=== block 1 ===
**Block 1: placed cells, one color a class**

Drawn at 4 px/um.
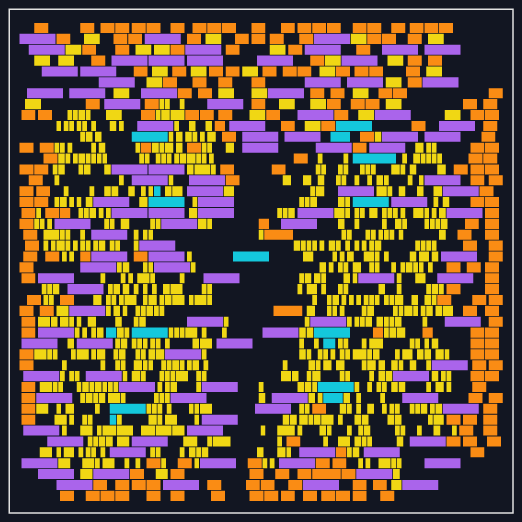
**Block 1: met3 routing**

Drawn at 2 px/um. Cells faint in the background.
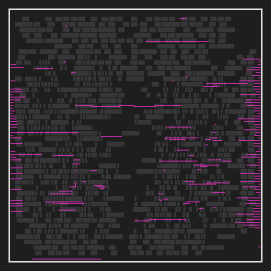
**Block 1: sequential cells grouped by signal name**

Drawn at 3 px/um. Other sequential cells in the stronger gray, the rest of the logic in the fainter gray.
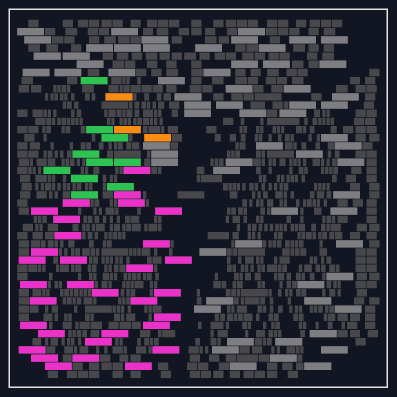
[src/rtl/core_sequencer.sv]
// Multi-cycle instruction sequencer: fetch, decode wait, execute, optional data
// memory access and writeback/retire, with a sticky trap on illegal decode or misaligned redirect.
module core_sequencer #(
  parameter logic [31:0] RESET_PC = 32'h0000_0000
) (
  input  logic        clock,
  input  logic        reset_n,
  output logic        imem_req_valid,
  input  logic        imem_req_ready,
  output logic [31:0] imem_addr,
  input  logic        imem_rsp_valid,
  input  logic [31:0] imem_rsp_data,
  output logic [31:0] instr,
  output logic [6:0]  opcode,
  input  logic        branch_en,
  input  logic        jalr_en,
  input  logic        jal_en,
  input  logic        lui_en,
  input  logic        auipc_en,
  input  logic        reg_imm_en,
  input  logic        reg_reg_en,
  input  logic        load_en,
  input  logic        store_en,
  input  logic        fence_en,
  input  logic [31:0] next_pc,
  input  logic        branch_taken,
  output logic        dmem_req_valid,
  input  logic        dmem_req_ready,
  output logic        dmem_we,
  input  logic        dmem_rsp_valid,
  output logic        alu_start,
  output logic        regfile_we,
  output logic [31:0] pc,
  output logic        retired,
  output logic [31:0] retire_count,
  output logic        illegal
);

  typedef enum logic [2:0] {
    FETCH_REQ, FETCH_WAIT, DECODE, EXECUTE, MEM_REQ, MEM_WAIT, WRITEBACK, TRAP
  } state_t;

  typedef struct packed {
    logic fence;
    logic store;
    logic load;
    logic reg_reg;
    logic reg_imm;
    logic auipc;
    logic lui;
    logic jal;
    logic jalr;
    logic branch;
  } cls_t;

  state_t     state;
  cls_t       cls;
  logic [9:0] en_bits;
  cls_t       en;
  logic       en_one;
  logic       redirect;
  logic       misalign;
  logic       wb;

  assign en_bits = {fence_en, store_en, load_en, reg_reg_en, reg_imm_en,
                    auipc_en, lui_en, jal_en, jalr_en, branch_en};
  assign en      = cls_t'(en_bits);
  assign en_one  = (en_bits != '0) && ((en_bits & (en_bits - 10'd1)) == '0);

  // Redirect decision uses the latched class; ALU inputs are only sampled in writeback.
  assign redirect = cls.jal | cls.jalr | (cls.branch & branch_taken);
  assign misalign = redirect && (next_pc[1:0] != 2'b00);
  assign wb       = (state == WRITEBACK);

  always_ff @(posedge clock or negedge reset_n) begin
    if (!reset_n) begin
      state        <= FETCH_REQ;
      pc           <= RESET_PC;
      instr        <= '0;
      retire_count <= '0;
      illegal      <= 1'b0;
      cls          <= '0;
    end else begin
      case (state)
        FETCH_REQ:  if (imem_req_ready) state <= FETCH_WAIT;
        FETCH_WAIT: if (imem_rsp_valid) begin
          instr <= imem_rsp_data;
          state <= DECODE;
        end
        DECODE:     state <= EXECUTE;
        EXECUTE: begin
          cls <= en;
          if (!en_one) begin
            state   <= TRAP;
            illegal <= 1'b1;
          end else if (en.load || en.store) begin
            state <= MEM_REQ;
          end else begin
            state <= WRITEBACK;
          end
        end
        MEM_REQ:    if (dmem_req_ready) state <= MEM_WAIT;
        MEM_WAIT:   if (dmem_rsp_valid) state <= WRITEBACK;
        WRITEBACK: begin
          if (misalign) begin
            state   <= TRAP;
            illegal <= 1'b1;
          end else begin
            pc           <= redirect ? next_pc : pc + 32'd4;
            retire_count <= retire_count + 32'd1;
            state        <= FETCH_REQ;
          end
        end
        TRAP:       illegal <= 1'b1;
        default:    state <= TRAP;
      endcase
    end
  end

  // Reset parks the FSM in FETCH_REQ, so the request is gated off while reset is held.
  assign imem_req_valid = reset_n && (state == FETCH_REQ);
  assign imem_addr      = pc;
  assign opcode         = instr[6:0];
  assign dmem_req_valid = (state == MEM_REQ);
  assign dmem_we        = (state == MEM_REQ) && cls.store;
  assign alu_start      = (state == EXECUTE);
  assign retired        = wb && !misalign && (cls != '0);
  assign regfile_we     = wb && !misalign &&
                          (cls.jal | cls.jalr | cls.lui | cls.auipc |
                           cls.reg_imm | cls.reg_reg | cls.load);

endmodule

[config.mk]
export PLATFORM = sky130hd
export DESIGN_NAME = core_sequencer
export DESIGN_NICKNAME = d
export VERILOG_FILES = /design/src/rtl/core_sequencer.sv
export SDC_FILE = /design/constraint.sdc
export NUM_CORES = 1
export LEC_CHECK = 0
export ABC_AREA = 1
export CORE_MARGIN = 2
export CORE_UTILIZATION = 44
export CTS_CLUSTER_DIAMETER = 30
export DETAILED_ROUTE_END_ITERATION = 8
export PLACE_DENSITY = 0.78
export SLEW_MARGIN = 20
export SYNTH_ARGS = -nofsm -noshare
export SYNTH_HDL_FRONTEND = slang
export SYNTH_SLANG_ARGS = --single-unit
[constraint.sdc]
create_clock -name clock -period 2.45 [get_ports clock]
set_input_delay 0.3675 -clock clock [delete_from_list [all_inputs] [get_ports clock]]
set_output_delay 0.3675 -clock clock [all_outputs]
set_load 0.005 [all_outputs]
==> run summary <==
fresh numbers from the pnr run: Netlist cell types 38, Yosys chip area ~6500 sq um, WL/cell 15.4 um, vias in the first global route between 6000 and 7000, Core Util, Final between 60% and 70%, outcome finished, final reports clean, ANT cells 0, post-synthesis cell count between 800 and 900, Signal buf overhead approximately 26%, Final Wtd Congestion 0.925, DR pass1 iterations 5, hold slack final around 0.047 ns, critical path, cell by cell nand2_1 > nor2_4 > nand2_4 > a21oi_1 > clkdlybuf4s50_1, worst min path class in -> async, fin crit share 93.8%, Commonest flop dfrtp_1, Critical Path Start state[1], CP max stage delay around 0.52 ns, RSZ-0062 raised after global routing false, gr busiest metal met2, Worst-Margin Slew 0.651 ns, clock buffer count 11, P_sw 3.46 mW, fmax 435 MHz, clk slew on worst S/H paths 0.08 ns
## Picture notes: 'placed cells, one color a class' of block 1
all other logic: in yellow, cells 678, share of their area 38%. flops: in purple, cells 110, share of their area 31%. clock drivers and dummy loads: in cyan, cells 16, share of their area 3.5%. other buffers and delay cells: in orange, cells 232, share of their area 27%.

## Picture notes: 'met3 routing' of block 1
The layer holds 5.0% of the routed length. 140 nets have wire on it. The wires run mostly horizontal.
met3 Use GR: 3.55%
Vias: 6203
final WL: 18700 um

## Picture notes: 'sequential cells grouped by signal name' of block 1
cls: in green, placed flops 10, where left middle. state: in orange, placed flops 3. retire_count: in magenta, placed flops 32.
Another 65 sequential cells are not colored.


=== block 2 ===
===== src/rtl/imem_arbiter.sv =====
// Arbiter that shares one memory read port between instruction fetch (F) and the LSU (L).
// Grants one transaction at a time, routes each response to its owner, and drops stale fetches.
module imem_arbiter #(
  parameter int DATA_WIDTH = 32,
  parameter int ADDR_WIDTH = 32
) (
  input  logic                  clk,
  input  logic                  rst,
  input  logic                  i_fetch_en,
  input  logic [ADDR_WIDTH-1:0] i_fetch_addr,
  input  logic                  i_fetch_flush,
  output logic                  o_fetch_gnt,
  output logic [DATA_WIDTH-1:0] o_fetch_data,
  output logic                  o_fetch_data_valid,
  input  logic                  i_lsu_en,
  input  logic [ADDR_WIDTH-1:0] i_lsu_addr,
  output logic                  o_lsu_gnt,
  output logic [DATA_WIDTH-1:0] o_lsu_data,
  output logic                  o_lsu_data_valid,
  output logic                  o_mem_en,
  output logic [ADDR_WIDTH-1:0] o_mem_addr,
  input  logic [DATA_WIDTH-1:0] i_mem_data,
  input  logic                  i_mem_data_valid
);

  // state  | meaning
  // IDLE   | no transaction outstanding, arbitration open
  // BUSY_F | fetch transaction outstanding, waiting for response
  // BUSY_L | LSU transaction outstanding, waiting for response
  typedef enum logic [1:0] {
    IDLE   = 2'd0,
    BUSY_F = 2'd1,
    BUSY_L = 2'd2
  } state_t;

  state_t state;
  logic   squash;
  logic   last_gnt_l;

  logic fetch_req;
  logic pick_f;
  logic pick_l;

  assign fetch_req = i_fetch_en & ~i_fetch_flush;

  // Round-robin on a tie: the port that did not win last time goes first.
  assign pick_f = (state == IDLE) & fetch_req & (~i_lsu_en | last_gnt_l);
  assign pick_l = (state == IDLE) & i_lsu_en & (~fetch_req | ~last_gnt_l);

  assign o_fetch_gnt = pick_f;
  assign o_lsu_gnt   = pick_l;
  assign o_mem_en    = pick_f | pick_l;

  always_comb begin
    o_mem_addr = '0;
    if (pick_f) begin
      o_mem_addr = i_fetch_addr;
    end else if (pick_l) begin
      o_mem_addr = i_lsu_addr;
    end
  end

  // A flush in the response cycle itself squashes just as a registered flush does.
  assign o_fetch_data_valid = (state == BUSY_F) & i_mem_data_valid & ~squash & ~i_fetch_flush;
  assign o_lsu_data_valid   = (state == BUSY_L) & i_mem_data_valid;

  assign o_fetch_data = o_fetch_data_valid ? i_mem_data : '0;
  assign o_lsu_data   = o_lsu_data_valid   ? i_mem_data : '0;

  always_ff @(posedge clk or posedge rst) begin
    if (rst) begin
      state      <= IDLE;
      squash     <= 1'b0;
      last_gnt_l <= 1'b1;
    end else begin
      case (state)
        IDLE: begin
          squash <= 1'b0;
          if (pick_f) begin
            state      <= BUSY_F;
            last_gnt_l <= 1'b0;
          end else if (pick_l) begin
            state      <= BUSY_L;
            last_gnt_l <= 1'b1;
          end
        end
        BUSY_F: begin
          if (i_mem_data_valid) begin
            state  <= IDLE;
            squash <= 1'b0;
          end else if (i_fetch_flush) begin
            squash <= 1'b1;
          end
        end
        BUSY_L: begin
          if (i_mem_data_valid) begin
            state  <= IDLE;
            squash <= 1'b0;
          end
        end
        default: begin
          state  <= IDLE;
          squash <= 1'b0;
        end
      endcase
    end
  end

endmodule


===== config.mk =====
export PLATFORM = sky130hd
export DESIGN_NAME = imem_arbiter
export DESIGN_NICKNAME = d
export VERILOG_FILES = /design/src/rtl/imem_arbiter.sv
export SDC_FILE = /design/constraint.sdc
export NUM_CORES = 1
export LEC_CHECK = 0
export CORE_MARGIN = 1.5
export CORE_UTILIZATION = 18
export CTS_CLUSTER_SIZE = 40
export DETAILED_ROUTE_END_ITERATION = 16
export PLACE_DENSITY = 0.79
export SKIP_CTS_REPAIR_TIMING = 1
export SYNTH_ARGS = -nofsm -noshare
export SYNTH_HDL_FRONTEND = slang
export SYNTH_SLANG_ARGS = --single-unit

===== constraint.sdc =====
create_clock -name clk -period 1.5 [get_ports clk]
set_input_delay 0.15 -clock clk [delete_from_list [all_inputs] [get_ports clk]]
set_output_delay 0.15 -clock clk [all_outputs]
set_load 0.02 [all_outputs]

==> run summary <==
fresh numbers from the pnr run: max FFs per register 2, Pleak 1.96 nW, Regs by FF count state: 2 flops, last_gnt_l: 1 flops, squash: 1 flops, post-route setup slack -0.317 ns, DR pass1 iterations 4, Clk pwr share under 10%, Slew HR roughly four fifths, outcome finished with violations, placed insts about 430, Top cell area share about 26%, worst vdd ir between 0.0007 and 0.0008 V, routed wl met3 618 um, Final Wtd Congestion 0.745, CTS H-Tree Depth 1, CP dominant cell by count buf_4, Biggest Area Class buffers, vias in the first global route roughly 1900, final net count about 490, most numerous cell in the Yosys netlist and2_1, Simple-Gate Area Share 43.3%, EDFF count, synth 0, Final setup viols 102, Core Util, Final 67.8%, Yosys warnings 0, crit path capture o_mem_addr[28], clock-cell share of area 1.14%, failing checks negative setup slack, Init Core Util 18.5%, post-route ant nets 0, chip width about 80 um, min Tclk post-route between 1.5 and 2 ns, # clock sinks 4, M2 GR Usage 35.1%
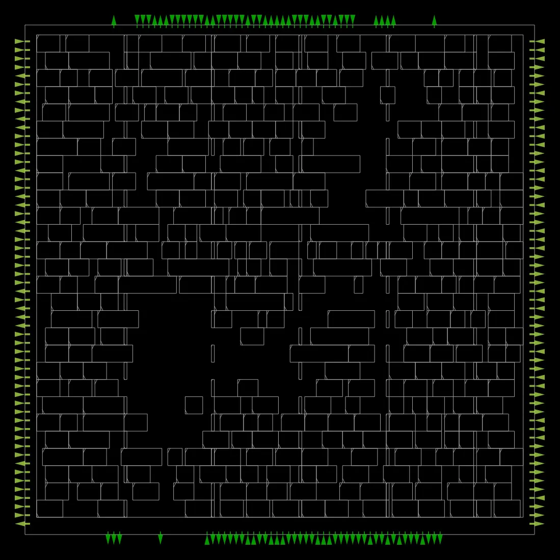
**Above:** block 2 (placement view).
row count: 28
Tap Cells: 75

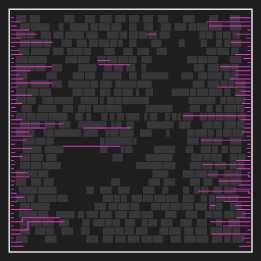
**Above:** block 2 (met3 routing).
Drawn at 3 px/um. Cells faint in the background.
The wires run mostly horizontal. 119 nets have wire on it. The layer carries 618 um of wire. The longest straight run is 22.3 um. The layer holds 8.6% of the routed length.


=== block 3 ===
===== src/rtl/alu_mult_seq.sv =====
// Sequential 16x16 unsigned shift-and-add multiplier.
// Partial sums go through an external registered 16-bit adder (latency 1, no carry-out).
module alu_mult_seq (
  input  logic        clk,
  input  logic        rst,
  input  logic        start,
  input  logic [15:0] a,
  input  logic [15:0] b,
  output logic [15:0] add_a,
  output logic [15:0] add_b,
  input  logic [15:0] add_sum,
  output logic        busy,
  output logic        done,
  output logic [31:0] product
);

  typedef enum logic [2:0] {StIdle, StEval, StAdd, StWb, StDone} state_e;

  state_e      state_q, state_d;
  logic [15:0] m_q, m_d;
  logic [15:0] hi_q, hi_d;
  logic [15:0] lo_q, lo_d;
  logic [3:0]  cnt_q, cnt_d;
  logic [15:0] add_a_q, add_a_d;
  logic [15:0] add_b_q, add_b_d;
  logic [31:0] product_q, product_d;
  logic        carry;

  always_comb begin
    state_d   = state_q;
    m_d       = m_q;
    hi_d      = hi_q;
    lo_d      = lo_q;
    cnt_d     = cnt_q;
    add_a_d   = add_a_q;
    add_b_d   = add_b_q;
    product_d = product_q;
    carry     = 1'b0;

    unique case (state_q)
      StIdle: begin
        if (start) begin
          m_d     = a;
          lo_d    = b;
          hi_d    = 16'h0000;
          cnt_d   = 4'd0;
          state_d = StEval;
        end
      end
      StEval: begin
        if (lo_q[0]) begin
          add_a_d = hi_q;
          add_b_d = m_q;
          state_d = StAdd;
        end else begin
          {hi_d, lo_d} = {1'b0, hi_q, lo_q[15:1]};
          cnt_d        = cnt_q + 4'd1;
          state_d      = (cnt_q == 4'd15) ? StDone : StEval;
        end
      end
      StAdd: state_d = StWb;
      StWb: begin
        // A wrapped 16-bit sum is smaller than either operand: that recovers the lost carry.
        carry        = (add_sum < add_a_q);
        {hi_d, lo_d} = {carry, add_sum, lo_q[15:1]};
        cnt_d        = cnt_q + 4'd1;
        state_d      = (cnt_q == 4'd15) ? StDone : StEval;
      end
      StDone: state_d = StIdle;
      default: state_d = StIdle;
    endcase

    // Load on entry to DONE so product is already valid while done is high.
    if (state_d == StDone && state_q != StDone) begin
      product_d = {hi_d, lo_d};
    end
  end

  always_ff @(posedge clk or negedge rst) begin
    if (!rst) begin
      state_q   <= StIdle;
      m_q       <= 16'h0000;
      hi_q      <= 16'h0000;
      lo_q      <= 16'h0000;
      cnt_q     <= 4'd0;
      add_a_q   <= 16'h0000;
      add_b_q   <= 16'h0000;
      product_q <= 32'h0000_0000;
    end else begin
      state_q   <= state_d;
      m_q       <= m_d;
      hi_q      <= hi_d;
      lo_q      <= lo_d;
      cnt_q     <= cnt_d;
      add_a_q   <= add_a_d;
      add_b_q   <= add_b_d;
      product_q <= product_d;
    end
  end

  assign add_a   = add_a_q;
  assign add_b   = add_b_q;
  assign busy    = (state_q != StIdle);
  assign done    = (state_q == StDone);
  assign product = product_q;

endmodule


===== config.mk =====
export PLATFORM = sky130hd
export DESIGN_NAME = alu_mult_seq
export DESIGN_NICKNAME = d
export VERILOG_FILES = /design/src/rtl/alu_mult_seq.sv
export SDC_FILE = /design/constraint.sdc
export NUM_CORES = 1
export LEC_CHECK = 0
export CAP_MARGIN = 20
export CORE_MARGIN = 1
export CORE_UTILIZATION = 40
export CTS_CLUSTER_SIZE = 8
export DETAILED_ROUTE_END_ITERATION = 8
export PLACE_DENSITY = 0.66
export SYNTH_ARGS = -nofsm -noshare
export SYNTH_HDL_FRONTEND = slang
export SYNTH_SLANG_ARGS = --single-unit

===== constraint.sdc =====
create_clock -name clk -period 1.93 [get_ports clk]
set_clock_uncertainty 0.2 [all_clocks]
set_input_delay 0.193 -clock clk [delete_from_list [all_inputs] [get_ports clk]]
set_output_delay 0.193 -clock clk [all_outputs]
set_load 0.01 [all_outputs]

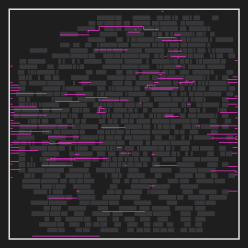
**Above:** block 3 (met3 routing).
Drawn at 2 px/um. Cells faint in the background.
The wires run mostly horizontal. The layer holds 5.3% of the routed length. The layer carries 794 um of wire. 81 nets have wire on it.

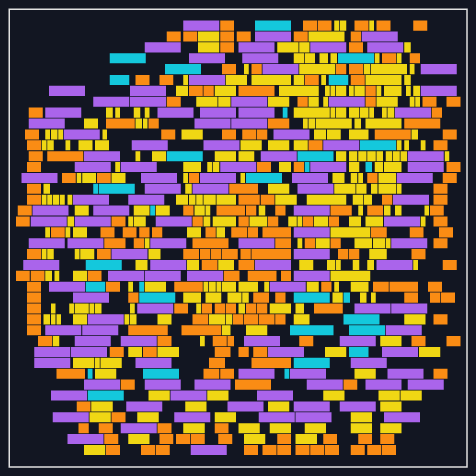
**Above:** block 3 (placed cells, one color a class).
Drawn at 4 px/um.
flops: in purple, cells 119, share of their area 37%. other buffers and delay cells: in orange, cells 203, share of their area 27%. clock drivers and dummy loads: in cyan, cells 31, share of their area 6.8%. all other logic: in yellow, cells 268, share of their area 29%.
Core Util, Final: 68.6%
cell area after layout: 8310 sq um
Seq/total area: 35.8%

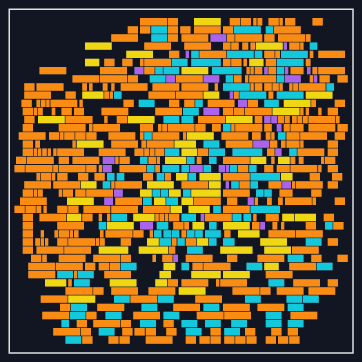
**Above:** block 3 (cells by drive strength).
Drawn at 3 px/um.
drive 3 to 4: in cyan, cells 117. drive 1 or less: in orange, cells 410. drive 6 and up: in yellow, cells 61. drive 2: in purple, cells 33.

==> run summary <==
fresh numbers from the pnr run: CTS Buffer Depth 2, Final setup viols slightly below 80, combinational power 6.54 mW, Post-synth seq share between 50% and 60%, Cell Count, Final, Fillers Out around 790, Sequential Power Share roughly 30%, Syn-to-layout area delta 65.4%, failing checks negative setup slack, antenna violations before repair 0, crit path DRT between 2 and 2.5 ns, M1 GR Usage 28.3%, Slew HR around 67%, remaining global-route overflow 0, tool warning count 29, post-route setup slack -0.181 ns, Switching Share between 30% and 40%, post-route ant nets 0, Avg Inst Size Synth 12.2 sq um, r2r worst-path depth 7, final net count between 600 and 700, crit start category register, Tap Cells 168, Clk pwr share 21.7%, DRT met1 WL ~6500 um, fin crit share 109%, vias in the first global route 4132, Top cell area share about three fifths, # clock sinks ~120, outcome finished with violations, Total GRT Usage between 20 and 25%

=== block 4 ===
**Block 4: met3 routing**

Drawn at 3 px/um. Cells faint in the background.
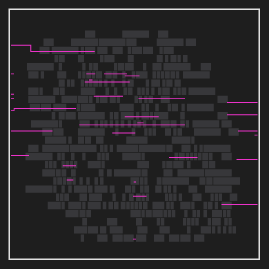
[src/rtl/seq_detect_param_if.sv]
// Bundles the configuration, serial input and status signals of seq_detect_param.
//   en, x, clear          : bit strobe, serial bit, synchronous clear (master -> slave)
//   pattern, len, overlap : run-time detector configuration (master -> slave)
//   match, match_count,
//   filled                : detector status (slave -> master)
interface seq_detect_param_if #(
    parameter int unsigned N     = 8,
    parameter int unsigned CNT_W = 16
);
    localparam int unsigned LW = $clog2(N + 1);

    logic             en;
    logic             x;
    logic             clear;
    logic [N-1:0]     pattern;
    logic [LW-1:0]    len;
    logic             overlap;
    logic             match;
    logic [CNT_W-1:0] match_count;
    logic             filled;

    // Bit source / configuration owner.
    modport master (
        output en, x, clear, pattern, len, overlap,
        input  match, match_count, filled
    );

    // Detector side.
    modport slave (
        input  en, x, clear, pattern, len, overlap,
        output match, match_count, filled
    );
endinterface

[src/rtl/seq_detect_param.sv]
// Parametrised Moore serial-pattern detector. One bit of x is shifted in per
// enabled clock; match flags when the newest L bits equal pattern[L-1:0].
//   clk      : rising-edge clock
//   reset_n  : asynchronous active-low reset
//   bus      : slave modport of seq_detect_param_if
//              inputs  en, x, clear, pattern, len, overlap
//              outputs match (decoded from state + config), match_count
//              (registered, saturating), filled (fill >= effective length)
module seq_detect_param #(
    parameter int unsigned N     = 8,
    parameter int unsigned CNT_W = 16
) (
    input  logic                clk,
    input  logic                reset_n,
    seq_detect_param_if.slave   bus
);
    localparam int unsigned LW = $clog2(N + 1);

    logic [N-1:0]     hist_q, hist_d;
    logic [LW-1:0]    fill_q, fill_d;
    logic [CNT_W-1:0] cnt_q,  cnt_d;

    logic [LW-1:0]    eff_len_c;
    logic [N-1:0]     mask_c;
    logic             match_c;
    logic             filled_c;
    logic             filled_next_c;
    logic             match_next_c;

    // Effective pattern length: 0 behaves as 1, anything above N clamps to N.
    always_comb begin
        eff_len_c = bus.len;
        if (bus.len == LW'(0)) begin
            eff_len_c = LW'(1);
        end else if (bus.len > LW'(N)) begin
            eff_len_c = LW'(N);
        end
    end

    // Compare mask covering the low eff_len_c bits of history and pattern.
    always_comb begin
        mask_c = '0;
        for (int unsigned i = 0; i < N; i++) begin
            mask_c[i] = (32'(i) < 32'(eff_len_c));
        end
    end

    // Moore outputs: registered state qualified by static configuration only.
    always_comb begin
        filled_c = (fill_q >= eff_len_c);
        match_c  = filled_c && ((hist_q & mask_c) == (bus.pattern & mask_c));
    end

    // Next-state: clear beats en; en shifts x in and advances/restarts fill.
    always_comb begin
        hist_d        = hist_q;
        fill_d        = fill_q;
        cnt_d         = cnt_q;
        filled_next_c = 1'b0;
        match_next_c  = 1'b0;

        if (bus.clear) begin
            hist_d = '0;
            fill_d = '0;
            cnt_d  = '0;
        end else if (bus.en) begin
            hist_d = {hist_q[N-2:0], bus.x};
            if (!bus.overlap && match_c) begin
                // Non-overlapping: the matched bits may not be reused.
                fill_d = LW'(1);
            end else if (fill_q >= LW'(N)) begin
                fill_d = LW'(N);
            end else begin
                fill_d = fill_q + LW'(1);
            end

            // Count every enabled edge that lands in a matching state.
            filled_next_c = (fill_d >= eff_len_c);
            match_next_c  = filled_next_c
                          && ((hist_d & mask_c) == (bus.pattern & mask_c));
            if (match_next_c && (cnt_q != {CNT_W{1'b1}})) begin
                cnt_d = cnt_q + CNT_W'(1);
            end
        end
    end

    // State registers.
    always_ff @(posedge clk or negedge reset_n) begin
        if (!reset_n) begin
            hist_q <= '0;
            fill_q <= '0;
            cnt_q  <= '0;
        end else begin
            hist_q <= hist_d;
            fill_q <= fill_d;
            cnt_q  <= cnt_d;
        end
    end

    assign bus.match       = match_c;
    assign bus.filled      = filled_c;
    assign bus.match_count = cnt_q;

endmodule
[src/flat_wrapper.sv]
// flat-port wrapper written by rule: the top's interface ports become plain ports
module seq_detect_param_flat 
#(
    parameter int unsigned N     = 8,
    parameter int unsigned CNT_W = 16
)
  (clk, reset_n, bus_en, bus_x, bus_clear, bus_pattern, bus_len, bus_overlap, bus_match, bus_match_count, bus_filled);
  seq_detect_param_if #(.N(N), .CNT_W(CNT_W)) bus_i ();
  input  logic clk;
  input  logic reset_n;
  input wire logic [$bits(bus_i.en)-1:0] bus_en;
  input wire logic [$bits(bus_i.x)-1:0] bus_x;
  input wire logic [$bits(bus_i.clear)-1:0] bus_clear;
  input wire logic [$bits(bus_i.pattern)-1:0] bus_pattern;
  input wire logic [$bits(bus_i.len)-1:0] bus_len;
  input wire logic [$bits(bus_i.overlap)-1:0] bus_overlap;
  output wire logic [$bits(bus_i.match)-1:0] bus_match;
  output wire logic [$bits(bus_i.match_count)-1:0] bus_match_count;
  output wire logic [$bits(bus_i.filled)-1:0] bus_filled;
  assign bus_i.en = bus_en;
  assign bus_i.x = bus_x;
  assign bus_i.clear = bus_clear;
  assign bus_i.pattern = bus_pattern;
  assign bus_i.len = bus_len;
  assign bus_i.overlap = bus_overlap;
  assign bus_match = bus_i.match;
  assign bus_match_count = bus_i.match_count;
  assign bus_filled = bus_i.filled;
  seq_detect_param #(.N(N), .CNT_W(CNT_W)) u_core (.clk(clk), .reset_n(reset_n), .bus(bus_i));
endmodule
[config.mk]
export PLATFORM = sky130hd
export DESIGN_NAME = seq_detect_param_flat
export DESIGN_NICKNAME = d
export VERILOG_FILES = /design/src/rtl/seq_detect_param_if.sv /design/src/rtl/seq_detect_param.sv /design/src/flat_wrapper.sv
export SDC_FILE = /design/constraint.sdc
export NUM_CORES = 1
export LEC_CHECK = 0
export ABC_AREA = 1
export CAP_MARGIN = 20
export CORE_MARGIN = 5
export CORE_UTILIZATION = 45
export CTS_CLUSTER_DIAMETER = 40
export DETAILED_ROUTE_END_ITERATION = 6
export PLACE_DENSITY = 0.68
export SLEW_MARGIN = 20
export SYNTH_ARGS = -nofsm -noshare
export SYNTH_HDL_FRONTEND = slang
export SYNTH_SLANG_ARGS = --single-unit
[constraint.sdc]
create_clock -name clk -period 5.7 [get_ports clk]
set_clock_uncertainty 0.15 [all_clocks]
set_input_delay 1.14 -clock clk [delete_from_list [all_inputs] [get_ports clk]]
set_output_delay 1.14 -clock clk [all_outputs]
set_load 0.01 [all_outputs]
==> run summary <==
fresh numbers from the pnr run: hold slack final 0.399 ns, AND-OR/OR-AND Cells, Area Fraction around 6.2%, post-synthesis async set-or-reset flop share 100%, Yosys warnings 0, Init Core Util a little under half, RSZ-0062 raised after global routing false, cell area after layout 2850 sq um, CP max-delay cell clkdlybuf4s50_1, Comb area share about half, CTS Buffer Depth 2, M2 GR Usage 25.9%, Hold Buf Count CTS 0, invs w/o clock 54, post-route setup slack approximately 0.90 ns, WL/cell approximately 13 um, outcome finished, final reports clean, Pwr top sequential cells, worst vdd ir about 0.000093 V, most frequent cells in the layout 98 x nand2_1, 53 x inv_1, 35 x clkdlybuf4s50_1, Switching Share 29.1%, yosys xor share under 10%, Reg area approximately 700 sq um, critical path, cell by cell clkdlybuf4s50_1 > inv_2 > o21ai_0 > ha_1 > inv_1 > o21bai_1 > nand3_1 > nand3_1 > and3_1 > clkdlybuf4s50_1, DRT met1 WL approximately 2800 um
Notes on 'met3 routing' of block 4 above:
The layer carries 249 um of wire. The layer holds 4.5% of the routed length. 28 nets have wire on it.


=== block 5 ===
**Block 5: cells by drive strength**

Drawn at 8 px/um.
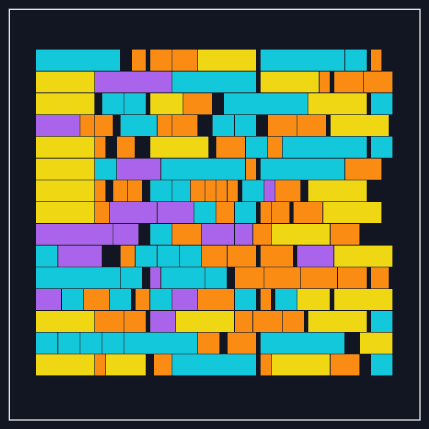
===== src/rtl/universal_shift_reg.sv =====
// universal_shift_reg: WIDTH-bit bidirectional shift register with hold,
// parallel load, serial-in or rotate shifting, and a saturating count of
// shifts since the last load or reset.
module universal_shift_reg #(
  parameter int unsigned           WIDTH       = 8,
  parameter logic [WIDTH-1:0]      RESET_VALUE = '0
) (
  input  logic                           clk,
  input  logic                           reset,
  input  logic                           enable,
  input  logic [1:0]                     mode,
  input  logic                           rotate,
  input  logic                           serial_in_left,
  input  logic                           serial_in_right,
  input  logic [WIDTH-1:0]               d,
  output logic [WIDTH-1:0]               q,
  output logic [WIDTH-1:0]               q_not,
  output logic [$clog2(WIDTH+1)-1:0]     shift_count,
  output logic                           drained
);

  localparam int unsigned   CW   = $clog2(WIDTH + 1);
  localparam logic [CW-1:0] FULL = CW'(WIDTH);

  typedef enum logic [1:0] {
    MODE_HOLD  = 2'b00,
    MODE_RIGHT = 2'b01,
    MODE_LEFT  = 2'b10,
    MODE_LOAD  = 2'b11
  } mode_t;

  mode_t          op;
  logic [WIDTH-1:0] q_next;
  logic [CW-1:0]    count_next;
  logic             in_msb;
  logic             in_lsb;

  assign op = mode_t'(mode);

  // Select the bit entering each end: recirculated bit when rotating, else serial input.
  always_comb begin
    in_msb = serial_in_left;
    in_lsb = serial_in_right;
    if (rotate) begin
      in_msb = q[0];
      in_lsb = q[WIDTH-1];
    end
  end

  // Next register contents and shift count for the selected operation.
  always_comb begin
    q_next     = q;
    count_next = shift_count;
    unique case (op)
      MODE_HOLD: begin
        q_next     = q;
        count_next = shift_count;
      end
      MODE_RIGHT: begin
        q_next     = {in_msb, q[WIDTH-1:1]};
        count_next = (shift_count == FULL) ? FULL : shift_count + 1'b1;
      end
      MODE_LEFT: begin
        q_next     = {q[WIDTH-2:0], in_lsb};
        count_next = (shift_count == FULL) ? FULL : shift_count + 1'b1;
      end
      MODE_LOAD: begin
        q_next     = d;
        count_next = '0;
      end
      default: begin
        q_next     = q;
        count_next = shift_count;
      end
    endcase
  end

  // State register: async reset, enable gates every update.
  always_ff @(posedge clk or posedge reset) begin
    if (reset) begin
      q           <= RESET_VALUE;
      shift_count <= '0;
    end else if (enable) begin
      q           <= q_next;
      shift_count <= count_next;
    end
  end

  assign q_not   = ~q;
  assign drained = (shift_count == FULL);

endmodule


===== config.mk =====
export PLATFORM = sky130hd
export DESIGN_NAME = universal_shift_reg
export DESIGN_NICKNAME = d
export VERILOG_FILES = /design/src/rtl/universal_shift_reg.sv
export SDC_FILE = /design/constraint.sdc
export NUM_CORES = 1
export LEC_CHECK = 0
export CAP_MARGIN = 20
export CORE_MARGIN = 3
export CORE_UTILIZATION = 40
export CTS_CLUSTER_SIZE = 24
export DETAILED_ROUTE_END_ITERATION = 8
export PLACE_DENSITY = 0.78
export SETUP_SLACK_MARGIN = 0.2
export SKIP_CTS_REPAIR_TIMING = 1
export SLEW_MARGIN = 20
export SYNTH_ARGS = -nofsm -noshare
export SYNTH_HDL_FRONTEND = slang
export SYNTH_SLANG_ARGS = --single-unit
export TNS_END_PERCENT = 10

===== constraint.sdc =====
create_clock -name clk -period 1.3 [get_ports clk]
set_input_delay 0.39 -clock clk [delete_from_list [all_inputs] [get_ports clk]]
set_output_delay 0.39 -clock clk [all_outputs]
set_load 0.1 [all_outputs]

==> run summary <==
fresh numbers from the pnr run: Residual DRC 0, post-route setup slack -0.477 ns, Slew HR 80.6%, Synth mux share between 10% and 20%, M1 GR Usage 27.4%, setup TNS -3.41 ns, Clk power around 0.33 mW, met3 Use GR under 10%, failing checks negative setup slack, P_sw between 1.5 and 2 mW, Worst path depth 4, AND-OR/OR-AND Cells, Area Fraction approximately a quarter, combinational power roughly 2.2 mW, clock-cell share of area 2.11%, Fill cells roughly 47, EDFF count, synth 0, Final setup viols 23, IO buf count 36, min Tclk post-route roughly 1.8 ns, Tap Cells 25, chip area around 2600 sq um, synthesized area between 800 and 900 sq um, crit path DRT about 0.9 ns, Max Transition Viols Final 0, Critical Path Start shift_count[0], M2 GR Usage 45.1%, crit path capture type output pin, Final Power around 3.1 mW, PD cells ~1800 nW/um^2, outcome finished with violations
Notes on 'cells by drive strength' of block 5 above:
drive 1 or less: in orange, cells 60. drive 3 to 4: in cyan, cells 45. drive 2: in purple, cells 16. drive 6 and up: in yellow, cells 25.


=== block 6 ===
**src/rtl/morse_char_display_if.sv**
```systemverilog
// rtl/morse_char_display_if.sv - decoder-to-display character and scan-output bundle
interface morse_char_display_if;
  logic [6:0] seg_in;
  logic       char_valid;
  logic       clear;
  logic [6:0] seg_out;
  logic [3:0] an;
  logic [2:0] char_count;

  modport master (
    output seg_in, char_valid, clear,
    input  seg_out, an, char_count
  );

  modport slave (
    input  seg_in, char_valid, clear,
    output seg_out, an, char_count
  );
endinterface

```
**src/rtl/morse_char_display.sv**
```systemverilog
// rtl/morse_char_display.sv - 4-deep scrolling character buffer scanned onto a 4-digit common-anode display
module morse_char_display #(
  parameter int         REFRESH_DIV = 100000,
  parameter logic [6:0] BLANK_SEG   = 7'b1111111
) (
  input logic                 clk,
  input logic                 rst,
  morse_char_display_if.slave dif
);

  localparam int CW = (REFRESH_DIV > 2) ? $clog2(REFRESH_DIV) : 1;

  logic [6:0]    char_buf [4];
  logic [2:0]    count_q;
  logic [CW-1:0] refresh_cnt;
  logic [1:0]    sel;
  logic          valid_q;
  logic          cap;

  // Only the rising edge of the decoder's level-type ready flag yields a character.
  assign cap = dif.char_valid & ~valid_q;
  assign dif.char_count = count_q;

  always_ff @(posedge clk) begin
    if (rst) begin
      for (int i = 0; i < 4; i++) char_buf[i] <= BLANK_SEG;
      count_q     <= 3'd0;
      refresh_cnt <= '0;
      sel         <= 2'd0;
      valid_q     <= 1'b1;
      dif.an      <= 4'b1110;
      dif.seg_out <= BLANK_SEG;
    end else begin
      valid_q <= dif.char_valid;

      if (dif.clear) begin
        for (int i = 0; i < 4; i++) char_buf[i] <= BLANK_SEG;
        count_q <= 3'd0;
      end else if (cap) begin
        char_buf[3] <= char_buf[2];
        char_buf[2] <= char_buf[1];
        char_buf[1] <= char_buf[0];
        char_buf[0] <= dif.seg_in;
        if (count_q != 3'd4) count_q <= count_q + 3'd1;
      end

      if (refresh_cnt == CW'(REFRESH_DIV - 1)) begin
        refresh_cnt <= '0;
        sel         <= sel + 2'd1;
      end else begin
        refresh_cnt <= refresh_cnt + CW'(1);
      end

      // Enable and pattern come from the same sel, so they switch together.
      dif.an      <= ~(4'b0001 << sel);
      dif.seg_out <= char_buf[sel];
    end
  end

endmodule

```
**src/flat_wrapper.sv**
```systemverilog
// flat-port wrapper written by rule: the top's interface ports become plain ports
module morse_char_display_flat 
#(
  parameter int         REFRESH_DIV = 100000,
  parameter logic [6:0] BLANK_SEG   = 7'b1111111
)
  (clk, rst, dif_seg_in, dif_char_valid, dif_clear, dif_seg_out, dif_an, dif_char_count);
  morse_char_display_if dif_i ();
  input logic clk;
  input logic rst;
  input wire logic [$bits(dif_i.seg_in)-1:0] dif_seg_in;
  input wire logic [$bits(dif_i.char_valid)-1:0] dif_char_valid;
  input wire logic [$bits(dif_i.clear)-1:0] dif_clear;
  output wire logic [$bits(dif_i.seg_out)-1:0] dif_seg_out;
  output wire logic [$bits(dif_i.an)-1:0] dif_an;
  output wire logic [$bits(dif_i.char_count)-1:0] dif_char_count;
  assign dif_i.seg_in = dif_seg_in;
  assign dif_i.char_valid = dif_char_valid;
  assign dif_i.clear = dif_clear;
  assign dif_seg_out = dif_i.seg_out;
  assign dif_an = dif_i.an;
  assign dif_char_count = dif_i.char_count;
  morse_char_display #(.REFRESH_DIV(REFRESH_DIV), .BLANK_SEG(BLANK_SEG)) u_core (.clk(clk), .rst(rst), .dif(dif_i));
endmodule
```
**config.mk**
```make
export PLATFORM = sky130hd
export DESIGN_NAME = morse_char_display_flat
export DESIGN_NICKNAME = d
export VERILOG_FILES = /design/src/rtl/morse_char_display_if.sv /design/src/rtl/morse_char_display.sv /design/src/flat_wrapper.sv
export SDC_FILE = /design/constraint.sdc
export NUM_CORES = 1
export LEC_CHECK = 0
export ABC_AREA = 1
export CAP_MARGIN = 10
export CORE_ASPECT_RATIO = 1.2
export CORE_MARGIN = 2
export CORE_UTILIZATION = 50
export CTS_CLUSTER_DIAMETER = 120
export DETAILED_ROUTE_END_ITERATION = 10
export HOLD_SLACK_MARGIN = 0.03
export PLACE_DENSITY_LB_ADDON = 0.08
export REMOVE_ABC_BUFFERS = 1
export SLEW_MARGIN = 20
export SYNTH_ARGS = -nofsm -noshare
export SYNTH_HDL_FRONTEND = slang
export SYNTH_SLANG_ARGS = --single-unit
```
**constraint.sdc**
```tcl
create_clock -name clk -period 1.7 [get_ports clk]
set_clock_uncertainty 0.05 [all_clocks]
set_input_delay 0.17 -clock clk [delete_from_list [all_inputs] [get_ports clk]]
set_output_delay 0.17 -clock clk [all_outputs]
set_load 0.03 [all_outputs]
```
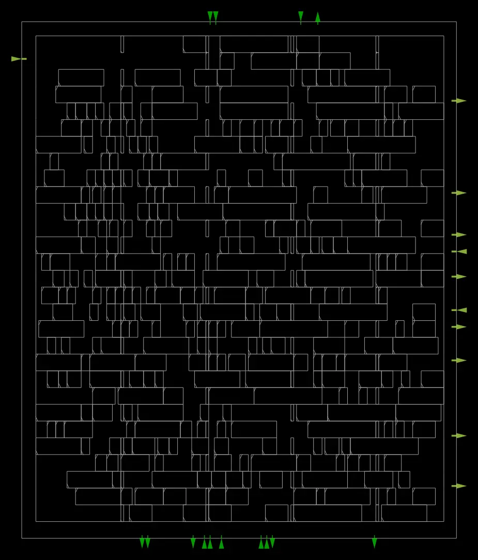
**Above:** block 6 (placement view).
Seq/total area: 45.1%
core box area: 5230 sq um
Cell Count, Final, Fillers Out: 403
Core Util, Final: 61.6%

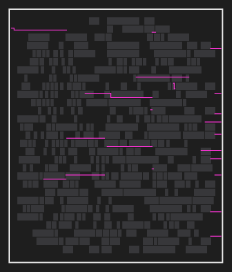
**Above:** block 6 (met3 routing).
Drawn at 3 px/um. Cells faint in the background.
The longest straight run is 17.5 um. 14 nets have wire on it. The wires run mostly horizontal.

==> run summary <==
fresh numbers from the pnr run: Logic Gate Count around 210, fin crit share between 90% and 100%, WS Path Type reg -> out, P_sw approximately 0.6 mW, logic area 1080 sq um, remaining global-route overflow 0, max FFs per register 28, Syn-to-layout area delta 21.0%, Residual DRC 0, most numerous logic cell after layout nand2_1, post-synthesis cell count slightly below 300, top cells by area dfxtp_1 31%, edfxtp_1 24%, nand2_1 10%, Yosys chip area approximately 2700 sq um, Synth area leader dfxtp_1, Regs by FF count u_core.char_buf: 28 flops, u_core.refresh_cnt: 17 flops, u_core.dif.seg_out: 7 flops, clock root buffer clkbuf_8, Total GRT Usage 19.5%, register bit total from synthesis between 60 and 70, CTS H-Tree Depth 3, yosys xor share 2.96%, Sequential Power Share a little under three fifths, Simple-Gate Area Share 25.8%, Clk pwr share between 30% and 40%, Comb pwr share under 10%, chip area about 5900 sq um, post-cts sizing count 0, Tap Cells roughly 62, tool warning count 29, outcome finished, final reports clean, Max Cap Viol 0, Final Wtd Congestion 0.848

=== block 7 ===
**Block 7: placement view**

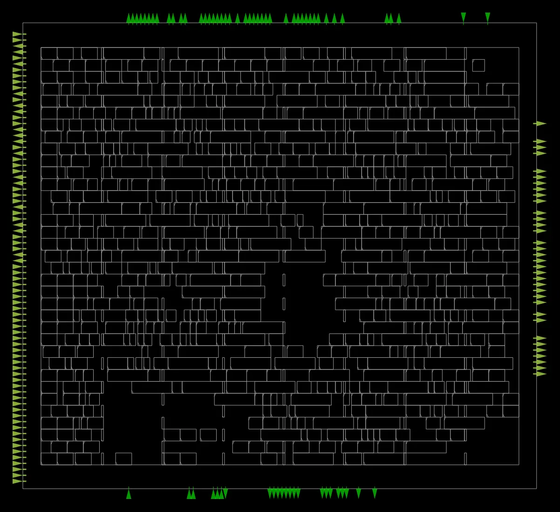
**Block 7: cells by drive strength**

Drawn at 3 px/um.
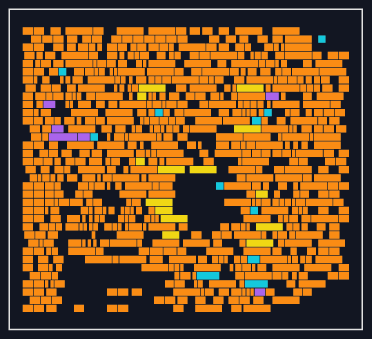
**Block 7: sequential cells grouped by signal name**

Drawn at 3 px/um. Other sequential cells in the stronger gray, the rest of the logic in the fainter gray.
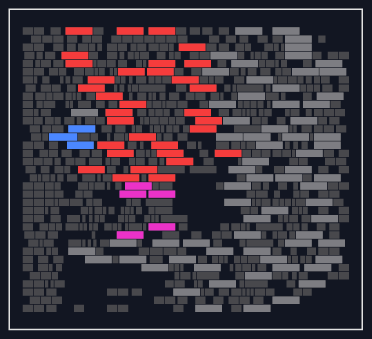
### src/rtl/y86_pkg.sv
// Shared constants for the Y86 pipeline controller: instruction codes, status
// codes, the register-none marker and the control FSM state type.
package y86_pkg;

    localparam logic [3:0] I_HALT   = 4'h0;
    localparam logic [3:0] I_NOP    = 4'h1;
    localparam logic [3:0] I_RRMOVL = 4'h2;
    localparam logic [3:0] I_IRMOVL = 4'h3;
    localparam logic [3:0] I_RMMOVL = 4'h4;
    localparam logic [3:0] I_MRMOVL = 4'h5;
    localparam logic [3:0] I_OPL    = 4'h6;
    localparam logic [3:0] I_JXX    = 4'h7;
    localparam logic [3:0] I_CALL   = 4'h8;
    localparam logic [3:0] I_RET    = 4'h9;
    localparam logic [3:0] I_PUSHL  = 4'hA;
    localparam logic [3:0] I_POPL   = 4'hB;

    localparam logic [3:0] RNONE    = 4'hF;

    localparam logic [2:0] S_AOK    = 3'd1;
    localparam logic [2:0] S_HLT    = 3'd2;
    localparam logic [2:0] S_ADR    = 3'd3;
    localparam logic [2:0] S_INS    = 3'd4;

    typedef enum logic [1:0] {
        ST_RUN     = 2'd0,
        ST_MEMWAIT = 2'd1,
        ST_DRAIN   = 2'd2,
        ST_HALTED  = 2'd3
    } ctl_state_e;

endpackage

### src/rtl/y86_perf_cnt.sv
// Three free-running wrap-around performance counters, each advancing by one
// on a cycle where its enable is high.
module y86_perf_cnt #(
    parameter int unsigned CNT_W = 32
) (
    input  logic             clk,
    input  logic             rst,
    input  logic             cyc_en,
    input  logic             ret_en,
    input  logic             stall_en,
    output logic [CNT_W-1:0] cyc_cnt,
    output logic [CNT_W-1:0] ret_cnt,
    output logic [CNT_W-1:0] stall_cnt
);

    logic [CNT_W-1:0] cyc_q, cyc_d;
    logic [CNT_W-1:0] ret_q, ret_d;
    logic [CNT_W-1:0] stall_q, stall_d;

    always_comb begin
        cyc_d   = cyc_q + CNT_W'(cyc_en);
        ret_d   = ret_q + CNT_W'(ret_en);
        stall_d = stall_q + CNT_W'(stall_en);
    end

    always_ff @(posedge clk or negedge rst) begin
        if (!rst) begin
            cyc_q   <= '0;
            ret_q   <= '0;
            stall_q <= '0;
        end else begin
            cyc_q   <= cyc_d;
            ret_q   <= ret_d;
            stall_q <= stall_d;
        end
    end

    assign cyc_cnt   = cyc_q;
    assign ret_cnt   = ret_q;
    assign stall_cnt = stall_q;

endmodule

### src/rtl/y86_pipe_ctl.sv
// Y86 five-stage pipeline control: per-stage stall/bubble generation, memory
// wait-state handshake with timeout, run/halt FSM and performance counters.
module y86_pipe_ctl
    import y86_pkg::*;
#(
    parameter int unsigned ID_W        = 8,
    parameter int unsigned CNT_W       = 32,
    parameter int unsigned MEM_TIMEOUT = 16
) (
    input  logic             clk,
    input  logic             rst,
    input  logic [ID_W-1:0]  D_icode,
    input  logic [ID_W-1:0]  d_srcA,
    input  logic [ID_W-1:0]  d_srcB,
    input  logic [ID_W-1:0]  E_icode,
    input  logic [ID_W-1:0]  E_dstM,
    input  logic             e_Cnd,
    input  logic [ID_W-1:0]  M_icode,
    input  logic [2:0]       m_stat,
    input  logic [ID_W-1:0]  W_icode,
    input  logic [2:0]       W_stat,
    input  logic             mem_req,
    input  logic             mem_ready,
    output logic             F_stall,
    output logic             D_stall,
    output logic             E_stall,
    output logic             M_stall,
    output logic             W_stall,
    output logic             D_bubble,
    output logic             E_bubble,
    output logic             M_bubble,
    output logic             W_bubble,
    output logic             mem_fault,
    output logic [2:0]       cpu_stat,
    output logic             halted,
    output logic [CNT_W-1:0] cyc_cnt,
    output logic [CNT_W-1:0] ret_cnt,
    output logic [CNT_W-1:0] stall_cnt
);

    localparam int unsigned WAIT_W = $clog2(MEM_TIMEOUT + 1);
    localparam logic [WAIT_W-1:0] WAIT_LIM = WAIT_W'(MEM_TIMEOUT - 1);

    ctl_state_e        state_q, state_d;
    logic [WAIT_W-1:0] wait_q, wait_d;
    logic              fault_q, fault_d;
    logic [2:0]        stat_q, stat_d;
    logic              halted_q, halted_d;

    logic loaduse, mispred, ret_haz, m_exc, w_exc, timeout;
    logic f_st, d_st, e_st, m_st, w_st, d_bb, e_bb, m_bb, w_bb;

    always_comb begin
        loaduse = (E_icode == ID_W'(I_MRMOVL) || E_icode == ID_W'(I_POPL))
                  && E_dstM != ID_W'(RNONE)
                  && (E_dstM == d_srcA || E_dstM == d_srcB);
        mispred = (E_icode == ID_W'(I_JXX)) && !e_Cnd;
        ret_haz = (D_icode == ID_W'(I_RET)) || (E_icode == ID_W'(I_RET))
                  || (M_icode == ID_W'(I_RET));
        m_exc   = (m_stat != S_AOK);
        w_exc   = (W_stat != S_AOK);
        // wait_q holds the number of mem_ready-low cycles already seen
        timeout = (state_q == ST_MEMWAIT) && !mem_ready && (wait_q >= WAIT_LIM);
    end

    always_comb begin
        f_st = 1'b0; d_st = 1'b0; e_st = 1'b0; m_st = 1'b0; w_st = 1'b0;
        d_bb = 1'b0; e_bb = 1'b0; m_bb = 1'b0; w_bb = 1'b0;
        unique case (state_q)
            ST_RUN: begin
                f_st = loaduse | ret_haz;
                d_st = loaduse;
                d_bb = mispred | (ret_haz & !loaduse);
                e_bb = mispred | loaduse;
                m_bb = m_exc | w_exc;
                w_st = w_exc;
            end
            ST_MEMWAIT: begin
                f_st = 1'b1; d_st = 1'b1; e_st = 1'b1; m_st = 1'b1;
                w_bb = 1'b1;
            end
            ST_DRAIN: begin
                f_st = 1'b1; d_st = 1'b1; e_st = 1'b1;
                m_bb = 1'b1;
            end
            ST_HALTED: begin
                f_st = 1'b1; d_st = 1'b1; e_st = 1'b1; m_st = 1'b1; w_st = 1'b1;
            end
            default: ;
        endcase
        // A stage in reset never holds or flushes; stall wins over bubble.
        F_stall  = rst & f_st;
        D_stall  = rst & d_st;
        E_stall  = rst & e_st;
        M_stall  = rst & m_st;
        W_stall  = rst & w_st;
        D_bubble = rst & d_bb & !d_st;
        E_bubble = rst & e_bb & !e_st;
        M_bubble = rst & m_bb & !m_st;
        W_bubble = rst & w_bb & !w_st;
    end

    always_comb begin
        state_d = state_q;
        wait_d  = wait_q;
        fault_d = 1'b0;
        stat_d  = stat_q;
        unique case (state_q)
            ST_RUN: begin
                if (w_exc) begin
                    state_d = ST_HALTED;
                    stat_d  = W_stat;
                end else if (mem_req && !mem_ready) begin
                    state_d = ST_MEMWAIT;
                    wait_d  = WAIT_W'(1);
                end else if (m_exc || fault_q) begin
                    state_d = ST_DRAIN;
                end
            end
            ST_MEMWAIT: begin
                if (mem_ready) begin
                    state_d = ST_RUN;
                    wait_d  = '0;
                end else if (timeout) begin
                    state_d = ST_DRAIN;
                    wait_d  = '0;
                    fault_d = 1'b1;
                end else begin
                    wait_d  = wait_q + WAIT_W'(1);
                end
            end
            ST_DRAIN: begin
                if (w_exc) begin
                    state_d = ST_HALTED;
                    stat_d  = W_stat;
                end
            end
            ST_HALTED: ;
            default: state_d = ST_RUN;
        endcase
        halted_d = (state_d == ST_HALTED);
    end

    always_ff @(posedge clk or negedge rst) begin
        if (!rst) begin
            state_q  <= ST_RUN;
            wait_q   <= '0;
            fault_q  <= 1'b0;
            stat_q   <= S_AOK;
            halted_q <= 1'b0;
        end else begin
            state_q  <= state_d;
            wait_q   <= wait_d;
            fault_q  <= fault_d;
            stat_q   <= stat_d;
            halted_q <= halted_d;
        end
    end

    assign mem_fault = fault_q;
    assign cpu_stat  = stat_q;
    assign halted    = halted_q;

    y86_perf_cnt #(
        .CNT_W (CNT_W)
    ) u_perf_cnt (
        .clk       (clk),
        .rst       (rst),
        .cyc_en    (state_q != ST_HALTED),
        .ret_en    (W_icode != ID_W'(I_NOP) && !W_stall && W_stat == S_AOK),
        .stall_en  (state_q == ST_MEMWAIT),
        .cyc_cnt   (cyc_cnt),
        .ret_cnt   (ret_cnt),
        .stall_cnt (stall_cnt)
    );

endmodule

### config.mk
export PLATFORM = sky130hd
export DESIGN_NAME = y86_pipe_ctl
export DESIGN_NICKNAME = d
export VERILOG_FILES = /design/src/rtl/y86_pkg.sv /design/src/rtl/y86_perf_cnt.sv /design/src/rtl/y86_pipe_ctl.sv
export SDC_FILE = /design/constraint.sdc
export NUM_CORES = 1
export LEC_CHECK = 0
export CAP_MARGIN = 0
export CORE_ASPECT_RATIO = 0.9
export CORE_MARGIN = 4
export CORE_UTILIZATION = 50
export DETAILED_ROUTE_END_ITERATION = 8
export GPL_ROUTABILITY_DRIVEN = 0
export PLACE_DENSITY = 0.88
export SLEW_MARGIN = 20
export SYNTH_ARGS = -nofsm -noshare
export SYNTH_HDL_FRONTEND = slang
export SYNTH_HIERARCHICAL = 1
export SYNTH_SLANG_ARGS = --single-unit
export TNS_END_PERCENT = 30
### constraint.sdc
create_clock -name clk -period 4.3 [get_ports clk]
set_clock_uncertainty 0.05 [all_clocks]
set_input_delay 0.86 -clock clk [delete_from_list [all_inputs] [get_ports clk]]
set_output_delay 0.86 -clock clk [all_outputs]
set_load 0.03 [all_outputs]
==> run summary <==
fresh numbers from the pnr run: Cell Int Power roughly 2 mW, antenna violations before repair 0, Biggest Area Class registers, Simple-Gate Area Share between 20% and 30%, CTS Buffer Depth 2, Reg area roughly 2700 sq um, logic area roughly 2600 sq um, Slew HR 32.5%, Max Cap Viol 0, AND-OR/OR-AND Cells, Area Fraction roughly 3.5%, gr busiest metal met2, Comb pwr share 32.3%, DR pass1 iterations 5, Logic Gate Count 378, post-synthesis cell count 502, PD cells between 400 and 500 nW/um^2, Worst R2R End u_perf_cnt/stall_cnt[30], final WL between 10000 and 15000 um, chip width roughly 120 um, pin count of the biggest net entering global routing 61, outcome finished, final reports clean, Clk power approximately 0.83 mW, Signal buf overhead roughly a quarter, worst slack, placed approximately 0.3 ns, register bit total from synthesis 108, r2r worst-path depth 7, Post-synth seq share around half
About 'placement view' of block 7:
Fill cells: 728
Cell Count, Final, Fillers Out: 824

About 'cells by drive strength' of block 7:
drive 1 or less: in orange, cells 664. drive 2: in purple, cells 6. drive 6 and up: in yellow, cells 14. drive 3 to 4: in cyan, cells 11.

About 'sequential cells grouped by signal name' of block 7:
wait_q: in magenta, placed flops 5. u_perf_cnt/stall_cnt: in red, placed flops 32. cpu_stat: in blue, placed flops 3.
Another 68 sequential cells are not colored.


=== block 8 ===
[src/rtl/mc_pkg.sv]
// Shared types and encodings for the multi-cycle MIPS sequencer.
// Latency: n/a (declarations only).
// Backpressure: n/a.
package mc_pkg;

    // Sequencer states; encodings 12..15 are unused and recover to FETCH.
    typedef enum logic [3:0] {
        S_FETCH   = 4'd0,
        S_DECODE  = 4'd1,
        S_MEMADR  = 4'd2,
        S_MEMRD   = 4'd3,
        S_MEMWB   = 4'd4,
        S_MEMWR   = 4'd5,
        S_EXEC    = 4'd6,
        S_RWB     = 4'd7,
        S_BRANCH  = 4'd8,
        S_JUMP    = 4'd9,
        S_ADDI_EX = 4'd10,
        S_ADDI_WB = 4'd11
    } state_t;

    localparam logic [5:0] OP_R    = 6'b000000;
    localparam logic [5:0] OP_LW   = 6'b100011;
    localparam logic [5:0] OP_SW   = 6'b101011;
    localparam logic [5:0] OP_BEQ  = 6'b000100;
    localparam logic [5:0] OP_J    = 6'b000010;
    localparam logic [5:0] OP_ADDI = 6'b001000;

    localparam logic [2:0] ALU_ADD   = 3'b000;
    localparam logic [2:0] ALU_SUB   = 3'b001;
    localparam logic [2:0] ALU_FUNCT = 3'b010;

    localparam logic [1:0] SRCB_REG  = 2'b00;
    localparam logic [1:0] SRCB_FOUR = 2'b01;
    localparam logic [1:0] SRCB_IMM  = 2'b10;
    localparam logic [1:0] SRCB_SHL2 = 2'b11;

    localparam logic [1:0] PCSRC_ALU    = 2'b00;
    localparam logic [1:0] PCSRC_ALUOUT = 2'b01;
    localparam logic [1:0] PCSRC_JUMP   = 2'b10;

    // All control strobes and selects driven into the datapath.
    typedef struct packed {
        logic       pc_write;
        logic       pc_write_cond;
        logic       iord;
        logic       mem_read;
        logic       mem_write;
        logic       ir_write;
        logic       reg_dst;
        logic       mem_to_reg;
        logic       reg_write;
        logic       alu_src_a;
        logic [1:0] alu_src_b;
        logic [2:0] aluop;
        logic [1:0] pc_source;
        logic       instr_done;
        logic       illegal_op;
    } ctrl_t;

    function automatic logic op_supported(input logic [5:0] op);
        return (op == OP_R) || (op == OP_LW) || (op == OP_SW) ||
               (op == OP_BEQ) || (op == OP_J) || (op == OP_ADDI);
    endfunction

endpackage

[src/rtl/mc_outdec.sv]
// Control-output decoder: maps the current state (plus run/mem_ready) to strobes.
// Latency: purely combinational.
// Backpressure: mem_ready only qualifies ir_write/pc_write in FETCH and instr_done in MEMWR.
module mc_outdec
    import mc_pkg::*;
(
    input  state_t      state,
    input  logic [5:0]  opcode,
    input  logic        mem_ready,
    input  logic        run,
    output ctrl_t       ctrl
);

    // Moore decode of state; everything is held at zero until run is set.
    always_comb begin
        ctrl = '0;
        if (run) begin
            case (state)
                S_FETCH: begin
                    ctrl.mem_read  = 1'b1;
                    ctrl.alu_src_b = SRCB_FOUR;
                    ctrl.aluop     = ALU_ADD;
                    ctrl.pc_source = PCSRC_ALU;
                    ctrl.ir_write  = mem_ready;
                    ctrl.pc_write  = mem_ready;
                end
                S_DECODE: begin
                    ctrl.alu_src_b  = SRCB_SHL2;
                    ctrl.aluop      = ALU_ADD;
                    ctrl.illegal_op = !op_supported(opcode);
                end
                S_MEMADR: begin
                    ctrl.alu_src_a = 1'b1;
                    ctrl.alu_src_b = SRCB_IMM;
                end
                S_MEMRD: begin
                    ctrl.mem_read = 1'b1;
                    ctrl.iord     = 1'b1;
                end
                S_MEMWB: begin
                    ctrl.reg_write  = 1'b1;
                    ctrl.mem_to_reg = 1'b1;
                    ctrl.instr_done = 1'b1;
                end
                S_MEMWR: begin
                    ctrl.mem_write  = 1'b1;
                    ctrl.iord       = 1'b1;
                    ctrl.instr_done = mem_ready;
                end
                S_EXEC: begin
                    ctrl.alu_src_a = 1'b1;
                    ctrl.alu_src_b = SRCB_REG;
                    ctrl.aluop     = ALU_FUNCT;
                end
                S_RWB: begin
                    ctrl.reg_write  = 1'b1;
                    ctrl.reg_dst    = 1'b1;
                    ctrl.instr_done = 1'b1;
                end
                S_BRANCH: begin
                    ctrl.alu_src_a     = 1'b1;
                    ctrl.alu_src_b     = SRCB_REG;
                    ctrl.aluop         = ALU_SUB;
                    ctrl.pc_write_cond = 1'b1;
                    ctrl.pc_source     = PCSRC_ALUOUT;
                    ctrl.instr_done    = 1'b1;
                end
                S_JUMP: begin
                    ctrl.pc_write   = 1'b1;
                    ctrl.pc_source  = PCSRC_JUMP;
                    ctrl.instr_done = 1'b1;
                end
                S_ADDI_EX: begin
                    ctrl.alu_src_a = 1'b1;
                    ctrl.alu_src_b = SRCB_IMM;
                end
                S_ADDI_WB: begin
                    ctrl.reg_write  = 1'b1;
                    ctrl.instr_done = 1'b1;
                end
                default: ;
            endcase
        end
    end

endmodule

[src/rtl/mc_control.sv]
// Multi-cycle MIPS sequencer: state register, next-state logic, run flag, retire counter.
// Latency: R 4, lw 5, sw 4, beq 3, j 3, addi 4, illegal 2 cycles at full memory rate.
// Backpressure: mem_ready low holds FETCH/MEMRD/MEMWR one extra cycle per low cycle.
module mc_control
    import mc_pkg::*;
(
    input  logic        clk,
    input  logic        rst_n,
    input  logic [5:0]  opcode,
    input  logic        zero,
    input  logic        mem_ready,
    output logic        pc_write,
    output logic        pc_write_cond,
    output logic        iord,
    output logic        mem_read,
    output logic        mem_write,
    output logic        ir_write,
    output logic        reg_dst,
    output logic        mem_to_reg,
    output logic        reg_write,
    output logic        alu_src_a,
    output logic [1:0]  alu_src_b,
    output logic [2:0]  aluop,
    output logic [1:0]  pc_source,
    output logic        instr_done,
    output logic        illegal_op,
    output logic [31:0] retired,
    output logic [3:0]  state
);

    state_t      state_q, state_d;
    logic        run_q, run_d;
    logic [31:0] retired_q, retired_d;
    ctrl_t       ctrl;

    // The zero flag is combined with pc_write_cond in the datapath, not here.
    logic unused_zero;
    assign unused_zero = zero;

    mc_outdec u_outdec (
        .state     (state_q),
        .opcode    (opcode),
        .mem_ready (mem_ready),
        .run       (run_q),
        .ctrl      (ctrl)
    );

    // Next state: sequence each opcode, stall on mem_ready, recover unused codes.
    always_comb begin
        state_d = S_FETCH;
        if (run_q) begin
            case (state_q)
                S_FETCH:   state_d = mem_ready ? S_DECODE : S_FETCH;
                S_DECODE: begin
                    case (opcode)
                        OP_LW, OP_SW: state_d = S_MEMADR;
                        OP_R:         state_d = S_EXEC;
                        OP_BEQ:       state_d = S_BRANCH;
                        OP_J:         state_d = S_JUMP;
                        OP_ADDI:      state_d = S_ADDI_EX;
                        default:      state_d = S_FETCH;
                    endcase
                end
                S_MEMADR: begin
                    if (opcode == OP_LW)      state_d = S_MEMRD;
                    else if (opcode == OP_SW) state_d = S_MEMWR;
                    else                      state_d = S_FETCH;
                end
                S_MEMRD:   state_d = mem_ready ? S_MEMWB : S_MEMRD;
                S_MEMWR:   state_d = mem_ready ? S_FETCH : S_MEMWR;
                S_EXEC:    state_d = S_RWB;
                S_ADDI_EX: state_d = S_ADDI_WB;
                default:   state_d = S_FETCH;
            endcase
        end
    end

    // run latches high one edge after reset release; retired counts done pulses.
    always_comb begin
        run_d     = 1'b1;
        retired_d = retired_q + {31'd0, ctrl.instr_done};
    end

    // State, run and retire registers.
    always_ff @(posedge clk or negedge rst_n) begin
        if (!rst_n) begin
            state_q   <= S_FETCH;
            run_q     <= 1'b0;
            retired_q <= 32'd0;
        end else begin
            state_q   <= state_d;
            run_q     <= run_d;
            retired_q <= retired_d;
        end
    end

    assign pc_write      = ctrl.pc_write;
    assign pc_write_cond = ctrl.pc_write_cond;
    assign iord          = ctrl.iord;
    assign mem_read      = ctrl.mem_read;
    assign mem_write     = ctrl.mem_write;
    assign ir_write      = ctrl.ir_write;
    assign reg_dst       = ctrl.reg_dst;
    assign mem_to_reg    = ctrl.mem_to_reg;
    assign reg_write     = ctrl.reg_write;
    assign alu_src_a     = ctrl.alu_src_a;
    assign alu_src_b     = ctrl.alu_src_b;
    assign aluop         = ctrl.aluop;
    assign pc_source     = ctrl.pc_source;
    assign instr_done    = ctrl.instr_done;
    assign illegal_op    = ctrl.illegal_op;
    assign retired       = retired_q;
    assign state         = state_q;

endmodule
[config.mk]
export PLATFORM = sky130hd
export DESIGN_NAME = mc_control
export DESIGN_NICKNAME = d
export VERILOG_FILES = /design/src/rtl/mc_pkg.sv /design/src/rtl/mc_outdec.sv /design/src/rtl/mc_control.sv
export SDC_FILE = /design/constraint.sdc
export NUM_CORES = 1
export LEC_CHECK = 0
export CORE_MARGIN = 3
export CORE_UTILIZATION = 43
export DETAILED_ROUTE_END_ITERATION = 10
export PLACE_DENSITY = 0.88
export SETUP_SLACK_MARGIN = 0.5
export SYNTH_ARGS = -nofsm -noshare
export SYNTH_HDL_FRONTEND = slang
export SYNTH_HIERARCHICAL = 1
export SYNTH_SLANG_ARGS = --single-unit
[constraint.sdc]
create_clock -name clk -period 2 [get_ports clk]
set_input_delay 0.4 -clock clk [delete_from_list [all_inputs] [get_ports clk]]
set_output_delay 0.4 -clock clk [all_outputs]
set_load 0.005 [all_outputs]
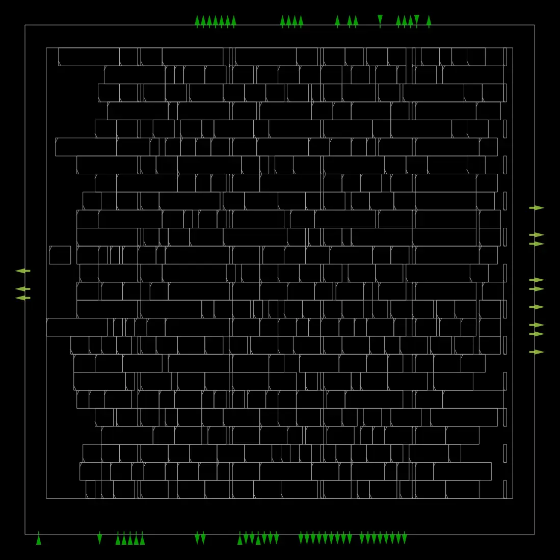
**Above:** block 8 (placement view).
Tap Cells: 67
row count: 25

==> run summary <==
fresh numbers from the pnr run: failing checks negative setup slack, bufs w/o clock ~160, RSZ-0062 raised after global routing true, critical path, cell by cell buf_6 > nand2b_4 > o211ai_1 > a21oi_2 > ha_2 > ha_4 > and4_4 > nand4_1 > nor2_1 > xor2_1, chip area about 5900 sq um, top cells by area dfrtp_1 43%, xnor2_1 9.3%, xor2_1 4.9%, outcome finished with violations, Avg Inst Size Synth roughly 10 sq um, Worst path depth 10, register bit total from synthesis 37, Clock Skew ~0.005 ns, Worst-Margin Slew about 0.8 ns, Final setup viols 38, yosys xor share about 14%, post-route setup slack -0.459 ns, synthesized area roughly 2200 sq um, Final Wtd Congestion between 0.8 and 0.9, crit path DRT 2.20 ns, Residual DRC 0, DR iter-0 viols 312, EDFF count, synth 0, most numerous logic cell after layout buf_4, Vias roughly 2600, Max Cap Viol 0, yosys cell count about 220, gr busiest metal met2

=== block 9 ===
--- config.mk ---
export PLATFORM = sky130hd
export DESIGN_NAME = sn_cfg_table_loader
export DESIGN_NICKNAME = d
export VERILOG_FILES = /design/src/rtl/sn_cfg_pkg.sv /design/src/rtl/sn_cfg_byte_assembler.sv /design/src/rtl/sn_cfg_table_loader.sv
export SDC_FILE = /design/constraint.sdc
export NUM_CORES = 1
export LEC_CHECK = 0
export ABC_CLOCK_PERIOD_IN_PS = 27100
export CAP_MARGIN = 10
export CORE_MARGIN = 4
export CORE_UTILIZATION = 25
export CTS_BUF_LIST = sky130_fd_sc_hd__clkbuf_4
export DETAILED_ROUTE_END_ITERATION = 16
export PLACE_DENSITY = 0.4
export SLEW_MARGIN = 0
export SYNTH_ARGS = -nofsm -noshare
export SYNTH_HDL_FRONTEND = slang
export SYNTH_SLANG_ARGS = --single-unit
--- constraint.sdc ---
create_clock -name clk -period 27.1 [get_ports clk]
set_clock_uncertainty 0.15 [all_clocks]
set_input_delay 4.065 -clock clk [delete_from_list [all_inputs] [get_ports clk]]
set_output_delay 4.065 -clock clk [all_outputs]
set_load 0.05 [all_outputs]
--- src/rtl/sn_cfg_pkg.sv ---
// Shared register map, CTRL/status bit positions and sizing helpers for the
// synaptic weight table loader.
package sn_cfg_pkg;

    typedef enum logic [1:0] {
        REG_TABLE_SEL = 2'd0,
        REG_ROW_PTR   = 2'd1,
        REG_DATA      = 2'd2,
        REG_CTRL      = 2'd3
    } reg_off_e;

    localparam int CTRL_COMMIT_BIT  = 0;
    localparam int CTRL_CLEAR_BIT   = 1;
    localparam int CTRL_ERRCLR_BIT  = 2;

    localparam int STAT_PARTIAL_BIT = 0;
    localparam int STAT_DIRTY_BIT   = 2;
    localparam int STAT_ERR_BIT     = 3;

    function automatic int bytes_per_entry(input int bw);
        return (bw + 7) / 8;
    endfunction

    // Index width for a counter over n values, never narrower than one bit.
    function automatic int ptr_bw(input int n);
        return (n > 1) ? $clog2(n) : 1;
    endfunction

endpackage

--- src/rtl/sn_cfg_byte_assembler.sv ---
// Collects LSB-first byte writes into one table entry and strobes entry_done_o
// on the byte that completes it.
module sn_cfg_byte_assembler
    import sn_cfg_pkg::*;
#(
    parameter int P_ENTRY_BW = 10
) (
    input  logic                                              clk,
    input  logic                                              rst,
    input  logic                                              clear_i,
    input  logic                                              step_i,
    input  logic                                              load_i,
    input  logic [7:0]                                        wdata_i,
    output logic [ptr_bw(bytes_per_entry(P_ENTRY_BW))-1:0]    byte_ptr_o,
    output logic [P_ENTRY_BW-1:0]                             entry_o,
    output logic                                              entry_done_o
);

    localparam int NB = bytes_per_entry(P_ENTRY_BW);
    localparam int PW = ptr_bw(NB);

    logic [NB*8-1:0] stage_q, stage_d, merged;
    logic [PW-1:0]   ptr_q, ptr_d;
    logic            last;

    assign last = (ptr_q == PW'(NB - 1));

    // The completing byte is merged combinationally so the entry is ready on its own edge.
    always_comb begin
        merged = stage_q;
        merged[ptr_q*8 +: 8] = wdata_i;
    end

    always_comb begin
        stage_d = stage_q;
        ptr_d   = ptr_q;
        if (clear_i) begin
            stage_d = '0;
            ptr_d   = '0;
        end else if (step_i) begin
            if (load_i) begin
                stage_d = merged;
            end
            if (last) begin
                stage_d = '0;
                ptr_d   = '0;
            end else begin
                ptr_d = ptr_q + 1'b1;
            end
        end
    end

    always_ff @(posedge clk or posedge rst) begin
        if (rst) begin
            stage_q <= '0;
            ptr_q   <= '0;
        end else begin
            stage_q <= stage_d;
            ptr_q   <= ptr_d;
        end
    end

    assign byte_ptr_o   = ptr_q;
    assign entry_o      = merged[P_ENTRY_BW-1:0];
    assign entry_done_o = step_i && last;

endmodule

--- src/rtl/sn_cfg_table_loader.sv ---
// Runtime shadow/active weight-table loader on the prot_* register bus.
// Define SN_CFG_READBACK_EN to build the shadow readback path on the DATA register.
module sn_cfg_table_loader
    import sn_cfg_pkg::*;
#(
    parameter int         P_NUM_NEURONS        = 5,
    parameter int         P_NUM_INPUTS         = 2,
    parameter int         P_NUM_OUTPUTS        = 1,
    parameter int         P_TABLE_MAX_NUM_ROWS = 10,
    parameter int         P_TABLE_WEIGHT_BW    = 7,
    parameter logic [6:0] P_BASE_ADDR          = 7'h60
) (
    input  logic       clk,
    input  logic       rst,
    input  logic       prot_enable,
    input  logic       prot_r0w1,
    input  logic [6:0] prot_addr,
    input  logic [7:0] prot_wdata,
    output logic [7:0] prot_rdata,
    output logic       prot_hit,
    output logic [P_NUM_NEURONS-P_NUM_INPUTS:1][P_TABLE_MAX_NUM_ROWS-1:0]
                 [P_TABLE_WEIGHT_BW+$clog2(P_NUM_NEURONS-P_NUM_OUTPUTS+1)-1:0] cfg_table_contents,
    output logic       cfg_update
);

    localparam int L_TABLE_IDX_BW    = $clog2(P_NUM_NEURONS - P_NUM_OUTPUTS + 1);
    localparam int L_ENTRY_BW        = P_TABLE_WEIGHT_BW + L_TABLE_IDX_BW;
    localparam int L_BYTES_PER_ENTRY = bytes_per_entry(L_ENTRY_BW);
    localparam int L_NUM_TABLES      = P_NUM_NEURONS - P_NUM_INPUTS;
    localparam int SEL_BW            = ptr_bw(L_NUM_TABLES + 1);
    localparam int ROW_BW            = ptr_bw(P_TABLE_MAX_NUM_ROWS);
    localparam int BP_BW             = ptr_bw(L_BYTES_PER_ENTRY);

    typedef logic [L_NUM_TABLES:1][P_TABLE_MAX_NUM_ROWS-1:0][L_ENTRY_BW-1:0] tab_t;

    tab_t              shadow_q, active_q;
    logic [SEL_BW-1:0] sel_q;
    logic [ROW_BW-1:0] row_ptr_q;
    logic              err_q, dirty_q, upd_q;

    logic [7:0]            addr_diff;
    reg_off_e              off;
    logic                  wr_en, sel_ok, row_ok;
    logic                  data_load, data_step, asm_clear, entry_done;
    logic [L_ENTRY_BW-1:0] entry;
    logic [BP_BW-1:0]      byte_ptr;
    logic [7:0]            rb_byte;

    // Addresses below the base wrap to large differences, so one compare covers both bounds.
    assign addr_diff = {1'b0, prot_addr} - {1'b0, P_BASE_ADDR};
    assign prot_hit  = (addr_diff < 8'd4);
    assign off       = reg_off_e'(addr_diff[1:0]);
    assign wr_en     = prot_enable && prot_hit && prot_r0w1;

    assign sel_ok    = (prot_wdata != 8'd0) && (32'(prot_wdata) <= L_NUM_TABLES);
    assign row_ok    = (32'(prot_wdata) < P_TABLE_MAX_NUM_ROWS);
    assign data_load = wr_en && (off == REG_DATA);
    assign asm_clear = wr_en && (((off == REG_TABLE_SEL) && sel_ok) ||
                                 ((off == REG_ROW_PTR) && row_ok));

`ifdef SN_CFG_READBACK_EN
    logic [L_BYTES_PER_ENTRY*8-1:0] rb_entry;

    assign data_step = data_load ||
                       (prot_enable && prot_hit && !prot_r0w1 && (off == REG_DATA));

    always_comb begin
        rb_entry = '0;
        rb_entry[L_ENTRY_BW-1:0] = shadow_q[sel_q][row_ptr_q];
    end

    assign rb_byte = rb_entry[byte_ptr*8 +: 8];
`else
    assign data_step = data_load;
    assign rb_byte   = 8'h00;
`endif

    sn_cfg_byte_assembler #(
        .P_ENTRY_BW (L_ENTRY_BW)
    ) u_asm (
        .clk          (clk),
        .rst          (rst),
        .clear_i      (asm_clear),
        .step_i       (data_step),
        .load_i       (data_load),
        .wdata_i      (prot_wdata),
        .byte_ptr_o   (byte_ptr),
        .entry_o      (entry),
        .entry_done_o (entry_done)
    );

    always_comb begin
        prot_rdata = 8'h00;
        if (prot_hit) begin
            case (off)
                REG_TABLE_SEL: prot_rdata = 8'(sel_q);
                REG_ROW_PTR:   prot_rdata = 8'(row_ptr_q);
                REG_DATA:      prot_rdata = rb_byte;
                REG_CTRL: begin
                    prot_rdata[STAT_ERR_BIT]     = err_q;
                    prot_rdata[STAT_DIRTY_BIT]   = dirty_q;
                    prot_rdata[STAT_PARTIAL_BIT] = (byte_ptr != '0);
                end
            endcase
        end
    end

    always_ff @(posedge clk or posedge rst) begin
        if (rst) begin
            shadow_q  <= '0;
            active_q  <= '0;
            sel_q     <= SEL_BW'(1);
            row_ptr_q <= '0;
            err_q     <= 1'b0;
            dirty_q   <= 1'b0;
            upd_q     <= 1'b0;
        end else begin
            upd_q <= 1'b0;
            if (entry_done) begin
                row_ptr_q <= (row_ptr_q == ROW_BW'(P_TABLE_MAX_NUM_ROWS - 1)) ? '0
                                                                             : row_ptr_q + 1'b1;
                if (data_load) begin
                    shadow_q[sel_q][row_ptr_q] <= entry;
                    dirty_q                    <= 1'b1;
                end
            end
            if (wr_en) begin
                case (off)
                    REG_TABLE_SEL: begin
                        if (sel_ok) begin
                            sel_q     <= prot_wdata[SEL_BW-1:0];
                            row_ptr_q <= '0;
                        end else begin
                            err_q <= 1'b1;
                        end
                    end
                    REG_ROW_PTR: begin
                        if (row_ok) row_ptr_q <= prot_wdata[ROW_BW-1:0];
                        else        err_q     <= 1'b1;
                    end
                    // Commit reads the pre-clear shadow, so COMMIT|CLEAR publishes then wipes.
                    REG_CTRL: begin
                        if (prot_wdata[CTRL_COMMIT_BIT]) begin
                            active_q <= shadow_q;
                            dirty_q  <= 1'b0;
                            upd_q    <= 1'b1;
                        end
                        if (prot_wdata[CTRL_CLEAR_BIT]) begin
                            shadow_q <= '0;
                            dirty_q  <= 1'b1;
                        end
                        if (prot_wdata[CTRL_ERRCLR_BIT]) begin
                            err_q <= 1'b0;
                        end
                    end
                    default: ;
                endcase
            end
        end
    end

    assign cfg_table_contents = active_q;
    assign cfg_update         = upd_q;

endmodule

==> run summary <==
fresh numbers from the pnr run: outcome finished, final reports clean, routed wl met3 approximately 4200 um, RSZ-0062 raised after global routing false, Max Transition Viols Final 0, Slew HR 21.1%, Yosys warnings 0, yosys xor share less than 1%, crit start category input port, hold slack final between 0.2 and 0.3 ns, Comb pwr share between 3 and 4%, EDFF count, synth 0, Core Util, Final 31.9%, most common library cells after synthesis 939 x nand2_1, 619 x dfrtp_1, 313 x nor2_1, Cell Int Power 1.41 mW, Switching Share roughly a quarter, Critical Path Start prot_addr[3], worst vdd ir between 0.00002 and 0.00003 V, Critical Path AT about 6.7 ns, Final Power about 1.9 mW, clock root buffer clkbuf_4, Max Cap Viol 0, Simple-Gate Area Share 22.3%, post-cts sizing count 0, comb area leader simple AND/OR/NAND/NOR gates, crit path capture prot_rdata[2], DRT met1 WL between 30000 and 40000 um, Flop Count around 620, chip area about 100000 sq um, Adders+Majority by Area 0%
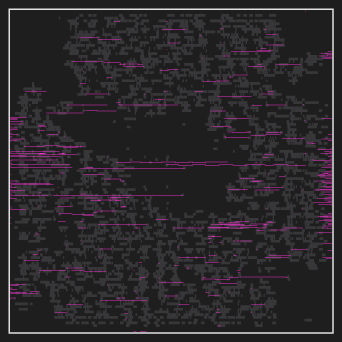
**Above:** block 9 (met3 routing).
Drawn at 1 px/um. Cells faint in the background.
The longest straight run is 130 um. The layer carries 4160 um of wire. The layer holds 4.9% of the routed length.

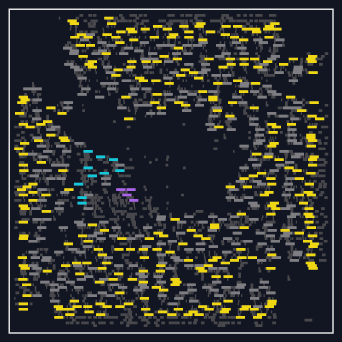
**Above:** block 9 (sequential cells grouped by signal name).
Drawn at 1 px/um. Other sequential cells in the stronger gray, the rest of the logic in the fainter gray.
row_ptr_q: in purple, placed flops 4. cfg_table_contents: in yellow, placed flops 300, where spread over the die. u_asm.stage_q: in cyan, placed flops 10, where left middle.
Another 306 sequential cells are not colored.
Sequential Power: 0.928 mW
Seq/total area: 49.5%
Reg area: 15500 sq um

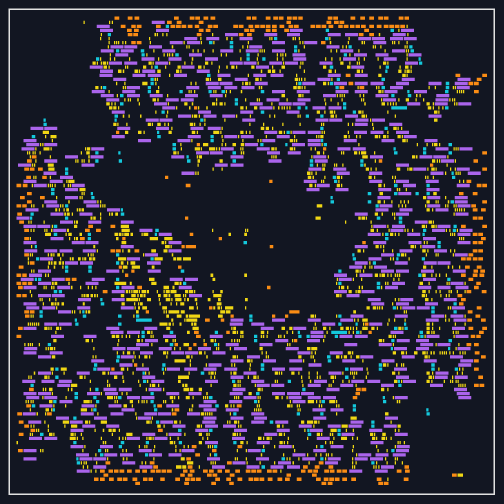
**Above:** block 9 (placed cells, one color a class).
Drawn at 1.5 px/um.
clock drivers and dummy loads: in cyan, cells 311, share of their area 7.6%. all other logic: in yellow, cells 1700, share of their area 28%. other buffers and delay cells: in orange, cells 362, share of their area 12%. flops: in purple, cells 620, share of their area 52%.


=== block 10 ===
==> src/rtl/sprite_pkg.sv <==
// sprite_pkg: state encoding, ROM latency limits and width helpers shared by
// the sprite_anim block and its address generator.
package sprite_pkg;

  typedef enum logic [2:0] {
    IDLE,
    START,
    AWAIT_POS,
    DRAW,
    NEXT_LINE,
    DONE
  } state_t;

  localparam int unsigned ROM_LAT_MIN = 1;
  localparam int unsigned ROM_LAT_MAX = 3;

  // Bit width needed to index n items, never less than one bit.
  function automatic int unsigned width_of(input int unsigned n);
    return (n > 1) ? $clog2(n) : 1;
  endfunction

  // Keep the ROM read latency inside the supported pipeline depths.
  function automatic int unsigned clamp_lat(input int unsigned lat);
    if (lat < ROM_LAT_MIN) return ROM_LAT_MIN;
    if (lat > ROM_LAT_MAX) return ROM_LAT_MAX;
    return lat;
  endfunction

endpackage

==> src/rtl/sprite_addr_gen.sv <==
// sprite_addr_gen: converts latched frame plus unscaled sprite coordinates
// into a ROM word address (frame base + row offset + optionally mirrored column).
module sprite_addr_gen
  import sprite_pkg::*;
#(
  parameter int unsigned WIDTH  = 16,
  parameter int unsigned HEIGHT = 16,
  parameter int unsigned FRAMES = 4,
  localparam int unsigned FW  = width_of(FRAMES),
  localparam int unsigned AW  = width_of(WIDTH * HEIGHT * FRAMES),
  localparam int unsigned OXW = width_of(WIDTH),
  localparam int unsigned OYW = width_of(HEIGHT)
) (
  input  logic [FW-1:0]  frame,
  input  logic [OYW-1:0] oy,
  input  logic [OXW-1:0] ox,
  input  logic           flip,
  output logic [AW-1:0]  addr
);

  localparam int unsigned FRAME_SZ = WIDTH * HEIGHT;

  logic [OXW-1:0] col;

  // Mirror the column when requested, then sum frame base, row offset and column.
  always_comb begin
    col  = flip ? (OXW'(WIDTH - 1) - ox) : ox;
    addr = AW'(FRAME_SZ) * AW'(frame) + AW'(WIDTH) * AW'(oy) + AW'(col);
  end

endmodule

==> src/rtl/sprite_anim.sv <==
// sprite_anim: scaled, animated sprite renderer fed from an external ROM.
// Optional feature macro: SPRITE_ANIM_FLIP_EN enables horizontal mirroring;
// when undefined the flip input is ignored.
module sprite_anim
  import sprite_pkg::*;
#(
  parameter int unsigned WIDTH     = 16,
  parameter int unsigned HEIGHT    = 16,
  parameter int unsigned FRAMES    = 4,
  parameter int unsigned SCALE_X   = 1,
  parameter int unsigned SCALE_Y   = 1,
  parameter int unsigned COLR_BITS = 12,
  parameter int unsigned CORDW     = 16,
  parameter logic [COLR_BITS-1:0] TRANSP = '0,
  parameter int unsigned ROM_LAT   = 1,
  localparam int unsigned FW = width_of(FRAMES),
  localparam int unsigned AW = width_of(WIDTH * HEIGHT * FRAMES)
) (
  input  logic                    clk_pix,
  input  logic                    rst,
  input  logic                    en,
  input  logic                    line,
  input  logic signed [CORDW-1:0] sx,
  input  logic signed [CORDW-1:0] sy,
  input  logic signed [CORDW-1:0] sprx,
  input  logic signed [CORDW-1:0] spry,
  input  logic [FW-1:0]           frame,
  input  logic                    flip,
  output logic [AW-1:0]           rom_addr,
  input  logic [COLR_BITS-1:0]    rom_data,
  output logic [COLR_BITS-1:0]    pix,
  output logic                    drawing,
  output logic                    done
);

  localparam int unsigned OXW = width_of(WIDTH);
  localparam int unsigned OYW = width_of(HEIGHT);
  localparam int unsigned SXW = width_of(SCALE_X);
  localparam int unsigned SYW = width_of(SCALE_Y);
  localparam int unsigned LAT = clamp_lat(ROM_LAT);
  // Address is presented LAT cycles ahead of the pixel, and DRAW is entered
  // one cycle after the trigger, so the trigger sits LAT+1 columns early.
  localparam logic signed [CORDW-1:0] LEAD = CORDW'(LAT + 1);

  state_t state, state_next;
  logic   armed, armed_next;

  logic [OXW-1:0] ox;
  logic [OYW-1:0] oy;
  logic [SXW-1:0] sxc;
  logic [SYW-1:0] syc;
  logic [FW-1:0]  frame_q;
  logic [FW-1:0]  frame_sel;
  logic           flip_eff;
  logic [LAT-1:0] vld_q;
  logic           done_q;

  logic                    col_last;
  logic                    row_last;
  logic signed [CORDW-1:0] trig;

  assign frame_sel = (32'(frame) >= FRAMES) ? FW'(FRAMES - 1) : frame;
  assign col_last  = (sxc == SXW'(SCALE_X - 1)) && (ox == OXW'(WIDTH - 1));
  assign row_last  = (syc == SYW'(SCALE_Y - 1)) && (oy == OYW'(HEIGHT - 1));
  assign trig      = sprx - LEAD;

`ifdef SPRITE_ANIM_FLIP_EN
  logic flip_q;

  // Mirror request is captured once per sprite.
  always_ff @(posedge clk_pix) begin
    if (rst)                flip_q <= 1'b0;
    else if (state == START) flip_q <= flip;
  end

  assign flip_eff = flip_q;
`else
  logic unused_flip;
  assign unused_flip = flip;
  assign flip_eff    = 1'b0;
`endif

  // State and line-arming register.
  always_ff @(posedge clk_pix) begin
    if (rst) begin
      state <= IDLE;
      armed <= 1'b0;
    end else begin
      state <= state_next;
      armed <= armed_next;
    end
  end

  // armed marks that the current screen line still owes the pending row; a
  // line strobe while armed means that row was missed and is counted anyway.
  // A missed final row goes straight to DONE so clipped sprites terminate.
  always_comb begin
    state_next = state;
    armed_next = armed;
    case (state)
      IDLE: begin
        if (line && (sy == spry)) state_next = START;
      end
      START: begin
        state_next = AWAIT_POS;
        armed_next = 1'b1;
      end
      AWAIT_POS: begin
        if (line) begin
          if (armed) state_next = row_last ? DONE : NEXT_LINE;
          else       armed_next = 1'b1;
        end else if (armed && (sx == trig)) begin
          state_next = DRAW;
        end
      end
      DRAW: begin
        if (line) begin
          state_next = row_last ? DONE : NEXT_LINE;
          armed_next = 1'b1;
        end else if (col_last) begin
          state_next = row_last ? DONE : NEXT_LINE;
          armed_next = 1'b0;
        end
      end
      NEXT_LINE: state_next = AWAIT_POS;
      DONE:      state_next = IDLE;
      default:   state_next = IDLE;
    endcase
  end

  // Sprite coordinate and scale counters plus the latched frame.
  always_ff @(posedge clk_pix) begin
    if (rst) begin
      ox      <= '0;
      oy      <= '0;
      sxc     <= '0;
      syc     <= '0;
      frame_q <= '0;
    end else begin
      case (state)
        START: begin
          frame_q <= frame_sel;
          ox      <= '0;
          oy      <= '0;
          sxc     <= '0;
          syc     <= '0;
        end
        DRAW: begin
          if (line || col_last) begin
            ox  <= '0;
            sxc <= '0;
          end else if (sxc == SXW'(SCALE_X - 1)) begin
            sxc <= '0;
            ox  <= ox + OXW'(1);
          end else begin
            sxc <= sxc + SXW'(1);
          end
        end
        NEXT_LINE: begin
          if (syc == SYW'(SCALE_Y - 1)) begin
            syc <= '0;
            oy  <= oy + OYW'(1);
          end else begin
            syc <= syc + SYW'(1);
          end
        end
        DONE: begin
          oy  <= '0;
          syc <= '0;
        end
        default: ;
      endcase
    end
  end

  // Track which presented addresses will return aligned pixels; a new line
  // discards anything still in flight from an aborted row.
  always_ff @(posedge clk_pix) begin
    if (rst || line) begin
      vld_q <= '0;
    end else begin
      vld_q[0] <= (state == DRAW);
      for (int unsigned i = 1; i < LAT; i++) vld_q[i] <= vld_q[i-1];
    end
  end

  // Completion pulse one cycle after DONE is entered.
  always_ff @(posedge clk_pix) begin
    if (rst) done_q <= 1'b0;
    else     done_q <= (state == DONE);
  end

  sprite_addr_gen #(
    .WIDTH  (WIDTH),
    .HEIGHT (HEIGHT),
    .FRAMES (FRAMES)
  ) u_addr_gen (
    .frame (frame_q),
    .oy    (oy),
    .ox    (ox),
    .flip  (flip_eff),
    .addr  (rom_addr)
  );

  assign drawing = vld_q[LAT-1] && en && (rom_data != TRANSP);
  assign pix     = drawing ? rom_data : '0;
  assign done    = done_q;

endmodule

==> config.mk <==
export PLATFORM = sky130hd
export DESIGN_NAME = sprite_anim
export DESIGN_NICKNAME = d
export VERILOG_FILES = /design/src/rtl/sprite_pkg.sv /design/src/rtl/sprite_addr_gen.sv /design/src/rtl/sprite_anim.sv
export SDC_FILE = /design/constraint.sdc
export NUM_CORES = 1
export LEC_CHECK = 0
export ABC_CLOCK_PERIOD_IN_PS = 1800
export CORE_ASPECT_RATIO = 1.25
export CORE_MARGIN = 5
export CORE_UTILIZATION = 32
export CTS_CLUSTER_DIAMETER = 60
export DETAILED_ROUTE_END_ITERATION = 6
export PLACE_DENSITY = 0.89
export SLEW_MARGIN = 5
export SYNTH_ARGS = -nofsm -noshare
export SYNTH_HDL_FRONTEND = slang
export SYNTH_SLANG_ARGS = --single-unit
==> constraint.sdc <==
create_clock -name clk_pix -period 1.8 [get_ports clk_pix]
set_input_delay 0.36 -clock clk_pix [delete_from_list [all_inputs] [get_ports clk_pix]]
set_output_delay 0.36 -clock clk_pix [all_outputs]
set_load 0.02 [all_outputs]
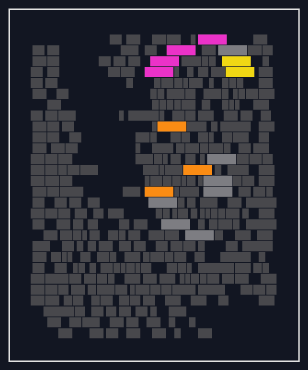
**Above:** block 10 (sequential cells grouped by signal name).
Drawn at 4 px/um. Other sequential cells in the stronger gray, the rest of the logic in the fainter gray.
frame_q: in yellow, placed flops 2. oy: in magenta, placed flops 4, where top middle. state: in orange, placed flops 3.
Another 7 sequential cells are not colored.
Core Util, Final: 66.2%
Sequential Power: 0.452 mW
Reg area: 320 sq um
Seq/total area: 10.3%

==> run summary <==
fresh numbers from the pnr run: placed insts 388, Synth mux share 1.95%, Yosys warnings 0, most numerous logic cell after layout clkdlybuf4s50_1, vias in the first global route between 2000 and 2500, Hold Buf Count CTS 0, tool warning count 28, logic area 1440 sq um, chip width 72.1 um, post-cts sizing count about 170, remaining global-route overflow 0, Netlist cell types 39, outcome finished, final reports clean, row count 28, ANT cells 0, Final Wtd Congestion approximately 0.85, # clock sinks 16, combinational power roughly 0.71 mW, Regs by FF count ox: 4 flops, oy: 4 flops, state: 3 flops, Worst-Margin Slew 0.507 ns, fmax between 500 and 600 MHz, Final setup viols 0, min-delay src frame_q[1], highest routed layer met4, Sequential Power Share between 30% and 40%, post-synthesis cell count around 210, I/O Pins 107, AND-OR/OR-AND Cells, Area Fraction about 18%, DP Wirelength ~4300 um, Tap Cells approximately 60, P_sw between 0.5 and 0.6 mW, Synth area leader dfxtp_1, crit start category input port, WS Path Type in -> out, most numerous cell in the Yosys netlist xnor2_1, Crit Reg-Reg Startpoint ox[0], most frequent cells in the layout 41 x clkdlybuf4s50_1, 30 x buf_4, 23 x dlygate4sd2_1, Comb area share between 40% and 50%, bufs w/o clock about 140, met3 Use GR around 1.8%, CTS tree done, register bit total from synthesis 16, clock buffer count 3, r2r worst-path depth 6, setup TNS 0 ns
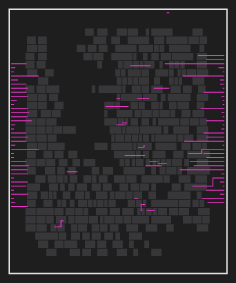
**Above:** block 10 (met3 routing).
Drawn at 3 px/um. Cells faint in the background.
The longest straight run is 19.6 um. The layer carries 394 um of wire. The wires run mostly horizontal. 88 nets have wire on it.


=== block 11 ===
**Block 11: cells by drive strength**

Drawn at 3 px/um.
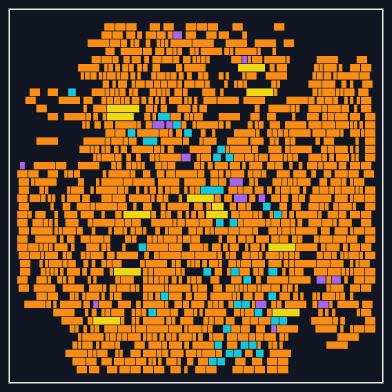
**Block 11: placement view**

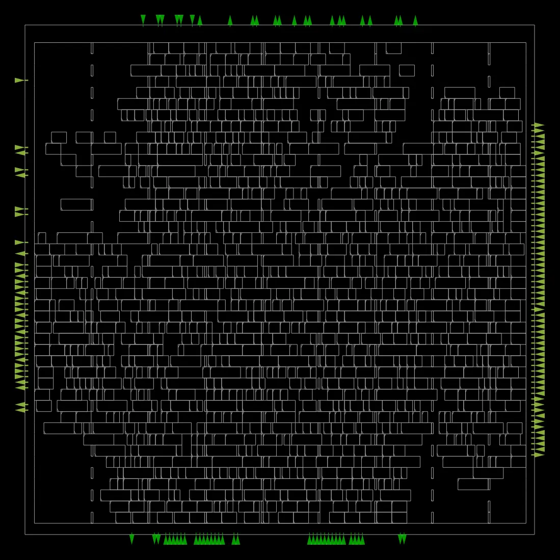
--- src/rtl/agc_gain_controller_if.sv ---
// Sample stream from the gain scaler plus the AGC status/gain outputs returned to it.
interface agc_gain_controller_if #(
  parameter int unsigned DATA_WIDTH = 32
);
  logic [DATA_WIDTH-1:0] sample_in;
  logic                  sample_valid_in;
  logic [7:0]            gain_control;
  logic                  gain_update;
  logic [DATA_WIDTH-1:0] peak_level;
  logic                  level_valid;
  logic                  agc_locked;
  logic                  at_limit;

  modport master (
    output sample_in, sample_valid_in,
    input  gain_control, gain_update, peak_level, level_valid, agc_locked, at_limit
  );

  modport slave (
    input  sample_in, sample_valid_in,
    output gain_control, gain_update, peak_level, level_valid, agc_locked, at_limit
  );
endinterface

--- src/rtl/agc_gain_controller.sv ---
// Closed-loop AGC: measures window peak magnitude of scaler output and steps the gain code
// to keep the peak between thr_low and thr_high, with a manual bypass when disabled.
module agc_gain_controller #(
  parameter int unsigned DATA_WIDTH     = 32,
  parameter int unsigned WIN_LOG2       = 8,
  parameter int unsigned SETTLE_SAMPLES = 16,
  parameter int unsigned MAX_SHIFT      = 7,
  parameter logic [7:0]  INIT_GAIN      = 8'h70
) (
  input  logic                  clk,
  input  logic                  rst,
  input  logic                  agc_enable,
  input  logic [7:0]            manual_gain,
  input  logic [DATA_WIDTH-1:0] thr_high,
  input  logic [DATA_WIDTH-1:0] thr_low,
  agc_gain_controller_if.slave  bus
);

  localparam int unsigned SetW    = $clog2(SETTLE_SAMPLES + 1);
  localparam logic [2:0]  MaxS    = 3'(MAX_SHIFT);
  localparam logic [SetW-1:0] SetLast = SetW'(SETTLE_SAMPLES - 1);

  typedef enum logic [2:0] {StIdle, StSanitize, StMeasure, StDecide, StSettle} state_e;

  state_e                state_q, state_d;
  logic [7:0]            gain_q, gain_d;
  logic                  upd_q, upd_d;
  logic [DATA_WIDTH-1:0] peak_lvl_q, peak_lvl_d;
  logic                  lvl_vld_q, lvl_vld_d;
  logic                  locked_q, locked_d;
  logic [DATA_WIDTH-1:0] run_peak_q, run_peak_d;
  logic [WIN_LOG2-1:0]   win_cnt_q, win_cnt_d;
  logic [SetW-1:0]       set_cnt_q, set_cnt_d;

  logic [DATA_WIDTH-1:0] mag;
  logic [3:0]            m;
  logic [2:0]            s;
  logic [7:0]            gain_up, gain_dn, gain_san, step;

  // Most negative input wraps to 2^(DATA_WIDTH-1), which is exactly its unsigned magnitude.
  assign mag = bus.sample_in[DATA_WIDTH-1] ? (~bus.sample_in + DATA_WIDTH'(1)) : bus.sample_in;
  assign m   = gain_q[7:4];
  assign s   = gain_q[2:0];

  always_comb begin
    gain_up = gain_q;
    if (m != 4'hF) begin
      gain_up[7:4] = m + 4'd1;
    end else if (s < MaxS) begin
      gain_up[7:4] = 4'd8;
      gain_up[2:0] = s + 3'd1;
    end

    gain_dn = gain_q;
    if (s != 3'd0 && m == 4'd8) begin
      gain_dn[7:4] = 4'hF;
      gain_dn[2:0] = s - 3'd1;
    end else if (m != 4'd0) begin
      gain_dn[7:4] = m - 4'd1;
    end else begin
      gain_dn = 8'h00;
    end

    gain_san = gain_q;
    if (gain_q[3]) begin
      gain_san = 8'h00;
    end else if (s > MaxS) begin
      gain_san[2:0] = MaxS;
    end else if (s != 3'd0 && m < 4'd8) begin
      gain_san[7:4] = 4'd8;
    end
  end

  always_comb begin
    state_d    = state_q;
    gain_d     = gain_q;
    upd_d      = 1'b0;
    peak_lvl_d = peak_lvl_q;
    lvl_vld_d  = 1'b0;
    locked_d   = locked_q;
    run_peak_d = run_peak_q;
    win_cnt_d  = win_cnt_q;
    set_cnt_d  = set_cnt_q;
    step       = gain_q;

    if (!agc_enable) begin
      state_d    = StIdle;
      gain_d     = manual_gain;
      upd_d      = (manual_gain != gain_q);
      locked_d   = 1'b0;
      run_peak_d = '0;
      win_cnt_d  = '0;
      set_cnt_d  = '0;
    end else begin
      unique case (state_q)
        StIdle: state_d = StSanitize;
        StSanitize: begin
          gain_d  = gain_san;
          upd_d   = (gain_san != gain_q);
          state_d = StMeasure;
        end
        StMeasure: begin
          if (bus.sample_valid_in) begin
            if (mag > run_peak_q) run_peak_d = mag;
            win_cnt_d = win_cnt_q + WIN_LOG2'(1);
            if (win_cnt_q == '1) state_d = StDecide;
          end
        end
        StDecide: begin
          peak_lvl_d = run_peak_q;
          lvl_vld_d  = 1'b1;
          run_peak_d = '0;
          win_cnt_d  = '0;
          set_cnt_d  = '0;
          // DOWN wins even when the thresholds are inverted.
          if (run_peak_q > thr_high) begin
            step     = gain_dn;
            locked_d = 1'b0;
          end else if (run_peak_q < thr_low) begin
            step     = gain_up;
            locked_d = 1'b0;
          end else begin
            locked_d = 1'b1;
          end
          gain_d  = step;
          upd_d   = (step != gain_q);
          state_d = (step != gain_q) ? StSettle : StMeasure;
        end
        StSettle: begin
          if (bus.sample_valid_in) begin
            if (set_cnt_q == SetLast) begin
              set_cnt_d = '0;
              state_d   = StMeasure;
            end else begin
              set_cnt_d = set_cnt_q + SetW'(1);
            end
          end
        end
        default: state_d = StIdle;
      endcase
    end
  end

  always_ff @(posedge clk) begin
    if (rst) begin
      state_q    <= StIdle;
      gain_q     <= INIT_GAIN;
      upd_q      <= 1'b0;
      peak_lvl_q <= '0;
      lvl_vld_q  <= 1'b0;
      locked_q   <= 1'b0;
      run_peak_q <= '0;
      win_cnt_q  <= '0;
      set_cnt_q  <= '0;
    end else begin
      state_q    <= state_d;
      gain_q     <= gain_d;
      upd_q      <= upd_d;
      peak_lvl_q <= peak_lvl_d;
      lvl_vld_q  <= lvl_vld_d;
      locked_q   <= locked_d;
      run_peak_q <= run_peak_d;
      win_cnt_q  <= win_cnt_d;
      set_cnt_q  <= set_cnt_d;
    end
  end

  assign bus.gain_control = gain_q;
  assign bus.gain_update  = upd_q;
  assign bus.peak_level   = peak_lvl_q;
  assign bus.level_valid  = lvl_vld_q;
  assign bus.agc_locked   = locked_q;
  assign bus.at_limit     = (gain_q == 8'h00) || (gain_q[7:4] == 4'hF && gain_q[2:0] == MaxS);

endmodule

--- src/flat_wrapper.sv ---
// flat-port wrapper written by rule: the top's interface ports become plain ports
module agc_gain_controller_flat 
#(
  parameter int unsigned DATA_WIDTH     = 32,
  parameter int unsigned WIN_LOG2       = 8,
  parameter int unsigned SETTLE_SAMPLES = 16,
  parameter int unsigned MAX_SHIFT      = 7,
  parameter logic [7:0]  INIT_GAIN      = 8'h70
)
  (clk, rst, agc_enable, manual_gain, thr_high, thr_low, bus_sample_in, bus_sample_valid_in, bus_gain_control, bus_gain_update, bus_peak_level, bus_level_valid, bus_agc_locked, bus_at_limit);
  agc_gain_controller_if #(.DATA_WIDTH(DATA_WIDTH)) bus_i ();
  input  logic clk;
  input  logic rst;
  input  logic agc_enable;
  input  logic [7:0] manual_gain;
  input  logic [DATA_WIDTH-1:0] thr_high;
  input  logic [DATA_WIDTH-1:0] thr_low;
  input wire logic [$bits(bus_i.sample_in)-1:0] bus_sample_in;
  input wire logic [$bits(bus_i.sample_valid_in)-1:0] bus_sample_valid_in;
  output wire logic [$bits(bus_i.gain_control)-1:0] bus_gain_control;
  output wire logic [$bits(bus_i.gain_update)-1:0] bus_gain_update;
  output wire logic [$bits(bus_i.peak_level)-1:0] bus_peak_level;
  output wire logic [$bits(bus_i.level_valid)-1:0] bus_level_valid;
  output wire logic [$bits(bus_i.agc_locked)-1:0] bus_agc_locked;
  output wire logic [$bits(bus_i.at_limit)-1:0] bus_at_limit;
  assign bus_i.sample_in = bus_sample_in;
  assign bus_i.sample_valid_in = bus_sample_valid_in;
  assign bus_gain_control = bus_i.gain_control;
  assign bus_gain_update = bus_i.gain_update;
  assign bus_peak_level = bus_i.peak_level;
  assign bus_level_valid = bus_i.level_valid;
  assign bus_agc_locked = bus_i.agc_locked;
  assign bus_at_limit = bus_i.at_limit;
  agc_gain_controller #(.DATA_WIDTH(DATA_WIDTH), .WIN_LOG2(WIN_LOG2), .SETTLE_SAMPLES(SETTLE_SAMPLES), .MAX_SHIFT(MAX_SHIFT), .INIT_GAIN(INIT_GAIN)) u_core (.clk(clk), .rst(rst), .agc_enable(agc_enable), .manual_gain(manual_gain), .thr_high(thr_high), .thr_low(thr_low), .bus(bus_i));
endmodule
--- config.mk ---
export PLATFORM = sky130hd
export DESIGN_NAME = agc_gain_controller_flat
export DESIGN_NICKNAME = d
export VERILOG_FILES = /design/src/rtl/agc_gain_controller_if.sv /design/src/rtl/agc_gain_controller.sv /design/src/flat_wrapper.sv
export SDC_FILE = /design/constraint.sdc
export NUM_CORES = 1
export LEC_CHECK = 0
export ABC_CLOCK_PERIOD_IN_PS = 5800
export CORE_MARGIN = 2
export CORE_UTILIZATION = 50
export CTS_CLUSTER_DIAMETER = 100
export DETAILED_ROUTE_END_ITERATION = 8
export PLACE_DENSITY = 0.9
export SYNTH_ARGS = -nofsm -noshare
export SYNTH_HDL_FRONTEND = slang
export SYNTH_SLANG_ARGS = --single-unit
--- constraint.sdc ---
create_clock -name clk -period 5.8 [get_ports clk]
set_input_delay 1.74 -clock clk [delete_from_list [all_inputs] [get_ports clk]]
set_output_delay 1.74 -clock clk [all_outputs]
set_load 0.03 [all_outputs]
==> run summary <==
fresh numbers from the pnr run: outcome finished, final reports clean, most numerous logic cell after layout clkdlybuf4s50_1, CP max-delay cell a2111oi_1, Seq/total area about a fifth, crit start category input port, post-synthesis async set-or-reset flop share 0%, PD cells ~170 nW/um^2, most common library cells after synthesis 109 x nand2_1, 105 x inv_1, 104 x ha_1, met3 Use GR 4.72%, Commonest flop dfxtp_1, worst hold endpoint u_core.set_cnt_q[4], placed insts about 1300, post-cts sizing count 0, most numerous cell in the Yosys netlist nand2_1, Total GRT Usage around 28%, Clk pwr share between 30% and 40%, combinational power 0.345 mW, post-synthesis cell count 948, M1 GR Usage 36.1%, DR iter-0 viols 672, Worst path depth 18, I/O Pins around 150, fin crit share 97.0%, Max Transition Viols Final 0, chip area 15400 sq um, M2 GR Usage around 45%, gr busiest metal met2, share of layout cells above drive strength 1 5.71%, Max Cap Viol 0, CTS H-Tree Depth 3, Comb area share about half, Cell Int Power between 1 and 1.5 mW, min-delay src u_core.set_cnt_q[4], clock-cell share of area 3.09%, Simple-Gate Area Share 22.2%, final WL approximately 21000 um, P_sw about 0.44 mW
About 'cells by drive strength' of block 11:
drive 2: in purple, cells 15. drive 1 or less: in orange, cells 1041. drive 3 to 4: in cyan, cells 36. drive 6 and up: in yellow, cells 12.
Syn-to-layout area delta: 29.0%
cell area after layout: 9290 sq um
bufs w/o clock: 185

About 'placement view' of block 11:
Cell Count, Final, Fillers Out: 1284
core box area: 14000 sq um
Fill cells: 1143
Core Util, Final: 66.4%
Flop Count: 91


=== block 12 ===
**Block 12: met3 routing**

Drawn at 2 px/um. Cells faint in the background.
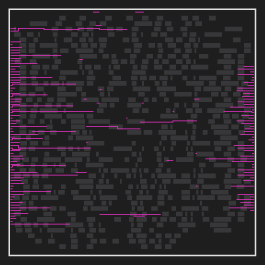
[src/rtl/mem_arbiter_if.sv]
// Requester-side and memory-controller-side signal bundle for mem_arbiter.
// master = the arbiter's view, slave = the surrounding clients/controller.
interface mem_arbiter_if #(
  parameter int unsigned N_REQ   = 4,
  parameter int unsigned M_WIDTH = 8,
  parameter int unsigned M_DEPTH = 8192
);
  localparam int unsigned AW = $clog2(M_DEPTH);

  logic [N_REQ-1:0]         req;
  logic [2*N_REQ-1:0]       req_op;
  logic [N_REQ*AW-1:0]      req_addr;
  logic [N_REQ*M_WIDTH-1:0] req_din1;
  logic [N_REQ*M_WIDTH-1:0] req_din2;
  logic [N_REQ-1:0]         gnt;
  logic [N_REQ-1:0]         done;
  logic [M_WIDTH-1:0]       rd_data1;
  logic [M_WIDTH-1:0]       rd_data2;
  logic                     busy;
  logic                     err;
  logic [2:0]               mc_cmd;
  logic [AW-1:0]            mc_addr;
  logic [M_WIDTH-1:0]       mc_din1;
  logic [M_WIDTH-1:0]       mc_din2;
  logic [M_WIDTH-1:0]       mc_dout1;
  logic [M_WIDTH-1:0]       mc_dout2;
  logic                     mc_cplt;

  modport master (
    input  req, req_op, req_addr, req_din1, req_din2,
    input  mc_dout1, mc_dout2, mc_cplt,
    output gnt, done, rd_data1, rd_data2, busy, err,
    output mc_cmd, mc_addr, mc_din1, mc_din2
  );

  modport slave (
    output req, req_op, req_addr, req_din1, req_din2,
    output mc_dout1, mc_dout2, mc_cplt,
    input  gnt, done, rd_data1, rd_data2, busy, err,
    input  mc_cmd, mc_addr, mc_din1, mc_din2
  );
endinterface

[src/rtl/mem_arbiter.sv]
// Round-robin arbiter sharing one single-port memory controller between N_REQ clients.
// Optional watchdog abort of a stuck controller op: define MEM_ARB_TIMEOUT_EN.
module mem_arbiter #(
  parameter int unsigned N_REQ   = 4,
  parameter int unsigned M_WIDTH = 8,
  parameter int unsigned M_DEPTH = 8192,
  parameter int unsigned TIMEOUT = 64
) (
  input  logic          clk,
  input  logic          rst,
  mem_arbiter_if.master bus
);
  localparam int unsigned AW = $clog2(M_DEPTH);
  localparam int unsigned IW = (N_REQ > 1) ? $clog2(N_REQ) : 1;

  localparam logic [1:0] S_IDLE    = 2'd0;
  localparam logic [1:0] S_ACTIVE  = 2'd1;
  localparam logic [1:0] S_RELEASE = 2'd2;

  logic [1:0]         state_q, state_d;
  logic [IW-1:0]      last_q, last_d;
  logic [N_REQ-1:0]   gnt_q, gnt_d;
  logic [N_REQ-1:0]   done_q, done_d;
  logic [M_WIDTH-1:0] rd1_q, rd1_d;
  logic [M_WIDTH-1:0] rd2_q, rd2_d;
  logic               busy_q, busy_d;
  logic [2:0]         cmd_q, cmd_d;
  logic [AW-1:0]      addr_q, addr_d;
  logic [M_WIDTH-1:0] din1_q, din1_d;
  logic [M_WIDTH-1:0] din2_q, din2_d;

  logic               found;
  logic [IW-1:0]      win;
  int unsigned        cand;
  logic [1:0]         win_op;
  logic [AW-1:0]      win_addr;
  logic [M_WIDTH-1:0] win_din1;
  logic [M_WIDTH-1:0] win_din2;

`ifdef MEM_ARB_TIMEOUT_EN
  localparam int unsigned CW = $clog2(TIMEOUT + 1);
  logic [CW-1:0] cnt_q, cnt_d;
  logic          err_q, err_d;
`else
  logic unused_timeout;
  assign unused_timeout = (TIMEOUT == 0);
`endif

  // Rotating priority search: first request at or after last+1, wrapping.
  always_comb begin
    found = 1'b0;
    win   = '0;
    cand  = 0;
    for (int unsigned k = 1; k <= N_REQ; k++) begin
      cand = 32'(last_q) + k;
      if (cand >= N_REQ) cand = cand - N_REQ;
      if (!found && bus.req[cand[IW-1:0]]) begin
        found = 1'b1;
        win   = cand[IW-1:0];
      end
    end
  end

  // Winner's operands from the flattened request buses.
  always_comb begin
    win_op   = '0;
    win_addr = '0;
    win_din1 = '0;
    win_din2 = '0;
    for (int unsigned i = 0; i < N_REQ; i++) begin
      if (win == IW'(i)) begin
        win_op   = bus.req_op[2*i +: 2];
        win_addr = bus.req_addr[AW*i +: AW];
        win_din1 = bus.req_din1[M_WIDTH*i +: M_WIDTH];
        win_din2 = bus.req_din2[M_WIDTH*i +: M_WIDTH];
      end
    end
  end

  // Next-state and registered-output logic.
  always_comb begin
    state_d = state_q;
    last_d  = last_q;
    gnt_d   = gnt_q;
    done_d  = '0;
    rd1_d   = rd1_q;
    rd2_d   = rd2_q;
    cmd_d   = cmd_q;
    addr_d  = addr_q;
    din1_d  = din1_q;
    din2_d  = din2_q;
`ifdef MEM_ARB_TIMEOUT_EN
    cnt_d   = cnt_q;
    err_d   = 1'b0;
`endif

    case (state_q)
      S_IDLE: begin
        cmd_d = 3'b000;
`ifdef MEM_ARB_TIMEOUT_EN
        cnt_d = '0;
`endif
        if (found) begin
          cmd_d      = {1'b1, win_op};
          addr_d     = win_addr;
          din1_d     = win_din1;
          din2_d     = win_din2;
          gnt_d      = '0;
          gnt_d[win] = 1'b1;
          last_d     = win;
          state_d    = S_ACTIVE;
        end
      end

      S_ACTIVE: begin
        if (bus.mc_cplt) begin
          rd1_d          = bus.mc_dout1;
          rd2_d          = bus.mc_dout2;
          done_d[last_q] = 1'b1;
          cmd_d          = 3'b000;
          state_d        = S_RELEASE;
        end
`ifdef MEM_ARB_TIMEOUT_EN
        // Controller never answered: abort, keep the previous read data.
        else if (cnt_q == CW'(TIMEOUT - 1)) begin
          done_d[last_q] = 1'b1;
          err_d          = 1'b1;
          cmd_d          = 3'b000;
          state_d        = S_RELEASE;
        end else begin
          cnt_d = cnt_q + CW'(1);
        end
`endif
      end

      S_RELEASE: begin
        // Wait for the controller to drop its completion flag before re-arbitrating.
        if (!bus.mc_cplt) begin
          gnt_d   = '0;
          state_d = S_IDLE;
        end
      end

      default: begin
        gnt_d   = '0;
        cmd_d   = 3'b000;
        state_d = S_IDLE;
      end
    endcase

    busy_d = (state_d != S_IDLE);
  end

  always_ff @(posedge clk or negedge rst) begin
    if (!rst) begin
      state_q <= S_IDLE;
      last_q  <= IW'(N_REQ - 1);
      gnt_q   <= '0;
      done_q  <= '0;
      rd1_q   <= '0;
      rd2_q   <= '0;
      busy_q  <= 1'b0;
      cmd_q   <= 3'b000;
      addr_q  <= '0;
      din1_q  <= '0;
      din2_q  <= '0;
`ifdef MEM_ARB_TIMEOUT_EN
      cnt_q   <= '0;
      err_q   <= 1'b0;
`endif
    end else begin
      state_q <= state_d;
      last_q  <= last_d;
      gnt_q   <= gnt_d;
      done_q  <= done_d;
      rd1_q   <= rd1_d;
      rd2_q   <= rd2_d;
      busy_q  <= busy_d;
      cmd_q   <= cmd_d;
      addr_q  <= addr_d;
      din1_q  <= din1_d;
      din2_q  <= din2_d;
`ifdef MEM_ARB_TIMEOUT_EN
      cnt_q   <= cnt_d;
      err_q   <= err_d;
`endif
    end
  end

  assign bus.gnt      = gnt_q;
  assign bus.done     = done_q;
  assign bus.rd_data1 = rd1_q;
  assign bus.rd_data2 = rd2_q;
  assign bus.busy     = busy_q;
  assign bus.mc_cmd   = cmd_q;
  assign bus.mc_addr  = addr_q;
  assign bus.mc_din1  = din1_q;
  assign bus.mc_din2  = din2_q;
`ifdef MEM_ARB_TIMEOUT_EN
  assign bus.err      = err_q;
`else
  assign bus.err      = 1'b0;
`endif

endmodule

[src/flat_wrapper.sv]
// flat-port wrapper written by rule: the top's interface ports become plain ports
module mem_arbiter_flat 
#(
  parameter int unsigned N_REQ   = 4,
  parameter int unsigned M_WIDTH = 8,
  parameter int unsigned M_DEPTH = 8192,
  parameter int unsigned TIMEOUT = 64
)
  (clk, rst, bus_req, bus_req_op, bus_req_addr, bus_req_din1, bus_req_din2, bus_mc_dout1, bus_mc_dout2, bus_mc_cplt, bus_gnt, bus_done, bus_rd_data1, bus_rd_data2, bus_busy, bus_err, bus_mc_cmd, bus_mc_addr, bus_mc_din1, bus_mc_din2);
  mem_arbiter_if #(.N_REQ(N_REQ), .M_WIDTH(M_WIDTH), .M_DEPTH(M_DEPTH)) bus_i ();
  input  logic clk;
  input  logic rst;
  input wire logic [$bits(bus_i.req)-1:0] bus_req;
  input wire logic [$bits(bus_i.req_op)-1:0] bus_req_op;
  input wire logic [$bits(bus_i.req_addr)-1:0] bus_req_addr;
  input wire logic [$bits(bus_i.req_din1)-1:0] bus_req_din1;
  input wire logic [$bits(bus_i.req_din2)-1:0] bus_req_din2;
  input wire logic [$bits(bus_i.mc_dout1)-1:0] bus_mc_dout1;
  input wire logic [$bits(bus_i.mc_dout2)-1:0] bus_mc_dout2;
  input wire logic [$bits(bus_i.mc_cplt)-1:0] bus_mc_cplt;
  output wire logic [$bits(bus_i.gnt)-1:0] bus_gnt;
  output wire logic [$bits(bus_i.done)-1:0] bus_done;
  output wire logic [$bits(bus_i.rd_data1)-1:0] bus_rd_data1;
  output wire logic [$bits(bus_i.rd_data2)-1:0] bus_rd_data2;
  output wire logic [$bits(bus_i.busy)-1:0] bus_busy;
  output wire logic [$bits(bus_i.err)-1:0] bus_err;
  output wire logic [$bits(bus_i.mc_cmd)-1:0] bus_mc_cmd;
  output wire logic [$bits(bus_i.mc_addr)-1:0] bus_mc_addr;
  output wire logic [$bits(bus_i.mc_din1)-1:0] bus_mc_din1;
  output wire logic [$bits(bus_i.mc_din2)-1:0] bus_mc_din2;
  assign bus_i.req = bus_req;
  assign bus_i.req_op = bus_req_op;
  assign bus_i.req_addr = bus_req_addr;
  assign bus_i.req_din1 = bus_req_din1;
  assign bus_i.req_din2 = bus_req_din2;
  assign bus_i.mc_dout1 = bus_mc_dout1;
  assign bus_i.mc_dout2 = bus_mc_dout2;
  assign bus_i.mc_cplt = bus_mc_cplt;
  assign bus_gnt = bus_i.gnt;
  assign bus_done = bus_i.done;
  assign bus_rd_data1 = bus_i.rd_data1;
  assign bus_rd_data2 = bus_i.rd_data2;
  assign bus_busy = bus_i.busy;
  assign bus_err = bus_i.err;
  assign bus_mc_cmd = bus_i.mc_cmd;
  assign bus_mc_addr = bus_i.mc_addr;
  assign bus_mc_din1 = bus_i.mc_din1;
  assign bus_mc_din2 = bus_i.mc_din2;
  mem_arbiter #(.N_REQ(N_REQ), .M_WIDTH(M_WIDTH), .M_DEPTH(M_DEPTH), .TIMEOUT(TIMEOUT)) u_core (.clk(clk), .rst(rst), .bus(bus_i));
endmodule
[config.mk]
export PLATFORM = sky130hd
export DESIGN_NAME = mem_arbiter_flat
export DESIGN_NICKNAME = d
export VERILOG_FILES = /design/src/rtl/mem_arbiter_if.sv /design/src/rtl/mem_arbiter.sv /design/src/flat_wrapper.sv
export SDC_FILE = /design/constraint.sdc
export NUM_CORES = 1
export LEC_CHECK = 0
export CAP_MARGIN = 15
export CELL_PAD_IN_SITES_DETAIL_PLACEMENT = 1
export CELL_PAD_IN_SITES_GLOBAL_PLACEMENT = 1
export CORE_MARGIN = 1
export CORE_UTILIZATION = 25
export DETAILED_ROUTE_END_ITERATION = 10
export PLACE_DENSITY_LB_ADDON = 0.1
export SYNTH_ARGS = -nofsm -noshare
export SYNTH_HDL_FRONTEND = slang
export SYNTH_SLANG_ARGS = --single-unit
[constraint.sdc]
create_clock -name clk -period 2.8 [get_ports clk]
set_input_delay 0.84 -clock clk [delete_from_list [all_inputs] [get_ports clk]]
set_output_delay 0.84 -clock clk [all_outputs]
set_load 0.01 [all_outputs]
==> run summary <==
fresh numbers from the pnr run: Post-synth seq share a little over two fifths, outcome finished, final reports clean, CP max stage delay 0.34 ns, DP Wirelength 9750 um, crit path DRT around 3 ns, CTS tree done, DR pass1 iterations 4, Synth area leader dfrtp_1, CTS H-Tree Depth 3, Signal buf overhead between 30 and 40%, # clock sinks ~61, post-route setup slack 0.0690 ns, Comb pwr share 65.6%, I/O Pins between 200 and 250, Cell Int Power about 4.8 mW, CP dominant cell by count buf_6, register bit total from synthesis between 60 and 70, setup TNS 0 ns, Switching Share 39.6%, Worst Hold Path Cells 1, core box area roughly 14000 sq um, Critical Path AT 2.93 ns, Avg Inst Size Synth roughly 10 sq um, yosys xor share less than 1%, highest routed layer met4, bufs w/o clock around 240, Clk pwr share between 10% and 20%, Seq/total area 23.3%, pin count of the biggest net entering global routing 62, clk ins delay skew pair 0.33 ns
Notes on 'met3 routing' of block 12 above:
129 nets have wire on it. The layer holds 8.4% of the routed length.
Vias: 3583
final WL: 13200 um
met3 Use GR: 5.11%


=== block 13 ===
### src/rtl/iot_pkg.sv
// Shared types and width helpers for the IoT event path (arbiter and monitor).
package iot_pkg;

    localparam int IOT_N_DEV_DEFAULT = 8;

    function automatic int iot_id_w(input int n);
        return (n > 1) ? $clog2(n) : 1;
    endfunction

    function automatic int iot_cnt_w(input int n);
        return $clog2(n + 1);
    endfunction

    localparam int IOT_ID_W_DEFAULT  = iot_id_w(IOT_N_DEV_DEFAULT);
    localparam int IOT_CNT_W_DEFAULT = iot_cnt_w(IOT_N_DEV_DEFAULT);

    typedef struct packed {
        logic                        change;
        logic                        on_off;
        logic [IOT_ID_W_DEFAULT-1:0] dev_id;
    } iot_event_t;

endpackage

### src/rtl/rr_arbiter.sv
// Combinational round-robin search: lowest requesting index at or above ptr, wrapping.
module rr_arbiter
    import iot_pkg::*;
#(
    parameter int N  = IOT_N_DEV_DEFAULT,
    parameter int IW = iot_id_w(N)
) (
    input  logic [N-1:0]  req,
    input  logic [IW-1:0] ptr,
    output logic          gnt_valid,
    output logic [IW-1:0] gnt_idx
);

    int j;

    // Scan offsets from farthest to nearest so the nearest requester wins.
    always_comb begin
        gnt_valid = 1'b0;
        gnt_idx   = '0;
        j         = 0;
        for (int k = N - 1; k >= 0; k--) begin
            j = int'(ptr) + k;
            if (j >= N) j = j - N;
            if (req[j]) begin
                gnt_valid = 1'b1;
                gnt_idx   = IW'(j);
            end
        end
    end

endmodule

### src/rtl/iot_event_arbiter.sv
// Per-device on/off edge capture with one pending net event per device, serialised round-robin.
// Optional IOT_EVQ_SYNC_EN adds a 2-flop synchroniser on dev_status.
module iot_event_arbiter
    import iot_pkg::*;
#(
    parameter int N_DEV = IOT_N_DEV_DEFAULT,
    parameter int ID_W  = iot_id_w(N_DEV),
    parameter int CNT_W = iot_cnt_w(N_DEV)
) (
    input  logic             clk,
    input  logic             rst,
    input  logic [N_DEV-1:0] dev_status,
    output logic             change,
    output logic             on_off,
    output logic [ID_W-1:0]  dev_id,
    output logic [CNT_W-1:0] pending_cnt,
    output logic             busy
);

    logic [N_DEV-1:0] stat;
    logic [N_DEV-1:0] status_q;
    logic [N_DEV-1:0] rise, fall;
    logic [N_DEV-1:0] pending_q, pending_d;
    logic [N_DEV-1:0] dir_q, dir_d;
    logic [ID_W-1:0]  rr_ptr_q, rr_ptr_d;
    logic [CNT_W-1:0] cnt_q, cnt_d;
    logic             change_q, on_off_q;
    logic [ID_W-1:0]  dev_id_q;
    logic             gnt_valid;
    logic [ID_W-1:0]  gnt_idx;
    logic             granted;
    int               nxt;

`ifdef IOT_EVQ_SYNC_EN
    logic [N_DEV-1:0] sync1_q, sync2_q;

    always_ff @(posedge clk) begin
        if (rst) begin
            sync1_q <= '0;
            sync2_q <= '0;
        end else begin
            sync1_q <= dev_status;
            sync2_q <= sync1_q;
        end
    end

    assign stat = sync2_q;
`else
    assign stat = dev_status;
`endif

    assign rise = stat & ~status_q;
    assign fall = ~stat & status_q;

    rr_arbiter #(.N(N_DEV), .IW(ID_W)) u_rr (
        .req       (pending_q),
        .ptr       (rr_ptr_q),
        .gnt_valid (gnt_valid),
        .gnt_idx   (gnt_idx)
    );

    // An opposite edge on a still-queued device nets to zero, so the event is dropped.
    always_comb begin
        pending_d = pending_q;
        dir_d     = dir_q;
        cnt_d     = '0;
        rr_ptr_d  = rr_ptr_q;
        granted   = 1'b0;
        nxt       = 0;
        for (int i = 0; i < N_DEV; i++) begin
            granted = gnt_valid && (gnt_idx == ID_W'(i));
            if (rise[i] || fall[i]) begin
                if (!pending_q[i] || granted) begin
                    pending_d[i] = 1'b1;
                    dir_d[i]     = rise[i];
                end else if (rise[i] != dir_q[i]) begin
                    pending_d[i] = 1'b0;
                end
            end else if (granted) begin
                pending_d[i] = 1'b0;
            end
        end
        for (int i = 0; i < N_DEV; i++) begin
            cnt_d = cnt_d + CNT_W'(pending_d[i]);
        end
        if (gnt_valid) begin
            nxt      = int'(gnt_idx) + 1;
            rr_ptr_d = (nxt >= N_DEV) ? '0 : ID_W'(nxt);
        end
    end

    always_ff @(posedge clk) begin
        if (rst) begin
            status_q  <= '0;
            pending_q <= '0;
            dir_q     <= '0;
            rr_ptr_q  <= '0;
            cnt_q     <= '0;
            change_q  <= 1'b0;
            on_off_q  <= 1'b0;
            dev_id_q  <= '0;
        end else begin
            status_q  <= stat;
            pending_q <= pending_d;
            dir_q     <= dir_d;
            rr_ptr_q  <= rr_ptr_d;
            cnt_q     <= cnt_d;
            change_q  <= gnt_valid;
            if (gnt_valid) begin
                on_off_q <= dir_q[gnt_idx];
                dev_id_q <= gnt_idx;
            end
        end
    end

    assign change      = change_q;
    assign on_off      = on_off_q;
    assign dev_id      = dev_id_q;
    assign pending_cnt = cnt_q;
    assign busy        = (cnt_q != '0) || change_q;

endmodule

### config.mk
export PLATFORM = sky130hd
export DESIGN_NAME = iot_event_arbiter
export DESIGN_NICKNAME = d
export VERILOG_FILES = /design/src/rtl/iot_pkg.sv /design/src/rtl/rr_arbiter.sv /design/src/rtl/iot_event_arbiter.sv
export SDC_FILE = /design/constraint.sdc
export NUM_CORES = 1
export LEC_CHECK = 0
export CAP_MARGIN = 20
export CORE_MARGIN = 4
export CORE_UTILIZATION = 40
export DETAILED_ROUTE_END_ITERATION = 10
export GPL_ROUTABILITY_DRIVEN = 0
export HOLD_SLACK_MARGIN = 0.12
export PLACE_DENSITY_LB_ADDON = 0.08
export RECOVER_POWER = 25
export SYNTH_ARGS = -nofsm -noshare
export SYNTH_HDL_FRONTEND = slang
export SYNTH_SLANG_ARGS = --single-unit
### constraint.sdc
create_clock -name clk -period 14.55 [get_ports clk]
set_clock_uncertainty 0.15 [all_clocks]
set_input_delay 2.91 -clock clk [delete_from_list [all_inputs] [get_ports clk]]
set_output_delay 2.91 -clock clk [all_outputs]
set_load 0.03 [all_outputs]
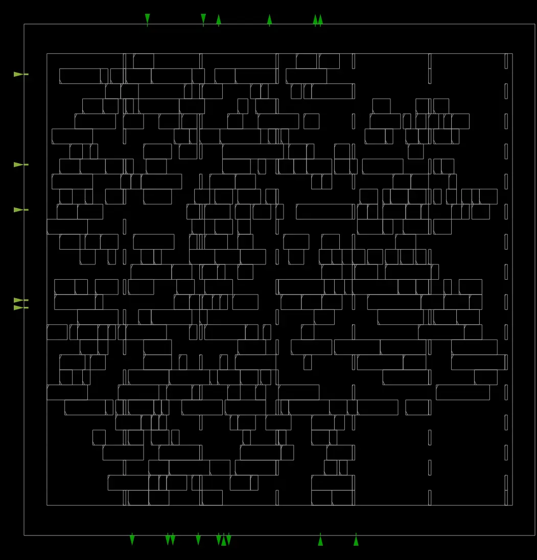
**Above:** block 13 (placement view).
Core Util, Final: 46.4%
core box area: 6870 sq um
Seq/total area: 22.6%

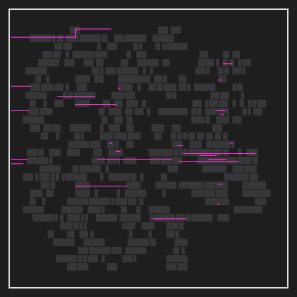
**Above:** block 13 (met3 routing).
Drawn at 3 px/um. Cells faint in the background.
The layer carries 204 um of wire. 18 nets have wire on it.
met3 Use GR: 2.03%
Vias: 2209

==> run summary <==
fresh numbers from the pnr run: fmax approximately 140 MHz, Worst Hold Path Cells 2, Cell Count, Final, Fillers Out approximately 410, failing checks max-capacitance violations, max-slew violations, most common library cells after synthesis 36 x dfxtp_1, 24 x inv_1, 22 x nor2_1, comb area leader multiplexers, Fill cells about 670, outcome finished with violations, ANT cells 0, Max Cap Viol 1, row count 30, Yosys chip area about 2800 sq um, R2R setup slack approximately 7.3 ns, CP max-delay cell dfxtp_1, tool warning count 31, Logic Gate Count 220, share of layout cells above drive strength 1 between 10% and 20%, CP bufs+invs 5, bufs w/o clock 20, critical path, cell by cell inv_1 > ha_1 > mux4_1 > mux2_4 > a2111oi_4 > o211ai_2 > and3_1 > ha_1 > a31oi_1 > mux2_2 > fa_1 > inv_1 > fa_1 > inv_1 > fa_1 > inv_1 > ha_1 > inv_1 > fa_1 > xor2_1 > nor2_1, Syn Nets between 300 and 400, worst hold endpoint dev_id[1], hold slack final between 0.3 and 0.4 ns, Tap Cells roughly 96, Max Transition Viols Final 38, DP Wirelength between 4000 and 5000 um, Residual DRC 0, CTS Buffer Depth 2, CP max stage delay a little under 0.9 ns, Total GRT Usage between 10% and 20%, final net count between 300 and 400, clk ins delay skew pair ~0.28 ns, Slew HR -8.16%, RSZ-0062 raised after global routing false, Adders+Majority by Area between 10% and 20%, vias per inst about 5.4, IO buf count 19, # clock sinks 36, post-synthesis async set-or-reset flop share 0%, vias in the first global route 2139
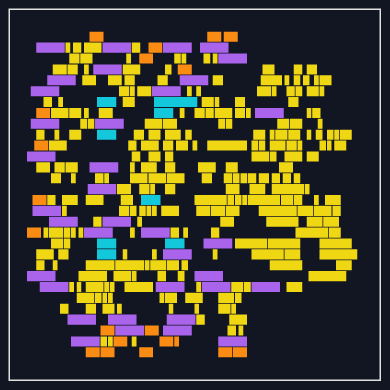
**Above:** block 13 (placed cells, one color a class).
Drawn at 4 px/um.
all other logic: in yellow, cells 247, share of their area 66%. flops: in purple, cells 36, share of their area 23%. other buffers and delay cells: in orange, cells 20, share of their area 6.3%. clock drivers and dummy loads: in cyan, cells 8, share of their area 4.1%.



==> screenshots <==
Cells by drive strength.
picture 1
Drawn at 4 px/um.
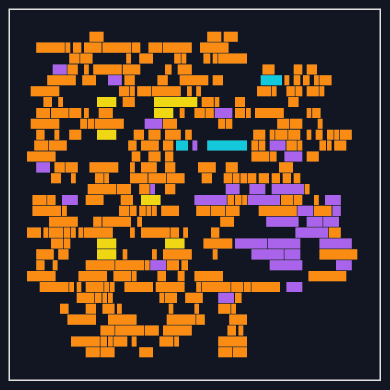
picture 2
Drawn at 4 px/um.
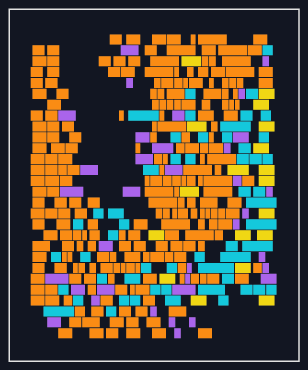
picture 3
Drawn at 3 px/um.
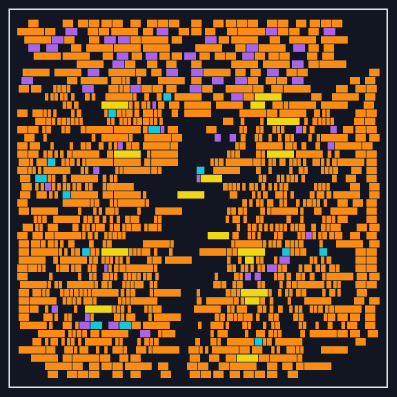
picture 4
Drawn at 4 px/um.
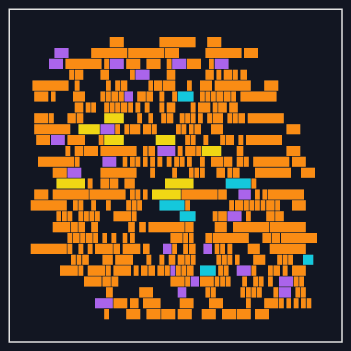
picture 5
Drawn at 4 px/um.
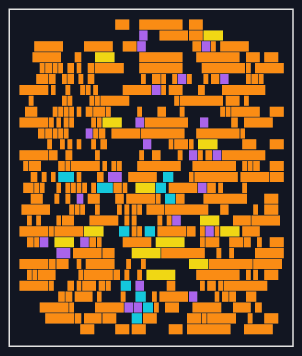
picture 6
Drawn at 4 px/um.
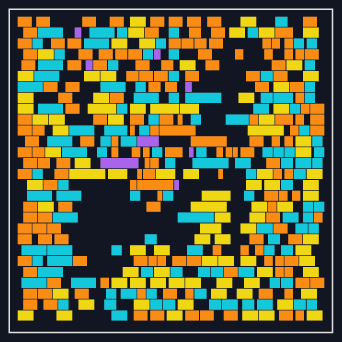
Picture 5 comes from block 6.
Picture 6 comes from block 2.
Picture 3 comes from block 1.
Picture 2 comes from block 10.
Picture 4 comes from block 4.
Picture 1 comes from block 13.
The one with the largest die is picture 3.
The one with the most cells is picture 3.


==> notes/layouts.md <==
Pictures saved along the way, in no particular order.

Sequential cells grouped by signal name.
image #1
Drawn at 8 px/um. Other cells in gray.
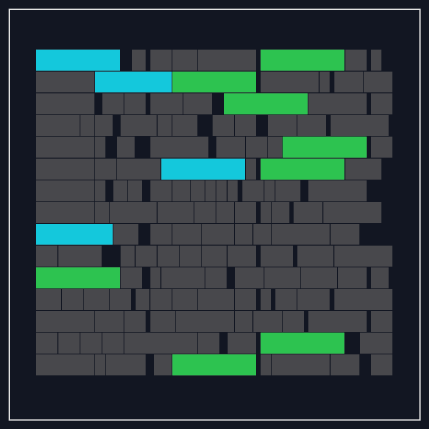
image #2
Drawn at 3 px/um. Other sequential cells in the stronger gray, the rest of the logic in the fainter gray.
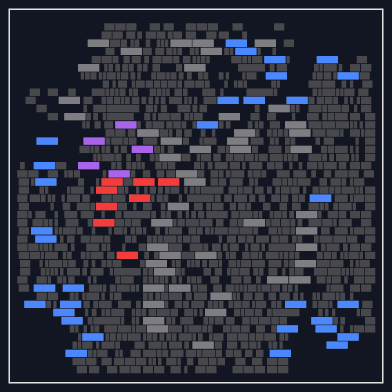
image #3
Drawn at 4 px/um. Other cells in gray.
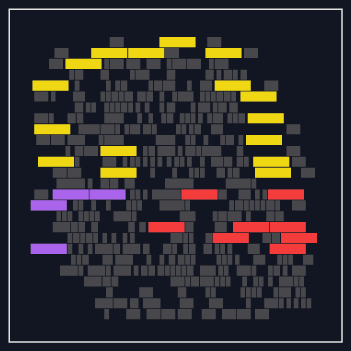
image #4
Drawn at 4 px/um. Other sequential cells in the stronger gray, the rest of the logic in the fainter gray.
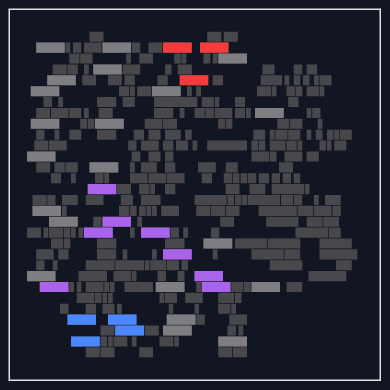
image #5
Drawn at 4 px/um. Other sequential cells in the stronger gray, the rest of the logic in the fainter gray.
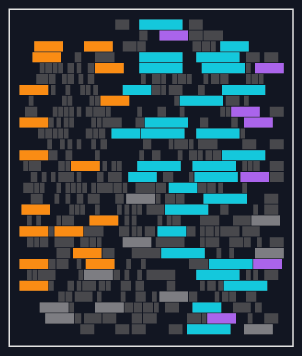
image #6
Drawn at 4 px/um. Other sequential cells in the stronger gray, the rest of the logic in the fainter gray.
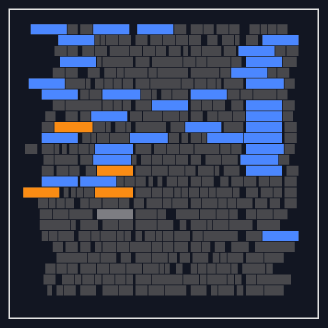
block 8 -> image #6
block 5 -> image #1
block 6 -> image #5
block 13 -> image #4
block 11 -> image #2
block 4 -> image #3

Power and IR drop assume default switching activity.
